==================== block 1
block_1/zoom.png
Region (25, 0) to (50, 25) um. Cells in grey, sequential cells in the stronger grey; small squares are vias.
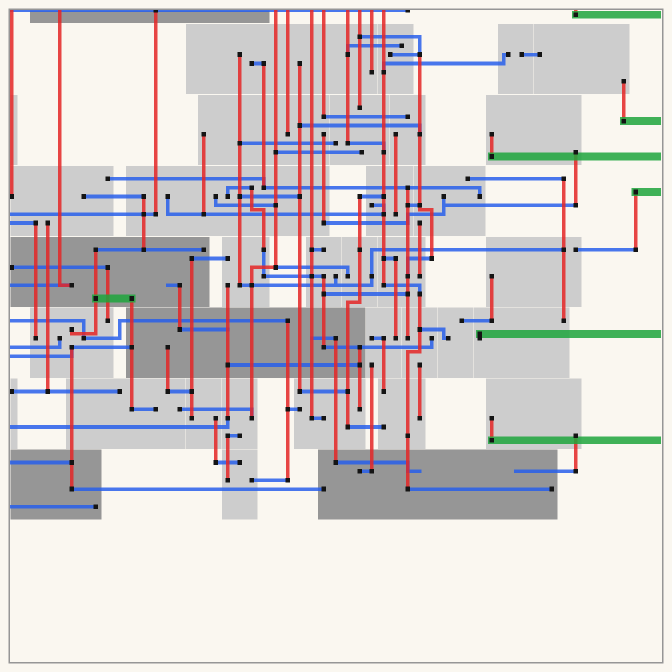

<file path="src/rtl/piso_pkg.sv">
// Shared types and helpers for the parallel-in/serial-out stream converter.
// Imported by both the shift core and the streaming top.
package piso_pkg;

    localparam int DATA_WIDTH_MIN = 2;

    typedef enum logic {
        IDLE  = 1'b0,
        SHIFT = 1'b1
    } state_e;

    // Bit counter width for a word of w bits; a counter always needs at least one bit.
    function automatic int cnt_width(input int w);
        return (w < DATA_WIDTH_MIN) ? 1 : $clog2(w);
    endfunction

endpackage

</file>
<file path="src/rtl/piso_shift_core.sv">
// Shift register plus bit counter for one word in flight.
// Load has priority over advance. MSB_FIRST selects which end is presented and the shift direction.
module piso_shift_core
    import piso_pkg::*;
#(
    parameter int DATA_WIDTH = 8,
    parameter bit MSB_FIRST  = 1'b1
) (
    input  logic                  clk,
    input  logic                  reset,
    input  logic                  load,
    input  logic [DATA_WIDTH-1:0] load_data,
    input  logic                  adv,
    output logic                  out_bit,
    output logic                  last
);

    localparam int            CW       = cnt_width(DATA_WIDTH);
    localparam logic [CW-1:0] CNT_LAST = CW'(DATA_WIDTH - 1);

    logic [DATA_WIDTH-1:0] shreg_q, shreg_d;
    logic [CW-1:0]         bit_cnt_q, bit_cnt_d;

    // Zeros are shifted in, so a fully drained word leaves the register clear.
    always_comb begin
        shreg_d   = shreg_q;
        bit_cnt_d = bit_cnt_q;
        if (load) begin
            shreg_d   = load_data;
            bit_cnt_d = '0;
        end else if (adv) begin
            if (MSB_FIRST) begin
                shreg_d = {shreg_q[DATA_WIDTH-2:0], 1'b0};
            end else begin
                shreg_d = {1'b0, shreg_q[DATA_WIDTH-1:1]};
            end
            bit_cnt_d = (bit_cnt_q == CNT_LAST) ? '0 : bit_cnt_q + 1'b1;
        end
    end

    always_ff @(posedge clk or negedge reset) begin
        if (!reset) begin
            shreg_q   <= '0;
            bit_cnt_q <= '0;
        end else begin
            shreg_q   <= shreg_d;
            bit_cnt_q <= bit_cnt_d;
        end
    end

    assign out_bit = MSB_FIRST ? shreg_q[DATA_WIDTH-1] : shreg_q[0];
    assign last    = (bit_cnt_q == CNT_LAST);

endmodule

</file>
<file path="src/rtl/piso_stream.sv">
// Word-in / bit-out converter with a one-word holding buffer so consecutive words stream without gaps.
// The FSM decides when the shift core loads, and whether the data comes from the hold buffer or the input.
module piso_stream
    import piso_pkg::*;
#(
    parameter int DATA_WIDTH = 8,
    parameter bit MSB_FIRST  = 1'b1
) (
    input  logic                  clk,
    input  logic                  reset,
    input  logic [DATA_WIDTH-1:0] in_data,
    input  logic                  in_valid,
    output logic                  in_ready,
    input  logic                  ser_en,
    output logic                  ser_out,
    output logic                  ser_valid,
    output logic                  ser_last
);

    state_e                state_q, state_d;
    logic [DATA_WIDTH-1:0] hold_q, hold_d;
    logic                  hold_valid_q, hold_valid_d;

    logic                  accept;
    logic                  boundary;
    logic                  load;
    logic [DATA_WIDTH-1:0] load_data;
    logic                  adv;
    logic                  core_bit;
    logic                  core_last;

    assign in_ready = !hold_valid_q;
    assign accept   = in_valid && in_ready;
    assign boundary = (state_q == SHIFT) && ser_en && core_last;

    // At a boundary the held word goes first. A word accepted in that same cycle bypasses the hold register.
    // If there is nothing to load, the last advance leaves the core empty.
    always_comb begin
        state_d      = state_q;
        hold_d       = hold_q;
        hold_valid_d = hold_valid_q;
        load         = 1'b0;
        load_data    = in_data;
        adv          = (state_q == SHIFT) && ser_en;
        case (state_q)
            IDLE: begin
                if (accept) begin
                    load    = 1'b1;
                    state_d = SHIFT;
                end
            end
            SHIFT: begin
                if (boundary) begin
                    if (hold_valid_q) begin
                        load         = 1'b1;
                        load_data    = hold_q;
                        hold_valid_d = 1'b0;
                    end else if (accept) begin
                        load = 1'b1;
                    end else begin
                        state_d = IDLE;
                    end
                end else if (accept) begin
                    hold_d       = in_data;
                    hold_valid_d = 1'b1;
                end
            end
            default: state_d = IDLE;
        endcase
    end

    always_ff @(posedge clk or negedge reset) begin
        if (!reset) begin
            state_q      <= IDLE;
            hold_q       <= '0;
            hold_valid_q <= 1'b0;
        end else begin
            state_q      <= state_d;
            hold_q       <= hold_d;
            hold_valid_q <= hold_valid_d;
        end
    end

    piso_shift_core #(
        .DATA_WIDTH(DATA_WIDTH),
        .MSB_FIRST (MSB_FIRST)
    ) u_core (
        .clk      (clk),
        .reset    (reset),
        .load     (load),
        .load_data(load_data),
        .adv      (adv),
        .out_bit  (core_bit),
        .last     (core_last)
    );

    assign ser_valid = (state_q == SHIFT);
    assign ser_out   = core_bit;
    assign ser_last  = ser_valid && core_last;

endmodule

</file>
<file path="config.mk">
export PLATFORM = sky130hd
export DESIGN_NAME = piso_stream
export DESIGN_NICKNAME = d
export VERILOG_FILES = /design/src/rtl/piso_pkg.sv /design/src/rtl/piso_shift_core.sv /design/src/rtl/piso_stream.sv
export SDC_FILE = /design/constraint.sdc
export NUM_CORES = 1
export LEC_CHECK = 0
export CAP_MARGIN = 10
export CORE_UTILIZATION = 45
export CTS_BUF_LIST = sky130_fd_sc_hd__clkbuf_8
export CTS_CLUSTER_SIZE = 10
export DETAILED_ROUTE_END_ITERATION = 8
export MAX_ROUTING_LAYER = met4
export PLACE_DENSITY_LB_ADDON = 0.25
export SLEW_MARGIN = 20
export SYNTH_ARGS = -nofsm -noshare
export SYNTH_HDL_FRONTEND = slang
export SYNTH_SLANG_ARGS = --single-unit
</file>
<file path="constraint.sdc">
create_clock -name clk -period 3.2 [get_ports clk]
set_clock_uncertainty 0.05 [all_clocks]
set_input_delay 0.64 -clock clk [delete_from_list [all_inputs] [get_ports clk]]
set_output_delay 0.64 -clock clk [all_outputs]
set_load 0.005 [all_outputs]
</file>
==================== block 2
**config.mk**
```make
export PLATFORM = sky130hd
export DESIGN_NAME = seq_shift_add_mult
export DESIGN_NICKNAME = d
export VERILOG_FILES = /design/src/rtl/mult_pkg.sv /design/src/rtl/mult_datapath.sv /design/src/rtl/seq_shift_add_mult.sv
export SDC_FILE = /design/constraint.sdc
export NUM_CORES = 1
export LEC_CHECK = 0
export ABC_AREA = 1
export CELL_PAD_IN_SITES_DETAIL_PLACEMENT = 0
export CELL_PAD_IN_SITES_GLOBAL_PLACEMENT = 1
export CORE_ASPECT_RATIO = 1.4
export CORE_MARGIN = 2
export CORE_UTILIZATION = 32
export CTS_BUF_LIST = sky130_fd_sc_hd__clkbuf_2 sky130_fd_sc_hd__clkbuf_4 sky130_fd_sc_hd__clkbuf_8
export CTS_CLUSTER_DIAMETER = 60
export CTS_CLUSTER_SIZE = 20
export DETAILED_ROUTE_END_ITERATION = 6
export GPL_TIMING_DRIVEN = 1
export PLACE_DENSITY = 0.69
export SETUP_SLACK_MARGIN = 0.4
export SYNTH_ARGS = -nofsm -noshare
export SYNTH_HDL_FRONTEND = slang
export SYNTH_SLANG_ARGS = --single-unit
```
**constraint.sdc**
```tcl
create_clock -name clk -period 3.03 [get_ports clk]
set_input_delay 0.4545 -clock clk [delete_from_list [all_inputs] [get_ports clk]]
set_output_delay 0.4545 -clock clk [all_outputs]
set_load 0.005 [all_outputs]
```
**src/rtl/mult_pkg.sv**
```systemverilog
// Shared definitions for the sequential shift-add multiplier.
//   ST_IDLE / ST_CALC / ST_DONE : 2-bit binary FSM state encodings
//   DEFAULT_WIDTH               : default operand width
//   prod_width()                : product width for a given operand width
package mult_pkg;

    localparam logic [1:0] ST_IDLE = 2'd0;
    localparam logic [1:0] ST_CALC = 2'd1;
    localparam logic [1:0] ST_DONE = 2'd2;

    localparam int unsigned DEFAULT_WIDTH = 8;

    function automatic int unsigned prod_width(input int unsigned w);
        return 2 * w;
    endfunction

endpackage

```
**src/rtl/mult_datapath.sv**
```systemverilog
// Shift-add datapath: A (accumulator), Q (multiplier), M (multiplicand) and C (carry)
// registers plus the conditional adder and right shifter.
//   clk    : system clock
//   reset  : synchronous active-low reset
//   load   : capture m_in/q_in, clear A and C
//   step   : perform one add-and-shift iteration
//   m_in   : multiplicand
//   q_in   : multiplier
//   result : {A,Q} as it will look after the current iteration (2*WIDTH bits)
module mult_datapath
    import mult_pkg::*;
#(
    parameter int unsigned WIDTH = DEFAULT_WIDTH
) (
    input  logic                   clk,
    input  logic                   reset,
    input  logic                   load,
    input  logic                   step,
    input  logic [WIDTH-1:0]       m_in,
    input  logic [WIDTH-1:0]       q_in,
    output logic [2*WIDTH-1:0]     result
);

    logic [WIDTH-1:0] acc;
    logic [WIDTH-1:0] mq;
    logic [WIDTH-1:0] mcand;
    logic             carry;
    logic [WIDTH:0]   sum;

    // The carry register is cleared by every shift, so {carry,acc} is just the
    // zero-extended accumulator; the sum MSB becomes the carry before the shift.
    always_comb begin
        sum = {carry, acc};
        if (mq[0]) begin
            sum = {carry, acc} + {1'b0, mcand};
        end
        result = {sum, mq[WIDTH-1:1]};
    end

    always_ff @(posedge clk) begin
        if (!reset) begin
            acc   <= '0;
            mq    <= '0;
            mcand <= '0;
            carry <= 1'b0;
        end else if (load) begin
            mcand <= m_in;
            mq    <= q_in;
            acc   <= '0;
            carry <= 1'b0;
        end else if (step) begin
            // {C,A,Q} <= {C',A',Q} >> 1 with C' = sum MSB
            carry <= 1'b0;
            acc   <= result[2*WIDTH-1:WIDTH];
            mq    <= result[WIDTH-1:0];
        end
    end

endmodule

```
**src/rtl/seq_shift_add_mult.sv**
```systemverilog
// Sequential unsigned shift-add multiplier with start/busy/done handshake.
// Takes WIDTH iterations per product; back-to-back period is WIDTH+2 cycles.
//   clk     : system clock
//   reset   : synchronous active-low reset
//   start   : begin a multiplication (sampled only in IDLE)
//   m_in    : multiplicand, captured on accepted start
//   q_in    : multiplier (from the Q register), captured on accepted start
//   busy    : high while iterating
//   done    : one-cycle pulse when product becomes valid
//   product : result register, held until the next completion
module seq_shift_add_mult
    import mult_pkg::*;
#(
    parameter int unsigned WIDTH = DEFAULT_WIDTH
) (
    input  logic                          clk,
    input  logic                          reset,
    input  logic                          start,
    input  logic [WIDTH-1:0]              m_in,
    input  logic [WIDTH-1:0]              q_in,
    output logic                          busy,
    output logic                          done,
    output logic [prod_width(WIDTH)-1:0]  product
);

    localparam int unsigned CNT_W = $clog2(WIDTH + 1);
    localparam int unsigned PW    = prod_width(WIDTH);

    logic [1:0]       state;
    logic [1:0]       state_next;
    logic [CNT_W-1:0] count;
    logic [CNT_W-1:0] count_next;
    logic [PW-1:0]    product_next;
    logic [PW-1:0]    result;
    logic             load;
    logic             step;

    mult_datapath #(
        .WIDTH (WIDTH)
    ) u_datapath (
        .clk    (clk),
        .reset  (reset),
        .load   (load),
        .step   (step),
        .m_in   (m_in),
        .q_in   (q_in),
        .result (result)
    );

    always_comb begin
        state_next   = state;
        count_next   = count;
        product_next = product;
        load         = 1'b0;
        step         = 1'b0;
        case (state)
            ST_IDLE: begin
                if (start) begin
                    load       = 1'b1;
                    count_next = CNT_W'(WIDTH);
                    state_next = ST_CALC;
                end
            end
            ST_CALC: begin
                step       = 1'b1;
                count_next = count - 1'b1;
                // Last iteration: latch the post-shift {A,Q} directly
                if (count == CNT_W'(1)) begin
                    product_next = result;
                    state_next   = ST_DONE;
                end
            end
            ST_DONE: begin
                state_next = ST_IDLE;
            end
            default: begin
                state_next = ST_IDLE;
            end
        endcase
    end

    always_ff @(posedge clk) begin
        if (!reset) begin
            state   <= ST_IDLE;
            count   <= '0;
            product <= '0;
        end else begin
            state   <= state_next;
            count   <= count_next;
            product <= product_next;
        end
    end

    assign busy = (state == ST_CALC);
    assign done = (state == ST_DONE);

endmodule

```
==================== block 3
## src/rtl/datamover_cmd_arbiter_if.sv

```systemverilog
// Generic valid/ready stream bundle shared by the command and status paths of
// the datamover command arbiter.
interface datamover_cmd_arbiter_if #(
    parameter int W = 72
);
    logic [W-1:0] tdata;
    logic         tvalid;
    logic         tready;

    modport master (output tdata, output tvalid, input tready);
    modport slave  (input tdata, input tvalid, output tready);
endinterface

```

## src/rtl/datamover_cmd_arbiter.sv

```systemverilog
// Two-requester round-robin arbiter in front of a DataMover S2MM command port,
// with tag stamping, outstanding-command limiting and status return routing.
module datamover_cmd_arbiter #(
    parameter int C_MAX_OUTSTANDING = 4
) (
    input  logic                    m_axi_aclk,
    input  logic                    m_axi_aresetn,
    datamover_cmd_arbiter_if.slave  s0_axis_cmd,
    datamover_cmd_arbiter_if.slave  s1_axis_cmd,
    datamover_cmd_arbiter_if.master m_axis_s2mm_cmd,
    datamover_cmd_arbiter_if.slave  s_axis_s2mm_sts,
    datamover_cmd_arbiter_if.master m0_axis_sts,
    datamover_cmd_arbiter_if.master m1_axis_sts,
    output logic                    tag_error
);

    // state | meaning
    // IDLE  | no command held; a grant may be made this cycle
    // HOLD  | command registered on m_axis_s2mm_cmd, waiting for tready
    typedef enum logic {IDLE, HOLD} state_t;

    state_t      state_q;
    logic [71:0] cmd_data_q;
    logic        cmd_valid_q;
    logic        last_q;
    logic [2:0]  seq_q [2];

    logic [3:0]  outst_q [2];
    logic [2:0]  exp_q [2];
    logic [7:0]  sts_data_q [2];
    logic        sts_valid_q [2];
    logic        tag_error_q;

    logic [1:0]  elig;
    logic [1:0]  gnt;
    logic        win;
    logic [71:0] cmd_d;
    logic        sts_sel;
    logic        sts_rdy;
    logic [1:0]  out_hs;
    logic [1:0]  sts_rt;
    logic        unused_tag_bits;

    assign unused_tag_bits = ^{s0_axis_cmd.tdata[67:64], s1_axis_cmd.tdata[67:64]};

    always_comb begin
        elig[0] = s0_axis_cmd.tvalid && (outst_q[0] < 4'(C_MAX_OUTSTANDING));
        elig[1] = s1_axis_cmd.tvalid && (outst_q[1] < 4'(C_MAX_OUTSTANDING));
        gnt     = 2'b00;
        if (m_axi_aresetn && (state_q == IDLE)) begin
            if (elig == 2'b11) begin
                gnt = last_q ? 2'b01 : 2'b10;
            end else begin
                gnt = elig;
            end
        end
        win   = gnt[1];
        cmd_d = win ? s1_axis_cmd.tdata : s0_axis_cmd.tdata;
        cmd_d[67:64] = {win, seq_q[win]};
    end

    always_comb begin
        out_hs[0] = sts_valid_q[0] && m0_axis_sts.tready;
        out_hs[1] = sts_valid_q[1] && m1_axis_sts.tready;
        sts_sel   = s_axis_s2mm_sts.tdata[3];
        sts_rdy   = m_axi_aresetn && (!sts_valid_q[sts_sel] || out_hs[sts_sel]);
        sts_rt[0] = s_axis_s2mm_sts.tvalid && sts_rdy && !sts_sel;
        sts_rt[1] = s_axis_s2mm_sts.tvalid && sts_rdy && sts_sel;
    end

    always_ff @(posedge m_axi_aclk or negedge m_axi_aresetn) begin
        if (!m_axi_aresetn) begin
            state_q     <= IDLE;
            cmd_data_q  <= '0;
            cmd_valid_q <= 1'b0;
            last_q      <= 1'b1;
            seq_q[0]    <= '0;
            seq_q[1]    <= '0;
        end else begin
            case (state_q)
                IDLE: begin
                    if (|gnt) begin
                        cmd_data_q  <= cmd_d;
                        cmd_valid_q <= 1'b1;
                        last_q      <= win;
                        seq_q[win]  <= seq_q[win] + 3'd1;
                        state_q     <= HOLD;
                    end
                end
                HOLD: begin
                    if (m_axis_s2mm_cmd.tready) begin
                        cmd_valid_q <= 1'b0;
                        state_q     <= IDLE;
                    end
                end
                default: state_q <= IDLE;
            endcase
        end
    end

    // A status arriving with nothing outstanding is still delivered, but flagged
    // and never allowed to wrap the counter below zero.
    always_ff @(posedge m_axi_aclk or negedge m_axi_aresetn) begin
        if (!m_axi_aresetn) begin
            for (int n = 0; n < 2; n++) begin
                outst_q[n]     <= '0;
                exp_q[n]       <= '0;
                sts_data_q[n]  <= '0;
                sts_valid_q[n] <= 1'b0;
            end
            tag_error_q <= 1'b0;
        end else begin
            for (int n = 0; n < 2; n++) begin
                if (gnt[n] && !(sts_rt[n] && (outst_q[n] != 4'd0))) begin
                    outst_q[n] <= outst_q[n] + 4'd1;
                end else if (!gnt[n] && sts_rt[n] && (outst_q[n] != 4'd0)) begin
                    outst_q[n] <= outst_q[n] - 4'd1;
                end
                if (sts_rt[n]) begin
                    sts_data_q[n]  <= s_axis_s2mm_sts.tdata;
                    sts_valid_q[n] <= 1'b1;
                    exp_q[n]       <= exp_q[n] + 3'd1;
                    if ((s_axis_s2mm_sts.tdata[2:0] != exp_q[n]) || (outst_q[n] == 4'd0)) begin
                        tag_error_q <= 1'b1;
                    end
                end else if (out_hs[n]) begin
                    sts_valid_q[n] <= 1'b0;
                end
            end
        end
    end

    assign s0_axis_cmd.tready     = gnt[0];
    assign s1_axis_cmd.tready     = gnt[1];
    assign m_axis_s2mm_cmd.tdata  = cmd_data_q;
    assign m_axis_s2mm_cmd.tvalid = cmd_valid_q;
    assign s_axis_s2mm_sts.tready = sts_rdy;
    assign m0_axis_sts.tdata      = sts_data_q[0];
    assign m0_axis_sts.tvalid     = sts_valid_q[0];
    assign m1_axis_sts.tdata      = sts_data_q[1];
    assign m1_axis_sts.tvalid     = sts_valid_q[1];
    assign tag_error              = tag_error_q;

endmodule

```

## src/flat_wrapper.sv

```systemverilog
// flat-port wrapper written by rule: the top's interface ports become plain ports
module datamover_cmd_arbiter_flat 
#(
    parameter int C_MAX_OUTSTANDING = 4
)
  (m_axi_aclk, m_axi_aresetn, tag_error, s0_axis_cmd_tdata, s0_axis_cmd_tvalid, s0_axis_cmd_tready, s1_axis_cmd_tdata, s1_axis_cmd_tvalid, s1_axis_cmd_tready, m_axis_s2mm_cmd_tdata, m_axis_s2mm_cmd_tvalid, m_axis_s2mm_cmd_tready, s_axis_s2mm_sts_tdata, s_axis_s2mm_sts_tvalid, s_axis_s2mm_sts_tready, m0_axis_sts_tdata, m0_axis_sts_tvalid, m0_axis_sts_tready, m1_axis_sts_tdata, m1_axis_sts_tvalid, m1_axis_sts_tready);
  datamover_cmd_arbiter_if #(.W(72)) s0_axis_cmd_i ();
  datamover_cmd_arbiter_if #(.W(72)) s1_axis_cmd_i ();
  datamover_cmd_arbiter_if #(.W(72)) m_axis_s2mm_cmd_i ();
  datamover_cmd_arbiter_if #(.W(8)) s_axis_s2mm_sts_i ();
  datamover_cmd_arbiter_if #(.W(8)) m0_axis_sts_i ();
  datamover_cmd_arbiter_if #(.W(8)) m1_axis_sts_i ();
  input  logic m_axi_aclk;
  input  logic m_axi_aresetn;
  output logic tag_error;
  input wire logic [$bits(s0_axis_cmd_i.tdata)-1:0] s0_axis_cmd_tdata;
  input wire logic [$bits(s0_axis_cmd_i.tvalid)-1:0] s0_axis_cmd_tvalid;
  output wire logic [$bits(s0_axis_cmd_i.tready)-1:0] s0_axis_cmd_tready;
  input wire logic [$bits(s1_axis_cmd_i.tdata)-1:0] s1_axis_cmd_tdata;
  input wire logic [$bits(s1_axis_cmd_i.tvalid)-1:0] s1_axis_cmd_tvalid;
  output wire logic [$bits(s1_axis_cmd_i.tready)-1:0] s1_axis_cmd_tready;
  output wire logic [$bits(m_axis_s2mm_cmd_i.tdata)-1:0] m_axis_s2mm_cmd_tdata;
  output wire logic [$bits(m_axis_s2mm_cmd_i.tvalid)-1:0] m_axis_s2mm_cmd_tvalid;
  input wire logic [$bits(m_axis_s2mm_cmd_i.tready)-1:0] m_axis_s2mm_cmd_tready;
  input wire logic [$bits(s_axis_s2mm_sts_i.tdata)-1:0] s_axis_s2mm_sts_tdata;
  input wire logic [$bits(s_axis_s2mm_sts_i.tvalid)-1:0] s_axis_s2mm_sts_tvalid;
  output wire logic [$bits(s_axis_s2mm_sts_i.tready)-1:0] s_axis_s2mm_sts_tready;
  output wire logic [$bits(m0_axis_sts_i.tdata)-1:0] m0_axis_sts_tdata;
  output wire logic [$bits(m0_axis_sts_i.tvalid)-1:0] m0_axis_sts_tvalid;
  input wire logic [$bits(m0_axis_sts_i.tready)-1:0] m0_axis_sts_tready;
  output wire logic [$bits(m1_axis_sts_i.tdata)-1:0] m1_axis_sts_tdata;
  output wire logic [$bits(m1_axis_sts_i.tvalid)-1:0] m1_axis_sts_tvalid;
  input wire logic [$bits(m1_axis_sts_i.tready)-1:0] m1_axis_sts_tready;
  assign s0_axis_cmd_i.tdata = s0_axis_cmd_tdata;
  assign s0_axis_cmd_i.tvalid = s0_axis_cmd_tvalid;
  assign s0_axis_cmd_tready = s0_axis_cmd_i.tready;
  assign s1_axis_cmd_i.tdata = s1_axis_cmd_tdata;
  assign s1_axis_cmd_i.tvalid = s1_axis_cmd_tvalid;
  assign s1_axis_cmd_tready = s1_axis_cmd_i.tready;
  assign m_axis_s2mm_cmd_tdata = m_axis_s2mm_cmd_i.tdata;
  assign m_axis_s2mm_cmd_tvalid = m_axis_s2mm_cmd_i.tvalid;
  assign m_axis_s2mm_cmd_i.tready = m_axis_s2mm_cmd_tready;
  assign s_axis_s2mm_sts_i.tdata = s_axis_s2mm_sts_tdata;
  assign s_axis_s2mm_sts_i.tvalid = s_axis_s2mm_sts_tvalid;
  assign s_axis_s2mm_sts_tready = s_axis_s2mm_sts_i.tready;
  assign m0_axis_sts_tdata = m0_axis_sts_i.tdata;
  assign m0_axis_sts_tvalid = m0_axis_sts_i.tvalid;
  assign m0_axis_sts_i.tready = m0_axis_sts_tready;
  assign m1_axis_sts_tdata = m1_axis_sts_i.tdata;
  assign m1_axis_sts_tvalid = m1_axis_sts_i.tvalid;
  assign m1_axis_sts_i.tready = m1_axis_sts_tready;
  datamover_cmd_arbiter #(.C_MAX_OUTSTANDING(C_MAX_OUTSTANDING)) u_core (.m_axi_aclk(m_axi_aclk), .m_axi_aresetn(m_axi_aresetn), .s0_axis_cmd(s0_axis_cmd_i), .s1_axis_cmd(s1_axis_cmd_i), .m_axis_s2mm_cmd(m_axis_s2mm_cmd_i), .s_axis_s2mm_sts(s_axis_s2mm_sts_i), .m0_axis_sts(m0_axis_sts_i), .m1_axis_sts(m1_axis_sts_i), .tag_error(tag_error));
endmodule
```

## config.mk

```make
export PLATFORM = sky130hd
export DESIGN_NAME = datamover_cmd_arbiter_flat
export DESIGN_NICKNAME = d
export VERILOG_FILES = /design/src/rtl/datamover_cmd_arbiter_if.sv /design/src/rtl/datamover_cmd_arbiter.sv /design/src/flat_wrapper.sv
export SDC_FILE = /design/constraint.sdc
export NUM_CORES = 1
export LEC_CHECK = 0
export CAP_MARGIN = 40
export CORE_MARGIN = 2
export CORE_UTILIZATION = 40
export CTS_BUF_LIST = sky130_fd_sc_hd__clkbuf_16
export CTS_CLUSTER_SIZE = 40
export DETAILED_ROUTE_END_ITERATION = 10
export GPL_ROUTABILITY_DRIVEN = 0
export GPL_TIMING_DRIVEN = 0
export PLACE_DENSITY_LB_ADDON = 0.12
export REMOVE_ABC_BUFFERS = 1
export SLEW_MARGIN = 20
export SYNTH_ARGS = -nofsm -noshare
export SYNTH_HDL_FRONTEND = slang
export SYNTH_SLANG_ARGS = --single-unit
```

## constraint.sdc

```tcl
create_clock -name m_axi_aclk -period 3.7 [get_ports m_axi_aclk]
set_input_delay 0.74 -clock m_axi_aclk [delete_from_list [all_inputs] [get_ports m_axi_aclk]]
set_output_delay 0.74 -clock m_axi_aclk [all_outputs]
set_load 0.01 [all_outputs]
```


==> screenshots <==
Routing congestion map.
shot_01.png
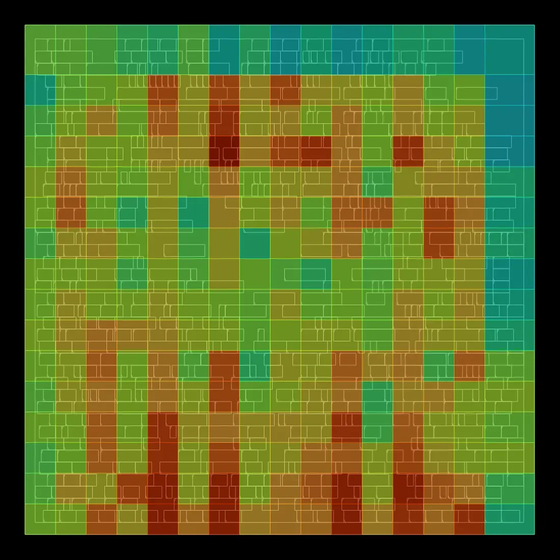
shot_02.png
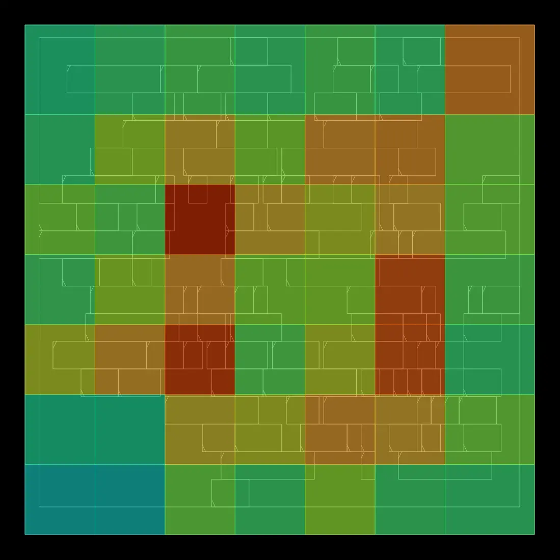
shot_03.png
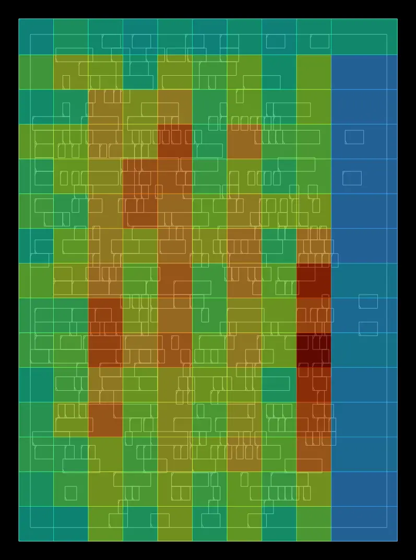
shot_01.png is block 3.
shot_02.png is block 1.
shot_03.png is block 2.
Of these, highest track usage: shot_01.png

block_3/met4.png
Cells faint in the background.
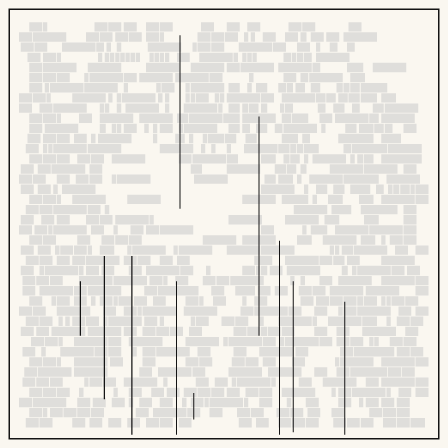
- longest straight run: 58.5 um
- nets with wire on the layer: 9
- wire length on this layer: 379 um
- main direction: vertical

==> metrics.cfg, block 3 <==
[final_timing]
max_freq_mhz = 277
finalClockPeriodUsage_pct = 97.4

[final_layout]
final_cells = 836
fillCellCount = 932

[floorplan]
initCoreUtil_pct = 41.0

[drt]
detail_route.first_pass.iterations = 10
met1Wirelength_um = 5820
wl_per_cell_um = 18.6

[global_routing]
grt_pass1_wl_um = 23900

[synthesis]
synthXorXnorAreaFrac_pct = 3.58
ys_top_cells_by_area = dfrtp_1 (58%), a222oi_1 (14%), inv_1 (5.5%), nand2_1 (4.4%), xnor2_1 (2.0%)

[run]
drv_cap = 0

[critical_path]
reg2reg_to = u_core.outst_q[3]
path_cells = clkdlybuf4s50_1 > or3b_4 > a311oi_4 > buf_8 > buf_6 > clkdlybuf4s50_1
cpMostUsedCell = clkdlybuf4s50_1
cpMaxStageDelayCell = clkdlybuf4s50_1
path_depth = 6

[clock_tree]
cts_max_level = 4

[placement]
post-place-ws_ps = -375

[outcome]
outcome = finished clean

[power_and_ir_drop]
p_leak_nw = 3.86

[block 3: power by group]
group | internal [mW] | switching, mW | total, mW
registers | 1.78 | 0.364 | 2.14
clock network | 1.04 | 0.556 | 1.59
logic | 1.39 | 1.09 | 2.48
total | 4.20 | 2.01 | 6.21
[block 3: layout make-up]
type	instances	area, um^2	area share, %
flip-flops and latches	114	2850	34.9
repair buffers	254	2590	31.7
multi-input cells	217	1690	20.7
clock buffers	17	425	5.20
inverters	72	278	3.40
well taps	147	184	2.25
clock inverters	15	149	1.82
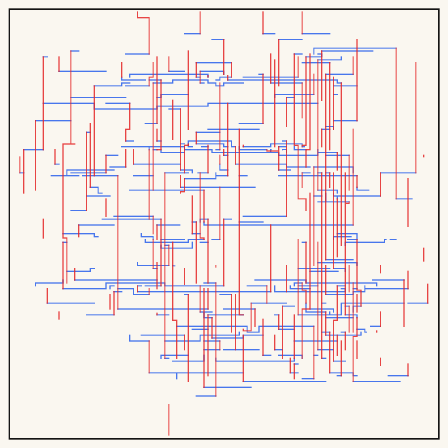
block_1/metal_stack.png
Two of the layers only.
- met1: blue (wire length 807 um)
- met2: red (wire length 947 um)
routed vias: 745
routed len/inst: 14.3 um
gr usage total: 18.0%
final WL: 1870 um

About block_1/zoom.png:
- met2: red
- met1: blue
- met3: green
- most frequent: clkdlybuf4s50_1 (5), nand2_1 (4), nor2_1 (4)
- netlist names of flops here include: u_core.bit_cnt_q (2), hold_valid_q (1)
- sequential cells in the window: 3
- cells with their middle in the window: 32

==> metrics.cfg, block 1 <==
[outcome]
outcome = finished clean

[global_routing]
antenna_found_initial = 0
grt_max_degree = 22

[synthesis]
top_logic_kind = multiplexers
yosysWarningCount = 0
synthSimpleGateAreaFrac_pct = 8.25

[clock_tree]
cts_max_level = 1

[placement]
dpl_cell_area_um2 = 1200

[final_layout]
comb_area_share_pct = 38.6
stdcell_area_um2 = 1250
flops = 21

[drt]
routed.top_layer = met4

[power_and_ir_drop]
seq_power_share_pct = 51.4
ir_drop_mv = 0.395
clock_power_share_pct = 21.1
intPower_uw = 578

[floorplan]
die_area_um2 = 2520
die-height_um = 50.2

[critical_path]
path_cells = ha_1 > ha_1 > nand2_1 > inv_1 > clkdlybuf4s50_1
reg2reg_to = hold_q[2]

[worst_hold_path]
hold_path.class = reg2reg

[run]
drv_cap = 0

-- block 1: cells in the mapped netlist --
cell type  number  area (um^2)
a211oi_4        1         20.0
nand4_4         1         21.3
mux2i_1         8         80.1
o21ai_0         9         45.0
nor2_1          6         22.5
a21o_1          1         7.51
o22ai_2         1         12.5
and3_1          1         6.26
buf_2           3         15.0
a22oi_1         6         45.0
nand2b_4        1         13.8
mux2_2          9          101
dfrtp_1        21          526
nand2_1         6         22.5
ha_1            3         37.5
inv_1           3         11.3
buf_6           1         11.3
o21a_1          2         15.0
a21oi_1         3         15.0
a22o_1          2         17.5
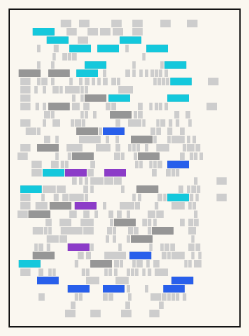
block_2/registers.png
Other sequential cells in the stronger grey, the rest of the logic in the fainter grey.
- count: purple (placed flops 4)
- u_datapath.mcand: blue (placed flops 8)
- product: cyan (placed flops 16)
- not coloured: 18
Seq. pwr: 673 uW
fraction of area in registers: 33.2%
register area: 921 um^2
Core Util, Final: 40.0%

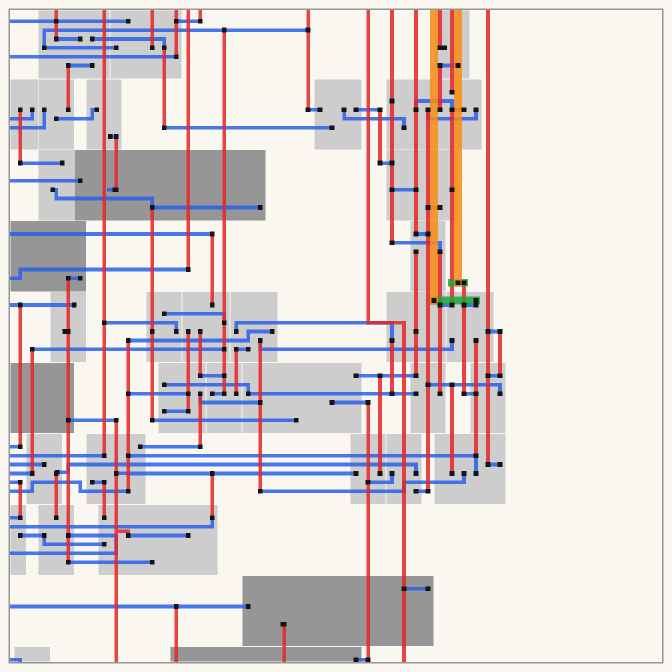
block_2/zoom.png
Region (44, 13) to (69, 38) um. Cells in grey, sequential cells in the stronger grey; small squares are vias.
- met2: red
- met3: green
- met4: orange
- met1: blue
- sequential cells in the window: 2
- netlist names of flops here include: u_datapath.acc (1), u_datapath.mcand (1)
- cells with their middle in the window: 32
- most frequent: nand2_1 (8), nand3_1 (5), inv_1 (4)

==> metrics.cfg, block 2 <==
[outcome]
outcome = finished clean

[drt]
detail_route.first_pass.iterations = 4
wl_per_cell_um = 12.8

[final_timing]
finalClockPeriodUsage_pct = 73.3
hold_ws_ps = 462
tns_ps = 0

[power_and_ir_drop]
ir_drop_mv = 0.278
power.total_mw = 1.29

[floorplan]
core_area_um2 = 6940
tap_cells = 95
die-height_um = 104

[global_routing]
met2_usage_pct = 26.5
grt_max_degree = 22
grt_overflow = 0

[critical_path]
worstRegToRegCells = 13
crit_path_end_kind = output port
path_cells = nand2_4 > inv_2 > clkdlybuf4s50_1
rrSetupSlack_ps = 1130

[clock_tree]
cts_max_level = 2

[synthesis]
adder_share_pct = 6.38

[block 2: flip-flops by register name, indices dropped and copies added (netlist names)]
signal            cells
count                 4
product              16
state                 2
u_datapath.acc        8
u_datapath.mcand      8
u_datapath.mq         8
[block 2: synth_stat cells, types with 2 or more instances]
cell	count
ha_1	10
inv_1	35
nor2_8	2
o211ai_1	3
or2_1	2
clkbuf_1	3
o21ai_0	18
buf_2	3
nand2_1	71
nand2_4	3
inv_2	4
nor2_1	41
dfxtp_1	46
nor2_2	2
inv_4	2
nand3b_1	2
nand3_1	23
a31oi_1	7
buf_6	4
a21oi_1	15

==================== block 4
block_4/final_congestion.png
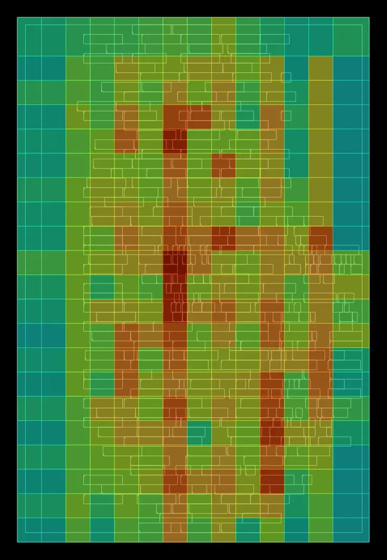

--- src/rtl/uart_pkg.sv ---
// uart_pkg: shared UART word/FIFO sizing constants and the FIFO address-width helper.
package uart_pkg;
  localparam int UART_WORD_W = 8;
  localparam int UART_FIFO_DEPTH = 16;
  function automatic int uart_aw(input int depth);
    return $clog2(depth);
  endfunction
endpackage

--- src/rtl/uart_fifo_mem.sv ---
// uart_fifo_mem: WIDTH x DEPTH storage, one synchronous write port, one combinational read port.
//   clk            rising-edge clock
//   we/waddr/wdata write enable, address, data
//   raddr/rdata    combinational read address and data
module uart_fifo_mem import uart_pkg::*; #(
  parameter int WIDTH = UART_WORD_W,
  parameter int DEPTH = UART_FIFO_DEPTH,
  localparam int AW = uart_aw(DEPTH)
) (
  input  logic             clk,
  input  logic             we,
  input  logic [AW-1:0]    waddr,
  input  logic [WIDTH-1:0] wdata,
  input  logic [AW-1:0]    raddr,
  output logic [WIDTH-1:0] rdata
);
  logic [WIDTH-1:0] mem_q [DEPTH];
  always_ff @(posedge clk) if (we) mem_q[waddr] <= wdata;
  assign rdata = mem_q[raddr];
endmodule

--- src/rtl/uart_fifo_ext.sv ---
// uart_fifo_ext: synchronous UART FIFO with registered/FWFT read, occupancy, almost flags, sticky errors, flush.
//   clk, rst (async, active-low)
//   datain/wr       write data and request
//   rd              pop request
//   flush           synchronous clear of contents
//   clr_err         clears overflow/underflow
//   dataout         read data
//   full/empty/almost_full/almost_empty/count  occupancy status (from registered pointers)
//   overflow/underflow                          sticky rejected-write / rejected-read flags
module uart_fifo_ext import uart_pkg::*; #(
  parameter int WIDTH = UART_WORD_W,
  parameter int DEPTH = UART_FIFO_DEPTH,
  parameter bit FWFT = 1'b0,
  parameter int AF_LEVEL = DEPTH - 2,
  parameter int AE_LEVEL = 1,
  localparam int AW = uart_aw(DEPTH)
) (
  input  logic             clk,
  input  logic             rst,
  input  logic [WIDTH-1:0] datain,
  input  logic             wr,
  input  logic             rd,
  input  logic             flush,
  input  logic             clr_err,
  output logic [WIDTH-1:0] dataout,
  output logic             full,
  output logic             empty,
  output logic             almost_full,
  output logic             almost_empty,
  output logic [AW:0]      count,
  output logic             overflow,
  output logic             underflow
);
  if (DEPTH < 2 || (DEPTH & (DEPTH - 1)) != 0) begin : g_bad_depth
    $error("uart_fifo_ext: DEPTH must be a power of two >= 2");
  end
  if (AF_LEVEL > DEPTH) begin : g_bad_af
    $error("uart_fifo_ext: AF_LEVEL must not exceed DEPTH");
  end
  if (AE_LEVEL >= DEPTH) begin : g_bad_ae
    $error("uart_fifo_ext: AE_LEVEL must be below DEPTH");
  end
  localparam logic [AW:0] DEPTH_C = (AW+1)'(DEPTH);
  localparam logic [AW:0] AF_C = (AW+1)'(AF_LEVEL);
  localparam logic [AW:0] AE_C = (AW+1)'(AE_LEVEL);
  logic [AW:0] wp_q, wp_d, rp_q, rp_d;
  logic ovf_q, ovf_d, udf_q, udf_d;
  logic [WIDTH-1:0] dout_q, dout_d, rdata;
  logic wr_ok, rd_ok;
  // Pointers carry one extra wrap bit so full and empty are distinguishable.
  assign count = wp_q - rp_q;
  assign full = count == DEPTH_C;
  assign empty = count == '0;
  assign almost_full = count >= AF_C;
  assign almost_empty = count <= AE_C;
  assign overflow = ovf_q;
  assign underflow = udf_q;
  assign dataout = FWFT ? (empty ? '0 : rdata) : dout_q;
  always_comb begin
    wr_ok = wr & ~full & ~flush;
    rd_ok = rd & ~empty & ~flush;
    wp_d = flush ? '0 : wp_q + {{AW{1'b0}}, wr_ok};
    rp_d = flush ? '0 : rp_q + {{AW{1'b0}}, rd_ok};
    // Set terms listed first so a new error wins over a same-cycle clear.
    ovf_d = (wr & full & ~flush) | (ovf_q & ~clr_err);
    udf_d = (rd & empty & ~flush) | (udf_q & ~clr_err);
    dout_d = rd_ok ? rdata : dout_q;
  end
  always_ff @(posedge clk or negedge rst) begin
    if (!rst) begin
      wp_q <= '0;
      rp_q <= '0;
      ovf_q <= 1'b0;
      udf_q <= 1'b0;
      dout_q <= '0;
    end else begin
      wp_q <= wp_d;
      rp_q <= rp_d;
      ovf_q <= ovf_d;
      udf_q <= udf_d;
      dout_q <= dout_d;
    end
  end
  uart_fifo_mem #(.WIDTH(WIDTH), .DEPTH(DEPTH)) u_mem (
    .clk(clk),
    .we(wr_ok),
    .waddr(wp_q[AW-1:0]),
    .wdata(datain),
    .raddr(rp_q[AW-1:0]),
    .rdata(rdata)
  );
endmodule

--- config.mk ---
export PLATFORM = sky130hd
export DESIGN_NAME = uart_fifo_ext
export DESIGN_NICKNAME = d
export VERILOG_FILES = /design/src/rtl/uart_pkg.sv /design/src/rtl/uart_fifo_mem.sv /design/src/rtl/uart_fifo_ext.sv
export SDC_FILE = /design/constraint.sdc
export NUM_CORES = 1
export LEC_CHECK = 0
export CORE_AREA = 2 2 98 147
export CTS_CLUSTER_DIAMETER = 100
export DETAILED_ROUTE_END_ITERATION = 6
export DIE_AREA = 0 0 100 149
export DONT_BUFFER_PORTS = 1
export PLACE_DENSITY = 0.68
export SLEW_MARGIN = 15
export SYNTH_ARGS = -nofsm -noshare
export SYNTH_HDL_FRONTEND = slang
export SYNTH_HIERARCHICAL = 1
export SYNTH_SLANG_ARGS = --single-unit
--- constraint.sdc ---
create_clock -name clk -period 7.32 [get_ports clk]
set_clock_uncertainty 0.2 [all_clocks]
set_input_delay 0.732 -clock clk [delete_from_list [all_inputs] [get_ports clk]]
set_output_delay 0.732 -clock clk [all_outputs]
set_load 0.02 [all_outputs]
==================== block 5
## src/rtl/ssd_scan_ctrl_if.sv

```systemverilog
// ---------------------------------------------------------------------------
// ssd_scan_ctrl_if
//
// Purpose : bundles the host-side write port and the display-side outputs of
//           the seven-segment scan controller into one interface.
//
// Parameters
//   NUM_DIGITS : number of multiplexed digits (sets the anode width)
//   AW         : digit address width
//
// Signals
//   en       : display enable (host -> controller)
//   wr_en    : digit register write strobe (host -> controller)
//   wr_addr  : digit index to write (host -> controller)
//   wr_data  : 4-bit hex value to store (host -> controller)
//   wr_dp    : decimal-point bit to store (host -> controller)
//   seg      : active-low segments, seg[6]=a .. seg[0]=g (controller -> pins)
//   dp       : active-low decimal point (controller -> pins)
//   an       : active-low digit anodes, an[i] low selects digit i
//
// Modports
//   master : the host / testbench side that drives the write port
//   slave  : the scan controller itself
// ---------------------------------------------------------------------------
interface ssd_scan_ctrl_if #(
    parameter int NUM_DIGITS = 8,
    parameter int AW         = $clog2(NUM_DIGITS)
);
    logic                  en;
    logic                  wr_en;
    logic [AW-1:0]         wr_addr;
    logic [3:0]            wr_data;
    logic                  wr_dp;
    logic [6:0]            seg;
    logic                  dp;
    logic [NUM_DIGITS-1:0] an;

    modport master (
        output en,
        output wr_en,
        output wr_addr,
        output wr_data,
        output wr_dp,
        input  seg,
        input  dp,
        input  an
    );

    modport slave (
        input  en,
        input  wr_en,
        input  wr_addr,
        input  wr_data,
        input  wr_dp,
        output seg,
        output dp,
        output an
    );
endinterface

```

## src/rtl/ssd_scan_ctrl.sv

```systemverilog
// ---------------------------------------------------------------------------
// ssd_scan_ctrl
//
// Purpose : multiplexed seven-segment display scan controller. Holds one
//           4-bit hex value plus a decimal-point bit per digit, steps a scan
//           index through the digits every REFRESH_DIV clocks and drives
//           registered, active-low segment / dp / anode outputs for the digit
//           currently selected.
//
// Parameters
//   NUM_DIGITS  : number of multiplexed digits, 2..16
//   REFRESH_DIV : clocks each digit stays lit, 1..2^24
//   AW          : digit address width
//
// Ports
//   clk : clock, all state changes on its rising edge
//   rst : asynchronous active-high reset; clears digits, counter, index and
//         forces the outputs to their blank (all-ones) state
//   bus : ssd_scan_ctrl_if.slave
//           en / wr_en / wr_addr / wr_data / wr_dp  in
//           seg / dp / an                           out
//
// Build option
//   SSD_LEADING_ZERO_BLANK_EN : when defined, a digit whose value and all
//   higher-index digit values are zero shows a blank segment pattern (dp and
//   anode behave as normal). Digit 0 is never blanked. When undefined no
//   blanking logic is built.
// ---------------------------------------------------------------------------
module ssd_scan_ctrl #(
    parameter int NUM_DIGITS  = 8,
    parameter int REFRESH_DIV = 100000,
    parameter int AW          = $clog2(NUM_DIGITS)
) (
    input  logic           clk,
    input  logic           rst,
    ssd_scan_ctrl_if.slave bus
);

    // Refresh counter wide enough for REFRESH_DIV-1; a divide of 1 still
    // needs a 1-bit register that simply sits at zero.
    localparam int               CW          = (REFRESH_DIV > 1) ? $clog2(REFRESH_DIV) : 1;
    localparam logic [CW-1:0]    CNT_LAST    = CW'(REFRESH_DIV - 1);
    localparam logic [AW-1:0]    SCAN_LAST   = AW'(NUM_DIGITS - 1);
    localparam int               AWP         = AW + 1;
    // One extra bit so the range compare is meaningful even when NUM_DIGITS
    // is an exact power of two.
    localparam logic [AWP-1:0]   DIGIT_LIMIT = AWP'(NUM_DIGITS);
    localparam logic [6:0]       SEG_BLANK   = 7'h7F;

    // -----------------------------------------------------------------------
    // State
    // -----------------------------------------------------------------------
    logic [CW-1:0]         cnt_q;
    logic [CW-1:0]         cnt_d;
    logic [AW-1:0]         scan_q;
    logic [AW-1:0]         scan_d;

    logic [3:0]            val_q [NUM_DIGITS];
    logic [NUM_DIGITS-1:0] dig_dp_q;

    logic [6:0]            seg_q;
    logic [6:0]            seg_d;
    logic                  dp_out_q;
    logic                  dp_out_d;
    logic [NUM_DIGITS-1:0] an_q;
    logic [NUM_DIGITS-1:0] an_d;

    // -----------------------------------------------------------------------
    // Digit register file write decode
    // -----------------------------------------------------------------------
    logic                  addr_ok;
    logic [NUM_DIGITS-1:0] wr_hit;

    assign addr_ok = ({1'b0, bus.wr_addr} < DIGIT_LIMIT);

    generate
        for (genvar gi = 0; gi < NUM_DIGITS; gi++) begin : g_wr_dec
            assign wr_hit[gi] = bus.wr_en && addr_ok && (bus.wr_addr == AW'(gi));
        end
    endgenerate

    // The digit file must clear on reset, so it is kept in flops rather than
    // a memory macro.
    always_ff @(posedge clk or posedge rst) begin
        if (rst) begin
            for (int i = 0; i < NUM_DIGITS; i++) begin
                val_q[i] <= 4'd0;
            end
            dig_dp_q <= '0;
        end else begin
            for (int i = 0; i < NUM_DIGITS; i++) begin
                if (wr_hit[i]) begin
                    val_q[i]    <= bus.wr_data;
                    dig_dp_q[i] <= bus.wr_dp;
                end
            end
        end
    end

    // -----------------------------------------------------------------------
    // Refresh counter and scan index (free-running, independent of en)
    // -----------------------------------------------------------------------
    always_comb begin
        cnt_d  = cnt_q + 1'b1;
        scan_d = scan_q;
        if (cnt_q == CNT_LAST) begin
            cnt_d  = '0;
            scan_d = (scan_q == SCAN_LAST) ? '0 : scan_q + 1'b1;
        end
    end

    always_ff @(posedge clk or posedge rst) begin
        if (rst) begin
            cnt_q  <= '0;
            scan_q <= '0;
        end else begin
            cnt_q  <= cnt_d;
            scan_q <= scan_d;
        end
    end

    // -----------------------------------------------------------------------
    // Current digit selection and hex decode
    // -----------------------------------------------------------------------
    logic [3:0] cur_val;
    logic       cur_dp;
    logic [6:0] seg_hex;

    assign cur_val = val_q[scan_q];
    assign cur_dp  = dig_dp_q[scan_q];

    // Active-low patterns, bit 6 = segment a down to bit 0 = segment g.
    always_comb begin
        seg_hex = SEG_BLANK;
        case (cur_val)
            4'h0: seg_hex = 7'h01;
            4'h1: seg_hex = 7'h4F;
            4'h2: seg_hex = 7'h12;
            4'h3: seg_hex = 7'h06;
            4'h4: seg_hex = 7'h4C;
            4'h5: seg_hex = 7'h24;
            4'h6: seg_hex = 7'h20;
            4'h7: seg_hex = 7'h0F;
            4'h8: seg_hex = 7'h00;
            4'h9: seg_hex = 7'h04;
            4'hA: seg_hex = 7'h08;
            4'hB: seg_hex = 7'h60;
            4'hC: seg_hex = 7'h31;
            4'hD: seg_hex = 7'h42;
            4'hE: seg_hex = 7'h30;
            4'hF: seg_hex = 7'h38;
        endcase
    end

`ifdef SSD_LEADING_ZERO_BLANK_EN
    // Walk from the most significant digit down; the run of zeros stays
    // alive only while every digit so far holds zero. Digit 0 always shows.
    logic [NUM_DIGITS-1:0] blank_vec;
    logic                  zero_run;
    logic                  cur_blank;

    always_comb begin
        zero_run  = 1'b1;
        blank_vec = '0;
        for (int i = NUM_DIGITS - 1; i >= 0; i--) begin
            zero_run     = zero_run && (val_q[i] == 4'd0);
            blank_vec[i] = zero_run && (i != 0);
        end
    end

    assign cur_blank = blank_vec[scan_q];
    assign seg_d     = cur_blank ? SEG_BLANK : seg_hex;
`else
    assign seg_d = seg_hex;
`endif

    assign dp_out_d = ~cur_dp;

    generate
        for (genvar gi = 0; gi < NUM_DIGITS; gi++) begin : g_anode
            assign an_d[gi] = (scan_q != AW'(gi));
        end
    endgenerate

    // -----------------------------------------------------------------------
    // Registered outputs; disabled display is dark but scanning carries on.
    // -----------------------------------------------------------------------
    always_ff @(posedge clk or posedge rst) begin
        if (rst) begin
            an_q     <= '1;
            seg_q    <= SEG_BLANK;
            dp_out_q <= 1'b1;
        end else if (!bus.en) begin
            an_q     <= '1;
            seg_q    <= SEG_BLANK;
            dp_out_q <= 1'b1;
        end else begin
            an_q     <= an_d;
            seg_q    <= seg_d;
            dp_out_q <= dp_out_d;
        end
    end

    assign bus.an  = an_q;
    assign bus.seg = seg_q;
    assign bus.dp  = dp_out_q;

endmodule

```

## src/flat_wrapper.sv

```systemverilog
// flat-port wrapper written by rule: the top's interface ports become plain ports
module ssd_scan_ctrl_flat 
#(
    parameter int NUM_DIGITS  = 8,
    parameter int REFRESH_DIV = 100000,
    parameter int AW          = $clog2(NUM_DIGITS)
)
  (clk, rst, bus_en, bus_wr_en, bus_wr_addr, bus_wr_data, bus_wr_dp, bus_seg, bus_dp, bus_an);
  ssd_scan_ctrl_if #(.NUM_DIGITS(NUM_DIGITS), .AW(AW)) bus_i ();
  input  logic clk;
  input  logic rst;
  input wire logic [$bits(bus_i.en)-1:0] bus_en;
  input wire logic [$bits(bus_i.wr_en)-1:0] bus_wr_en;
  input wire logic [$bits(bus_i.wr_addr)-1:0] bus_wr_addr;
  input wire logic [$bits(bus_i.wr_data)-1:0] bus_wr_data;
  input wire logic [$bits(bus_i.wr_dp)-1:0] bus_wr_dp;
  output wire logic [$bits(bus_i.seg)-1:0] bus_seg;
  output wire logic [$bits(bus_i.dp)-1:0] bus_dp;
  output wire logic [$bits(bus_i.an)-1:0] bus_an;
  assign bus_i.en = bus_en;
  assign bus_i.wr_en = bus_wr_en;
  assign bus_i.wr_addr = bus_wr_addr;
  assign bus_i.wr_data = bus_wr_data;
  assign bus_i.wr_dp = bus_wr_dp;
  assign bus_seg = bus_i.seg;
  assign bus_dp = bus_i.dp;
  assign bus_an = bus_i.an;
  ssd_scan_ctrl #(.NUM_DIGITS(NUM_DIGITS), .REFRESH_DIV(REFRESH_DIV), .AW(AW)) u_core (.clk(clk), .rst(rst), .bus(bus_i));
endmodule
```

## config.mk

```make
export PLATFORM = sky130hd
export DESIGN_NAME = ssd_scan_ctrl_flat
export DESIGN_NICKNAME = d
export VERILOG_FILES = /design/src/rtl/ssd_scan_ctrl_if.sv /design/src/rtl/ssd_scan_ctrl.sv /design/src/flat_wrapper.sv
export SDC_FILE = /design/constraint.sdc
export NUM_CORES = 1
export LEC_CHECK = 0
export CORE_MARGIN = 4
export CORE_UTILIZATION = 54
export CTS_BUF_LIST = sky130_fd_sc_hd__clkbuf_4 sky130_fd_sc_hd__clkbuf_8
export DETAILED_ROUTE_END_ITERATION = 8
export PLACE_DENSITY = 0.8
export SLEW_MARGIN = 20
export SYNTH_ARGS = -nofsm -noshare
export SYNTH_HDL_FRONTEND = slang
export SYNTH_SLANG_ARGS = --single-unit
```

## constraint.sdc

```tcl
create_clock -name clk -period 2.8 [get_ports clk]
set_clock_uncertainty 0.15 [all_clocks]
set_input_delay 0.42 -clock clk [delete_from_list [all_inputs] [get_ports clk]]
set_output_delay 0.42 -clock clk [all_outputs]
set_load 0.03 [all_outputs]
```

==================== block 6
## src/rtl/obj_fetch_pkg.sv

```systemverilog
// Shared types and constants for the object attribute fetch unit.
// Holds the fetch FSM state enum, halfword width and attr0 mode field.
package obj_fetch_pkg;

    localparam int HW_W = 16;

    // attr0[9:8] is the object mode; 2'b10 means "not affine, disabled"
    localparam int ATTR0_MODE_LSB = 8;
    localparam int ATTR0_MODE_MSB = 9;
    localparam logic [1:0] MODE_DISABLED = 2'b10;

    typedef enum logic [2:0] {
        S_IDLE,
        S_ISSUE,
        S_WAIT,
        S_PRESENT,
        S_FINISH
    } fetch_state_e;

endpackage

```

## src/rtl/obj_register.sv

```systemverilog
// Enabled storage register with asynchronous active-low clear.
// Ports: clock, reset, en (load), d (next value), q (held value).
module obj_register #(
    parameter int W = 8
) (
    input  logic         clock,
    input  logic         reset,
    input  logic         en,
    input  logic [W-1:0] d,
    output logic [W-1:0] q
);

    always_ff @(posedge clock or negedge reset) begin
        if (!reset) begin
            q <= '0;
        end else if (en) begin
            q <= d;
        end
    end

endmodule

```

## src/rtl/obj_attr_fetch_unit.sv

```systemverilog
// Fetches N_ATTR OAM halfwords per object for a run of consecutive slots
// and presents them packed on a valid/ready stream (attr_*), with abort.
// Ports: clock/reset, start/base_obj/obj_count, abort, oam_rd/oam_addr/
// oam_rdata, attr_valid/attr_ready/attr_data/attr_obj, busy, done.
// Optional: define OBJ_SKIP_DISABLED_EN to skip objects whose attr0 mode
// field reads as disabled.
module obj_attr_fetch_unit
    import obj_fetch_pkg::*;
#(
    parameter int OBJ_W    = 7,
    parameter int N_ATTR   = 3,
    parameter int STRIDE   = 4,
    parameter int READ_LAT = 1,
    localparam int ADDR_W  = OBJ_W + $clog2(STRIDE)
) (
    input  logic                   clock,
    input  logic                   reset,
    input  logic                   start,
    input  logic [OBJ_W-1:0]       base_obj,
    input  logic [OBJ_W:0]         obj_count,
    input  logic                   abort,
    output logic                   oam_rd,
    output logic [ADDR_W-1:0]      oam_addr,
    input  logic [HW_W-1:0]        oam_rdata,
    output logic                   attr_valid,
    input  logic                   attr_ready,
    output logic [HW_W*N_ATTR-1:0] attr_data,
    output logic [OBJ_W-1:0]       attr_obj,
    output logic                   busy,
    output logic                   done
);

    localparam int CNT_W   = OBJ_W + 1;
    localparam int DATA_W  = HW_W * N_ATTR;
    localparam int SLOT_SH = $clog2(STRIDE);

    fetch_state_e state_q;

    logic [1:0]          iss_q;
    logic [1:0]          ret_q;
    logic [READ_LAT-1:0] pipe_q;
    logic                oam_rd_q;
    logic                attr_valid_q;
    logic                done_q;
    logic                busy_q;

    logic [OBJ_W-1:0]  obj_q, obj_d, obj_nxt;
    logic [CNT_W-1:0]  cnt_q, cnt_d;
    logic [ADDR_W-1:0] addr_q, addr_d;
    logic [DATA_W-1:0] cap_q, cap_d;
    logic              obj_en, cnt_en, addr_en, cap_en;

    logic kill, start_go, hs, ret_vld;
    logic last_iss, last_ret, skip, adv, more;

    function automatic logic [ADDR_W-1:0] slot_addr(
        input logic [OBJ_W-1:0] o,
        input logic [1:0]       k
    );
        return (ADDR_W'(o) << SLOT_SH) | ADDR_W'(k);
    endfunction

    // Return slot capture: the return counter steers each halfword
    always_comb begin
        cap_d = cap_q;
        if (ret_vld) begin
            for (int k = 0; k < N_ATTR; k++) begin
                if (ret_q == 2'(k)) begin
                    cap_d[HW_W*k +: HW_W] = oam_rdata;
                end
            end
        end
    end

    always_comb begin
        kill     = abort && (state_q != S_IDLE);
        start_go = (state_q == S_IDLE) && start;
        ret_vld  = pipe_q[READ_LAT-1];
        last_iss = (iss_q == 2'(N_ATTR-1));
        last_ret = ret_vld && (ret_q == 2'(N_ATTR-1));
        hs       = (state_q == S_PRESENT) && attr_ready && !kill;
`ifdef OBJ_SKIP_DISABLED_EN
        skip     = (state_q == S_WAIT) && last_ret && !kill &&
                   (cap_d[ATTR0_MODE_MSB:ATTR0_MODE_LSB] == MODE_DISABLED);
`else
        skip     = 1'b0;
`endif
        adv      = hs || skip;
        more     = (cnt_q != CNT_W'(1));
        obj_nxt  = obj_q + OBJ_W'(1);

        obj_en   = start_go || adv;
        obj_d    = start_go ? base_obj : obj_nxt;
        cnt_en   = start_go || adv;
        cnt_d    = start_go ? obj_count : cnt_q - CNT_W'(1);

        // Address only moves when a read is about to be issued
        addr_en  = (start_go && (obj_count != '0)) ||
                   (adv && more) ||
                   ((state_q == S_ISSUE) && !last_iss && !kill);
        if (start_go) begin
            addr_d = slot_addr(base_obj, 2'd0);
        end else if (adv) begin
            addr_d = slot_addr(obj_nxt, 2'd0);
        end else begin
            addr_d = slot_addr(obj_q, iss_q + 2'd1);
        end

        cap_en   = ret_vld && !kill;
    end

    always_ff @(posedge clock or negedge reset) begin
        if (!reset) begin
            state_q      <= S_IDLE;
            iss_q        <= '0;
            ret_q        <= '0;
            pipe_q       <= '0;
            oam_rd_q     <= 1'b0;
            attr_valid_q <= 1'b0;
            done_q       <= 1'b0;
            busy_q       <= 1'b0;
        end else begin
            done_q <= 1'b0;
            // In-flight returns are flushed on abort
            pipe_q <= kill ? '0 : READ_LAT'({pipe_q, oam_rd_q});
            if (ret_vld) begin
                ret_q <= ret_q + 2'd1;
            end
            if (kill) begin
                state_q      <= S_IDLE;
                oam_rd_q     <= 1'b0;
                attr_valid_q <= 1'b0;
                busy_q       <= 1'b0;
                ret_q        <= '0;
            end else begin
                unique case (state_q)
                    S_IDLE: begin
                        if (start) begin
                            busy_q <= 1'b1;
                            if (obj_count != '0) begin
                                state_q  <= S_ISSUE;
                                oam_rd_q <= 1'b1;
                                iss_q    <= '0;
                                ret_q    <= '0;
                            end else begin
                                state_q <= S_FINISH;
                                done_q  <= 1'b1;
                            end
                        end
                    end
                    S_ISSUE: begin
                        if (last_iss) begin
                            oam_rd_q <= 1'b0;
                            state_q  <= S_WAIT;
                        end else begin
                            iss_q <= iss_q + 2'd1;
                        end
                    end
                    S_WAIT: begin
                        if (last_ret) begin
                            if (skip) begin
                                if (more) begin
                                    state_q  <= S_ISSUE;
                                    oam_rd_q <= 1'b1;
                                    iss_q    <= '0;
                                    ret_q    <= '0;
                                end else begin
                                    state_q <= S_FINISH;
                                    done_q  <= 1'b1;
                                end
                            end else begin
                                state_q      <= S_PRESENT;
                                attr_valid_q <= 1'b1;
                            end
                        end
                    end
                    S_PRESENT: begin
                        if (attr_ready) begin
                            attr_valid_q <= 1'b0;
                            if (more) begin
                                state_q  <= S_ISSUE;
                                oam_rd_q <= 1'b1;
                                iss_q    <= '0;
                                ret_q    <= '0;
                            end else begin
                                state_q <= S_FINISH;
                                done_q  <= 1'b1;
                            end
                        end
                    end
                    S_FINISH: begin
                        state_q <= S_IDLE;
                        busy_q  <= 1'b0;
                    end
                    default: begin
                        state_q <= S_IDLE;
                    end
                endcase
            end
        end
    end

    obj_register #(.W(OBJ_W)) u_obj (
        .clock (clock),
        .reset (reset),
        .en    (obj_en),
        .d     (obj_d),
        .q     (obj_q)
    );

    obj_register #(.W(CNT_W)) u_cnt (
        .clock (clock),
        .reset (reset),
        .en    (cnt_en),
        .d     (cnt_d),
        .q     (cnt_q)
    );

    obj_register #(.W(ADDR_W)) u_addr (
        .clock (clock),
        .reset (reset),
        .en    (addr_en),
        .d     (addr_d),
        .q     (addr_q)
    );

    obj_register #(.W(DATA_W)) u_cap (
        .clock (clock),
        .reset (reset),
        .en    (cap_en),
        .d     (cap_d),
        .q     (cap_q)
    );

    assign oam_rd     = oam_rd_q;
    assign oam_addr   = addr_q;
    assign attr_valid = attr_valid_q;
    assign attr_data  = cap_q;
    assign attr_obj   = obj_q;
    assign busy       = busy_q;
    assign done       = done_q;

endmodule

```

## config.mk

```make
export PLATFORM = sky130hd
export DESIGN_NAME = obj_attr_fetch_unit
export DESIGN_NICKNAME = d
export VERILOG_FILES = /design/src/rtl/obj_fetch_pkg.sv /design/src/rtl/obj_register.sv /design/src/rtl/obj_attr_fetch_unit.sv
export SDC_FILE = /design/constraint.sdc
export NUM_CORES = 1
export LEC_CHECK = 0
export CAP_MARGIN = 30
export CORE_ASPECT_RATIO = 1.25
export CORE_MARGIN = 10
export CORE_UTILIZATION = 48
export DETAILED_ROUTE_END_ITERATION = 10
export PLACE_DENSITY = 0.78
export SKIP_CTS_REPAIR_TIMING = 1
export SYNTH_ARGS = -nofsm -noshare
export SYNTH_HDL_FRONTEND = slang
export SYNTH_SLANG_ARGS = --single-unit
export TNS_END_PERCENT = 5
```

## constraint.sdc

```tcl
create_clock -name clock -period 2.45 [get_ports clock]
set_input_delay 0.3675 -clock clock [delete_from_list [all_inputs] [get_ports clock]]
set_output_delay 0.3675 -clock clock [all_outputs]
set_load 0.01 [all_outputs]
```

==================== block 7
`src/rtl/tow_pkg.sv`:
```
`default_nettype none
// +----------------------------------------------------------------------+
// | tow_pkg: shared state encoding, score limit and LED bar sizing       |
// | Revision: 1.0                                                         |
// +----------------------------------------------------------------------+
package tow_pkg;

  localparam logic [1:0] ST_PLAY  = 2'd0;
  localparam logic [1:0] ST_WIN_L = 2'd1;
  localparam logic [1:0] ST_WIN_R = 2'd2;

  typedef enum logic [1:0] {
    PLAY  = ST_PLAY,
    WIN_L = ST_WIN_L,
    WIN_R = ST_WIN_R
  } tow_state_e;

  localparam int SCORE_MAX = 9;

  function automatic int led_width(input int half);
    return 2 * half + 1;
  endfunction

endpackage
`default_nettype wire

```
`src/rtl/blink_timer.sv`:
```
`default_nettype none
// +----------------------------------------------------------------------+
// | blink_timer: square-wave phase, BLINK_CYC cycles per half-period      |
// | Revision: 1.0                                                         |
// +----------------------------------------------------------------------+
module blink_timer #(
  parameter int BLINK_CYC = 25_000_000
) (
  input  logic clk,
  input  logic rst,
  input  logic clr,
  input  logic en,
  output logic phase
);

  localparam int CNT_W = (BLINK_CYC > 1) ? $clog2(BLINK_CYC) : 1;
  localparam logic [CNT_W-1:0] C_CNT_LAST = CNT_W'(BLINK_CYC - 1);

  logic [CNT_W-1:0] r_cnt;
  logic             r_phase;

  // Phase restarts high so the end LED lights immediately on a win.
  always_ff @(posedge clk) begin
    if (!rst || clr) begin
      r_cnt   <= '0;
      r_phase <= 1'b1;
    end else if (en) begin
      if (r_cnt == C_CNT_LAST) begin
        r_cnt   <= '0;
        r_phase <= ~r_phase;
      end else begin
        r_cnt <= r_cnt + 1'b1;
      end
    end
  end

  assign phase = r_phase;

endmodule
`default_nettype wire

```
`src/rtl/tow_referee.sv`:
```
`default_nettype none
// +----------------------------------------------------------------------+
// | tow_referee: tug-of-war marker, round win detection, scores, blink    |
// | Revision: 1.0                                                         |
// +----------------------------------------------------------------------+
module tow_referee
  import tow_pkg::*;
#(
  parameter int HALF      = 4,
  parameter int BLINK_CYC = 25_000_000,
  parameter int SCORE_W   = 4
) (
  input  logic                         clk,
  input  logic                         rst,
  input  logic                         pl,
  input  logic                         pr,
  input  logic                         newgame,
  output logic [led_width(HALF)-1:0]   leds,
  output logic [SCORE_W-1:0]           scorel,
  output logic [SCORE_W-1:0]           scorer,
  output logic                         winl,
  output logic                         winr
);

  localparam int LED_W = led_width(HALF);
  localparam int IDX_W = $clog2(LED_W);
  localparam logic [IDX_W-1:0]   C_IDX_CENTRE = IDX_W'(HALF);
  localparam logic [IDX_W-1:0]   C_IDX_PRE_L  = IDX_W'(2 * HALF - 1);
  localparam logic [IDX_W-1:0]   C_IDX_PRE_R  = IDX_W'(1);
  localparam logic [SCORE_W-1:0] C_SCORE_MAX  = SCORE_W'(SCORE_MAX);

  tow_state_e       r_state;
  logic [IDX_W-1:0] r_idx;
  logic [SCORE_W-1:0] r_scorel;
  logic [SCORE_W-1:0] r_scorer;
  logic             w_step_l;
  logic             w_step_r;
  logic             w_phase;
  logic [LED_W-1:0] w_leds;

  // Simultaneous pushes cancel out.
  assign w_step_l = pl & ~pr;
  assign w_step_r = pr & ~pl;

  always_ff @(posedge clk) begin
    if (!rst) begin
      r_state  <= PLAY;
      r_idx    <= C_IDX_CENTRE;
      r_scorel <= '0;
      r_scorer <= '0;
    end else if (newgame) begin
      r_state <= PLAY;
      r_idx   <= C_IDX_CENTRE;
    end else if (r_state == PLAY) begin
      if (w_step_l) begin
        r_idx <= r_idx + 1'b1;
        if (r_idx == C_IDX_PRE_L) begin
          r_state <= WIN_L;
          if (r_scorel != C_SCORE_MAX) r_scorel <= r_scorel + 1'b1;
        end
      end else if (w_step_r) begin
        r_idx <= r_idx - 1'b1;
        if (r_idx == C_IDX_PRE_R) begin
          r_state <= WIN_R;
          if (r_scorer != C_SCORE_MAX) r_scorer <= r_scorer + 1'b1;
        end
      end
    end
  end

  // Held clear throughout play so the win entry edge starts a fresh blink.
  blink_timer #(
    .BLINK_CYC (BLINK_CYC)
  ) u_blink (
    .clk   (clk),
    .rst   (rst),
    .clr   ((r_state == PLAY) | newgame),
    .en    (r_state != PLAY),
    .phase (w_phase)
  );

  always_comb begin
    w_leds = '0;
    case (r_state)
      WIN_L:   w_leds[LED_W-1] = w_phase;
      WIN_R:   w_leds[0]       = w_phase;
      default: w_leds          = LED_W'(1) << r_idx;
    endcase
  end

  assign leds   = w_leds;
  assign scorel = r_scorel;
  assign scorer = r_scorer;
  assign winl   = (r_state == WIN_L);
  assign winr   = (r_state == WIN_R);

endmodule
`default_nettype wire

```
`config.mk`:
```
export PLATFORM = sky130hd
export DESIGN_NAME = tow_referee
export DESIGN_NICKNAME = d
export VERILOG_FILES = /design/src/rtl/tow_pkg.sv /design/src/rtl/blink_timer.sv /design/src/rtl/tow_referee.sv
export SDC_FILE = /design/constraint.sdc
export NUM_CORES = 1
export LEC_CHECK = 0
export ABC_AREA = 1
export CORE_AREA = 2 2 86 88
export CTS_CLUSTER_DIAMETER = 30
export DETAILED_ROUTE_END_ITERATION = 6
export DIE_AREA = 0 0 88 90
export PLACE_DENSITY = 0.63
export SYNTH_ARGS = -nofsm -noshare
export SYNTH_HDL_FRONTEND = slang
export SYNTH_SLANG_ARGS = --single-unit
```
`constraint.sdc`:
```
create_clock -name clk -period 2.6 [get_ports clk]
set_input_delay 0.39 -clock clk [delete_from_list [all_inputs] [get_ports clk]]
set_output_delay 0.39 -clock clk [all_outputs]
set_load 0.005 [all_outputs]
```
block_7/final_congestion.png
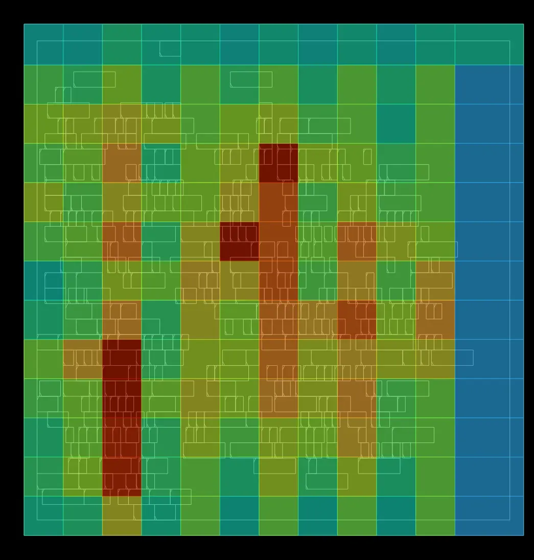
M3 GR Usage: 3.49%
gr usage total: 14.6%
GRT Max-Usage Layer: met2
routed len/inst: 11.4 um
Core Util, Final: 40.8%

==> metrics.cfg, block 7 <==
[final_timing]
setup_viol = 0
rsz0062_at_grt = no

[synthesis]
synth_chip_area_um2 = 2450
most_common_cell = nand2_1
synth_cell_types = 38

[final_layout]
comb_area_um2 = 1470
lay_top_cells = nand2_1 (85), nor2_1 (66), dfxtp_1 (40), inv_1 (36), nand3_1 (26)
fillCellCount = 766

[outcome]
outcome = finished clean

[floorplan]
die-width_um = 88

[clock_tree]
cts_max_level = 2

[power_and_ir_drop]
ir_drop_mv = 0.163
clk-power_uw = 398

[critical_path]
reg2reg_to = u_blink.r_cnt[24]

[global_routing]
grtUsageMet1_pct = 18.2

block 7: metrics by stage:
stage / cell area (um^2) / util, % / hold WS [ps]
after floorplan: 2450 / - / 430
after global placement: 2780 / 39.6 / 445
after detailed placement: 2780 / 39.6 / 460
after CTS: 2860 / 40.7 / 481
after global routing: 2860 / 40.8 / 505
final: 2860 / 40.8 / 485
block 7: cells by family after synthesis:
group,share of synthesized area (%)
AND/OR/NAND/NOR,40.4
buffers and inverters,7.46
flip-flops,32.7
AND-OR/OR-AND,8.23
adder cells (fa/ha/maj),8.69
XOR/XNOR,2.50
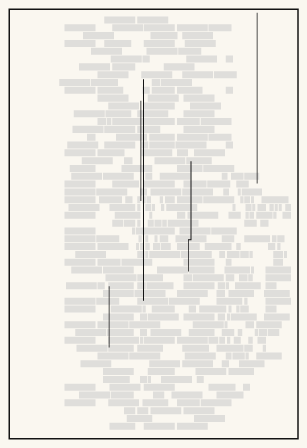
block_4/met4.png
Cells faint in the background.
- nets with wire on the layer: 4
- share of all routed wire: 2.0%
- longest straight run: 76.8 um
final WL: 11600 um
routed vias: 2874

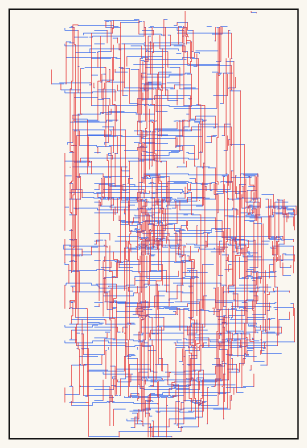
block_4/metal_stack.png
Two of the layers only.
- met1: blue (wire length 4590 um)
- met2: red (wire length 6110 um)
routed len/inst: 23.2 um
gr usage total: 16.5%

About block_4/final_congestion.png:
Core Util, Final: 49.2%
met1 Resource Use GR: 20.4%
met2 GRT Util: 28.0%

==> metrics.cfg, block 4 <==
[global_routing]
grt_overflow = 0

[outcome]
outcome = finished clean

[synthesis]
top_logic_kind = multiplexers
netlist_area_um2 = 6030
yosys-stat-cells = 309

[power_and_ir_drop]
clk-power_uw = 865
switchingPower_uw = 567

[final_layout]
layout_top_cell = edfxtp_1
syn_to_final_growth_pct = 12.5

[clock_tree]
cts_resized = 0
cts_max_level = 4

[critical_path]
reg2reg_to = u_mem/mem_q[2][5]
crit_path_start = rp_q[0]
max_stage_delay_ps = 660

[floorplan]
initCoreUtil_pct = 43.7

[block 4: layout make-up]
type,instances,area (um^2)
fill,1091,7010
inverter,11,41.3
tap,165,206
multi-input combinational,139,1570
clock buffer,17,425
sequential,148,4350
timing repair buffer,4,32.5
clock inverter,15,170
[block 4: registers in the layout, summed over array words and instances, names as in the netlist]
register	flops
wp_q	5
u_mem/mem_q	128
dataout	8
overflow	1
rp_q	5
underflow	1
[block 4: kinds of logic after synthesis]
logic type      count (synthesis)
compound gates                 22
xor+xnor                       10
fa+ha+maj                       9
buf+inv                        22
flops                         148
mux                            40
simple gates                   58
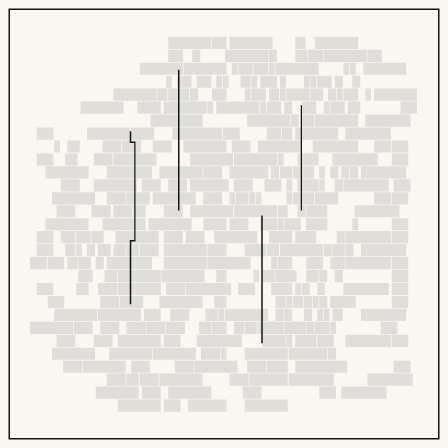
block_5/met4.png
Cells faint in the background.
- share of all routed wire: 1.7%
- main direction: vertical
- wire length on this layer: 115 um

==> metrics.cfg, block 5 <==
[outcome]
outcome = finished clean

[critical_path]
endpoint = u_core.bus.seg[3]
crit_path_start_kind = flip-flop
cp.arrival_ps = 2560
cpMaxStageDelayCell = dfrtp_1

[power_and_ir_drop]
clk-power_uw = 922
seq_cell_power_mw = 1.34
top_power_group = sequential cells

[final_timing]
max_freq_mhz = 407
tns_ps = 0
setup_viol = 0
worstMarginPinSlew_ps = 588
drv_slew = 0

[drt]
detail_route.first_pass.iterations = 4

[global_routing]
grtUsageMet3_pct = 3.09
grt_pass1_vias = 2257

[final_layout]
stdcell_area_um2 = 4240
layout_top_cell = dfrtp_1

[floorplan]
num_io_pins = 28
die-height_um = 89.9

[clock_tree]
cts_tree = done
cts-root-buf = clkbuf_8
clk_latency_ps = 350

[synthesis]
synthXorXnorAreaFrac_pct = 3.63
most_common_cell = dfrtp_1
netlist_area_um2 = 3620
edf_count = 0

[worst_hold_path]
hold_path.class = in2async

[placement]
dpl.hpwl_um = 4750

==> block 5: cells by family (layout without fill, tap and decap cells) <==
kind of cell             count (synthesis)  count (layout)
adder cells (fa/ha/maj)                 13              13
flip-flops                              76              76
buffers and inverters                   18              66
AND/OR/NAND/NOR                         74              74
multiplexers                            60              60
AND-OR/OR-AND                           19              19
XOR/XNOR                                15              15
==> block 5: layout make-up <==
cell class,instances,area (um^2)
Fill cell,490,2190
Sequential cell,76,1920
Multi-Input combinational cell,181,1600
Timing Repair Buffer,39,360
Clock buffer,10,131
Tap cell,77,96.3
Clock inverter,6,88.8
Inverter,11,41.3
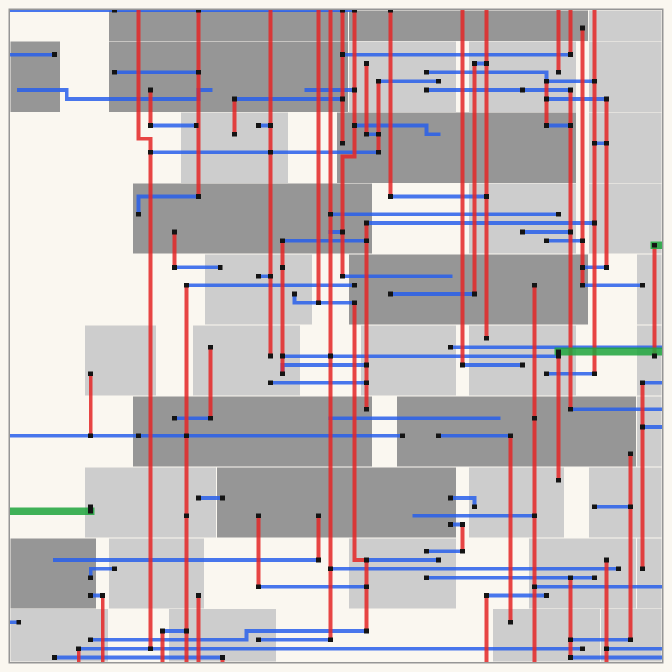
block_6/zoom.png
Region (62, 17) to (87, 42) um. Cells in grey, sequential cells in the stronger grey; small squares are vias.
- met1: blue
- met3: green
- met2: red
- cells with their middle in the window: 29
- sequential cells in the window: 7
- netlist names of flops here include: u_cap.q (7)
- most frequent: mux2_2 (12), clkdlybuf4s50_1 (8), dfrtp_1 (7)

==> metrics.cfg, block 6 <==
[outcome]
outcome = finished clean

[critical_path]
cp.arrival_ps = 2590
reg2reg_to = u_addr.q[1]
worstRegToRegCells = 5
critPathKind = reg2reg

[final_layout]
top_area_cell_class = flip-flops and latches
seq_share_pct = 39.9
final_cells = 528
clk_share_pct = 3.80

[worst_hold_path]
hold_start = u_cap.q[7]

[power_and_ir_drop]
p_leak_nw = 2.21
power.total_mw = 7.06

[synthesis]
synthArstFlopShare_pct = 100
syn_nets = 356
postSynthAreaPerCell_um2 = 12.2
edf_count = 0

[final_timing]
drv_slew = 0
rsz0062_at_grt = no

[placement]
dpl_cell_area_um2 = 5050

[run]
stage_log_warnings = 29

[global_routing]
grtUsageTotal_pct = 15.8

[drt]
vias_per_cell = 5.53

[clock_tree]
cts_made_buffers = 9

block 6: sequential cells by signal, summed over array words and instances (netlist names), 2 cells and up:
name / count
iss_q: 2
ret_q: 2
u_addr.q: 9
u_cap.q: 48
u_cnt.q: 8
u_obj.q: 7
state_q: 3
block 6: routing by layer:
metal / up-vias / GRT usage (%) / share of wire [%]
met5: - / 0 / 0
met4: 0 / 5.66 / 0.85
met3: 6 / 5.80 / 9.1
met2: 126 / 25.7 / 49
met1: 1415 / 18.7 / 41
li1: 1371 / - / -


==> layout pictures side by side <==
Signal wires by layer.
Two of the layers only.
panel A
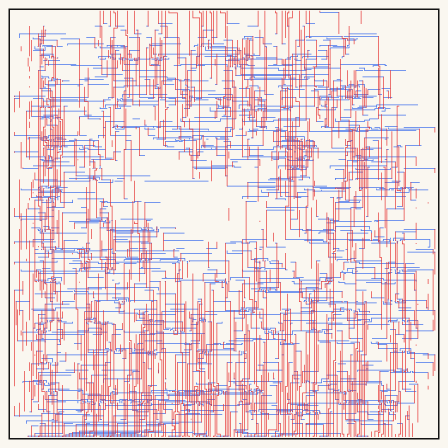
panel B
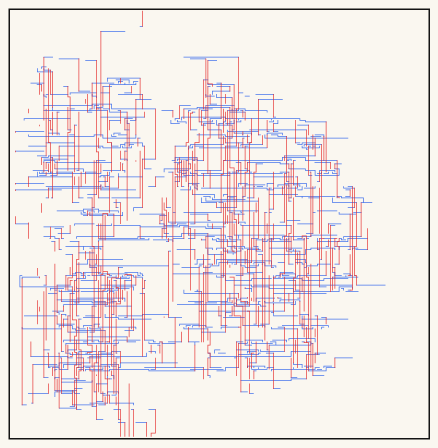
panel C
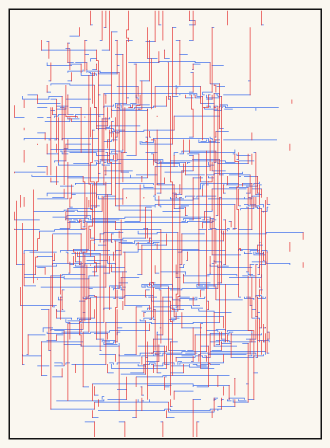
panel D
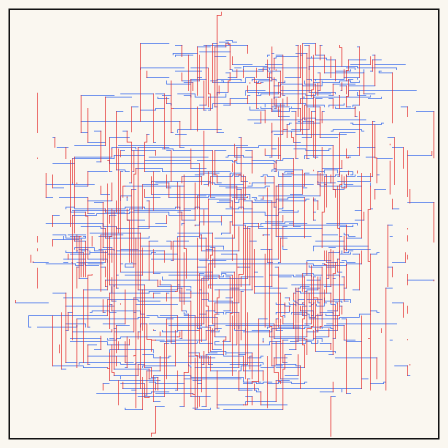
panel E
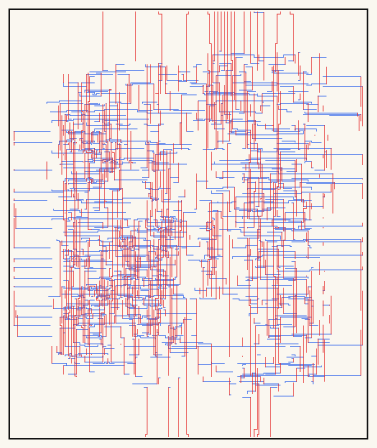
The one with the most wire is panel A.
panel D: block 5
panel B: block 7
panel A: block 3
panel E: block 6
panel C: block 2

Key to panel B:
- met1: blue (wire length 2530 um)
- met2: red (wire length 2620 um)


## Gallery

Where the registers sit.
Other sequential cells in the stronger grey, the rest of the logic in the fainter grey.
Plate I
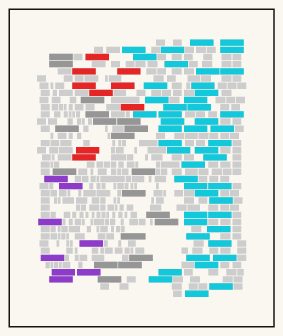
Plate II
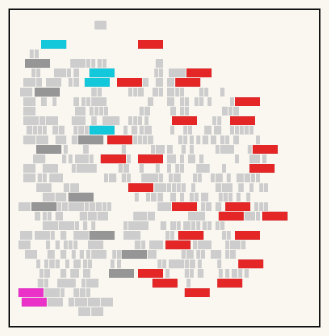
Plate III
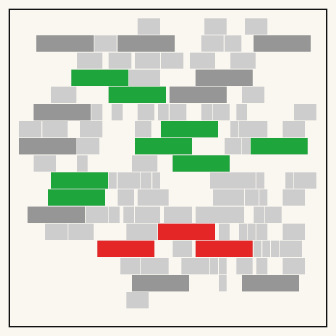
The one with the most sequential cells is Plate I.
The one with the fewest cells is Plate III.
Block 6 is Plate I.
Block 1 is Plate III.
Block 7 is Plate II.

Key to Plate III:
- u_core.shreg_q: green (placed flops 8)
- u_core.bit_cnt_q: red (placed flops 3)

Power figures rest on the tool's default switching activity, not on a simulated workload.
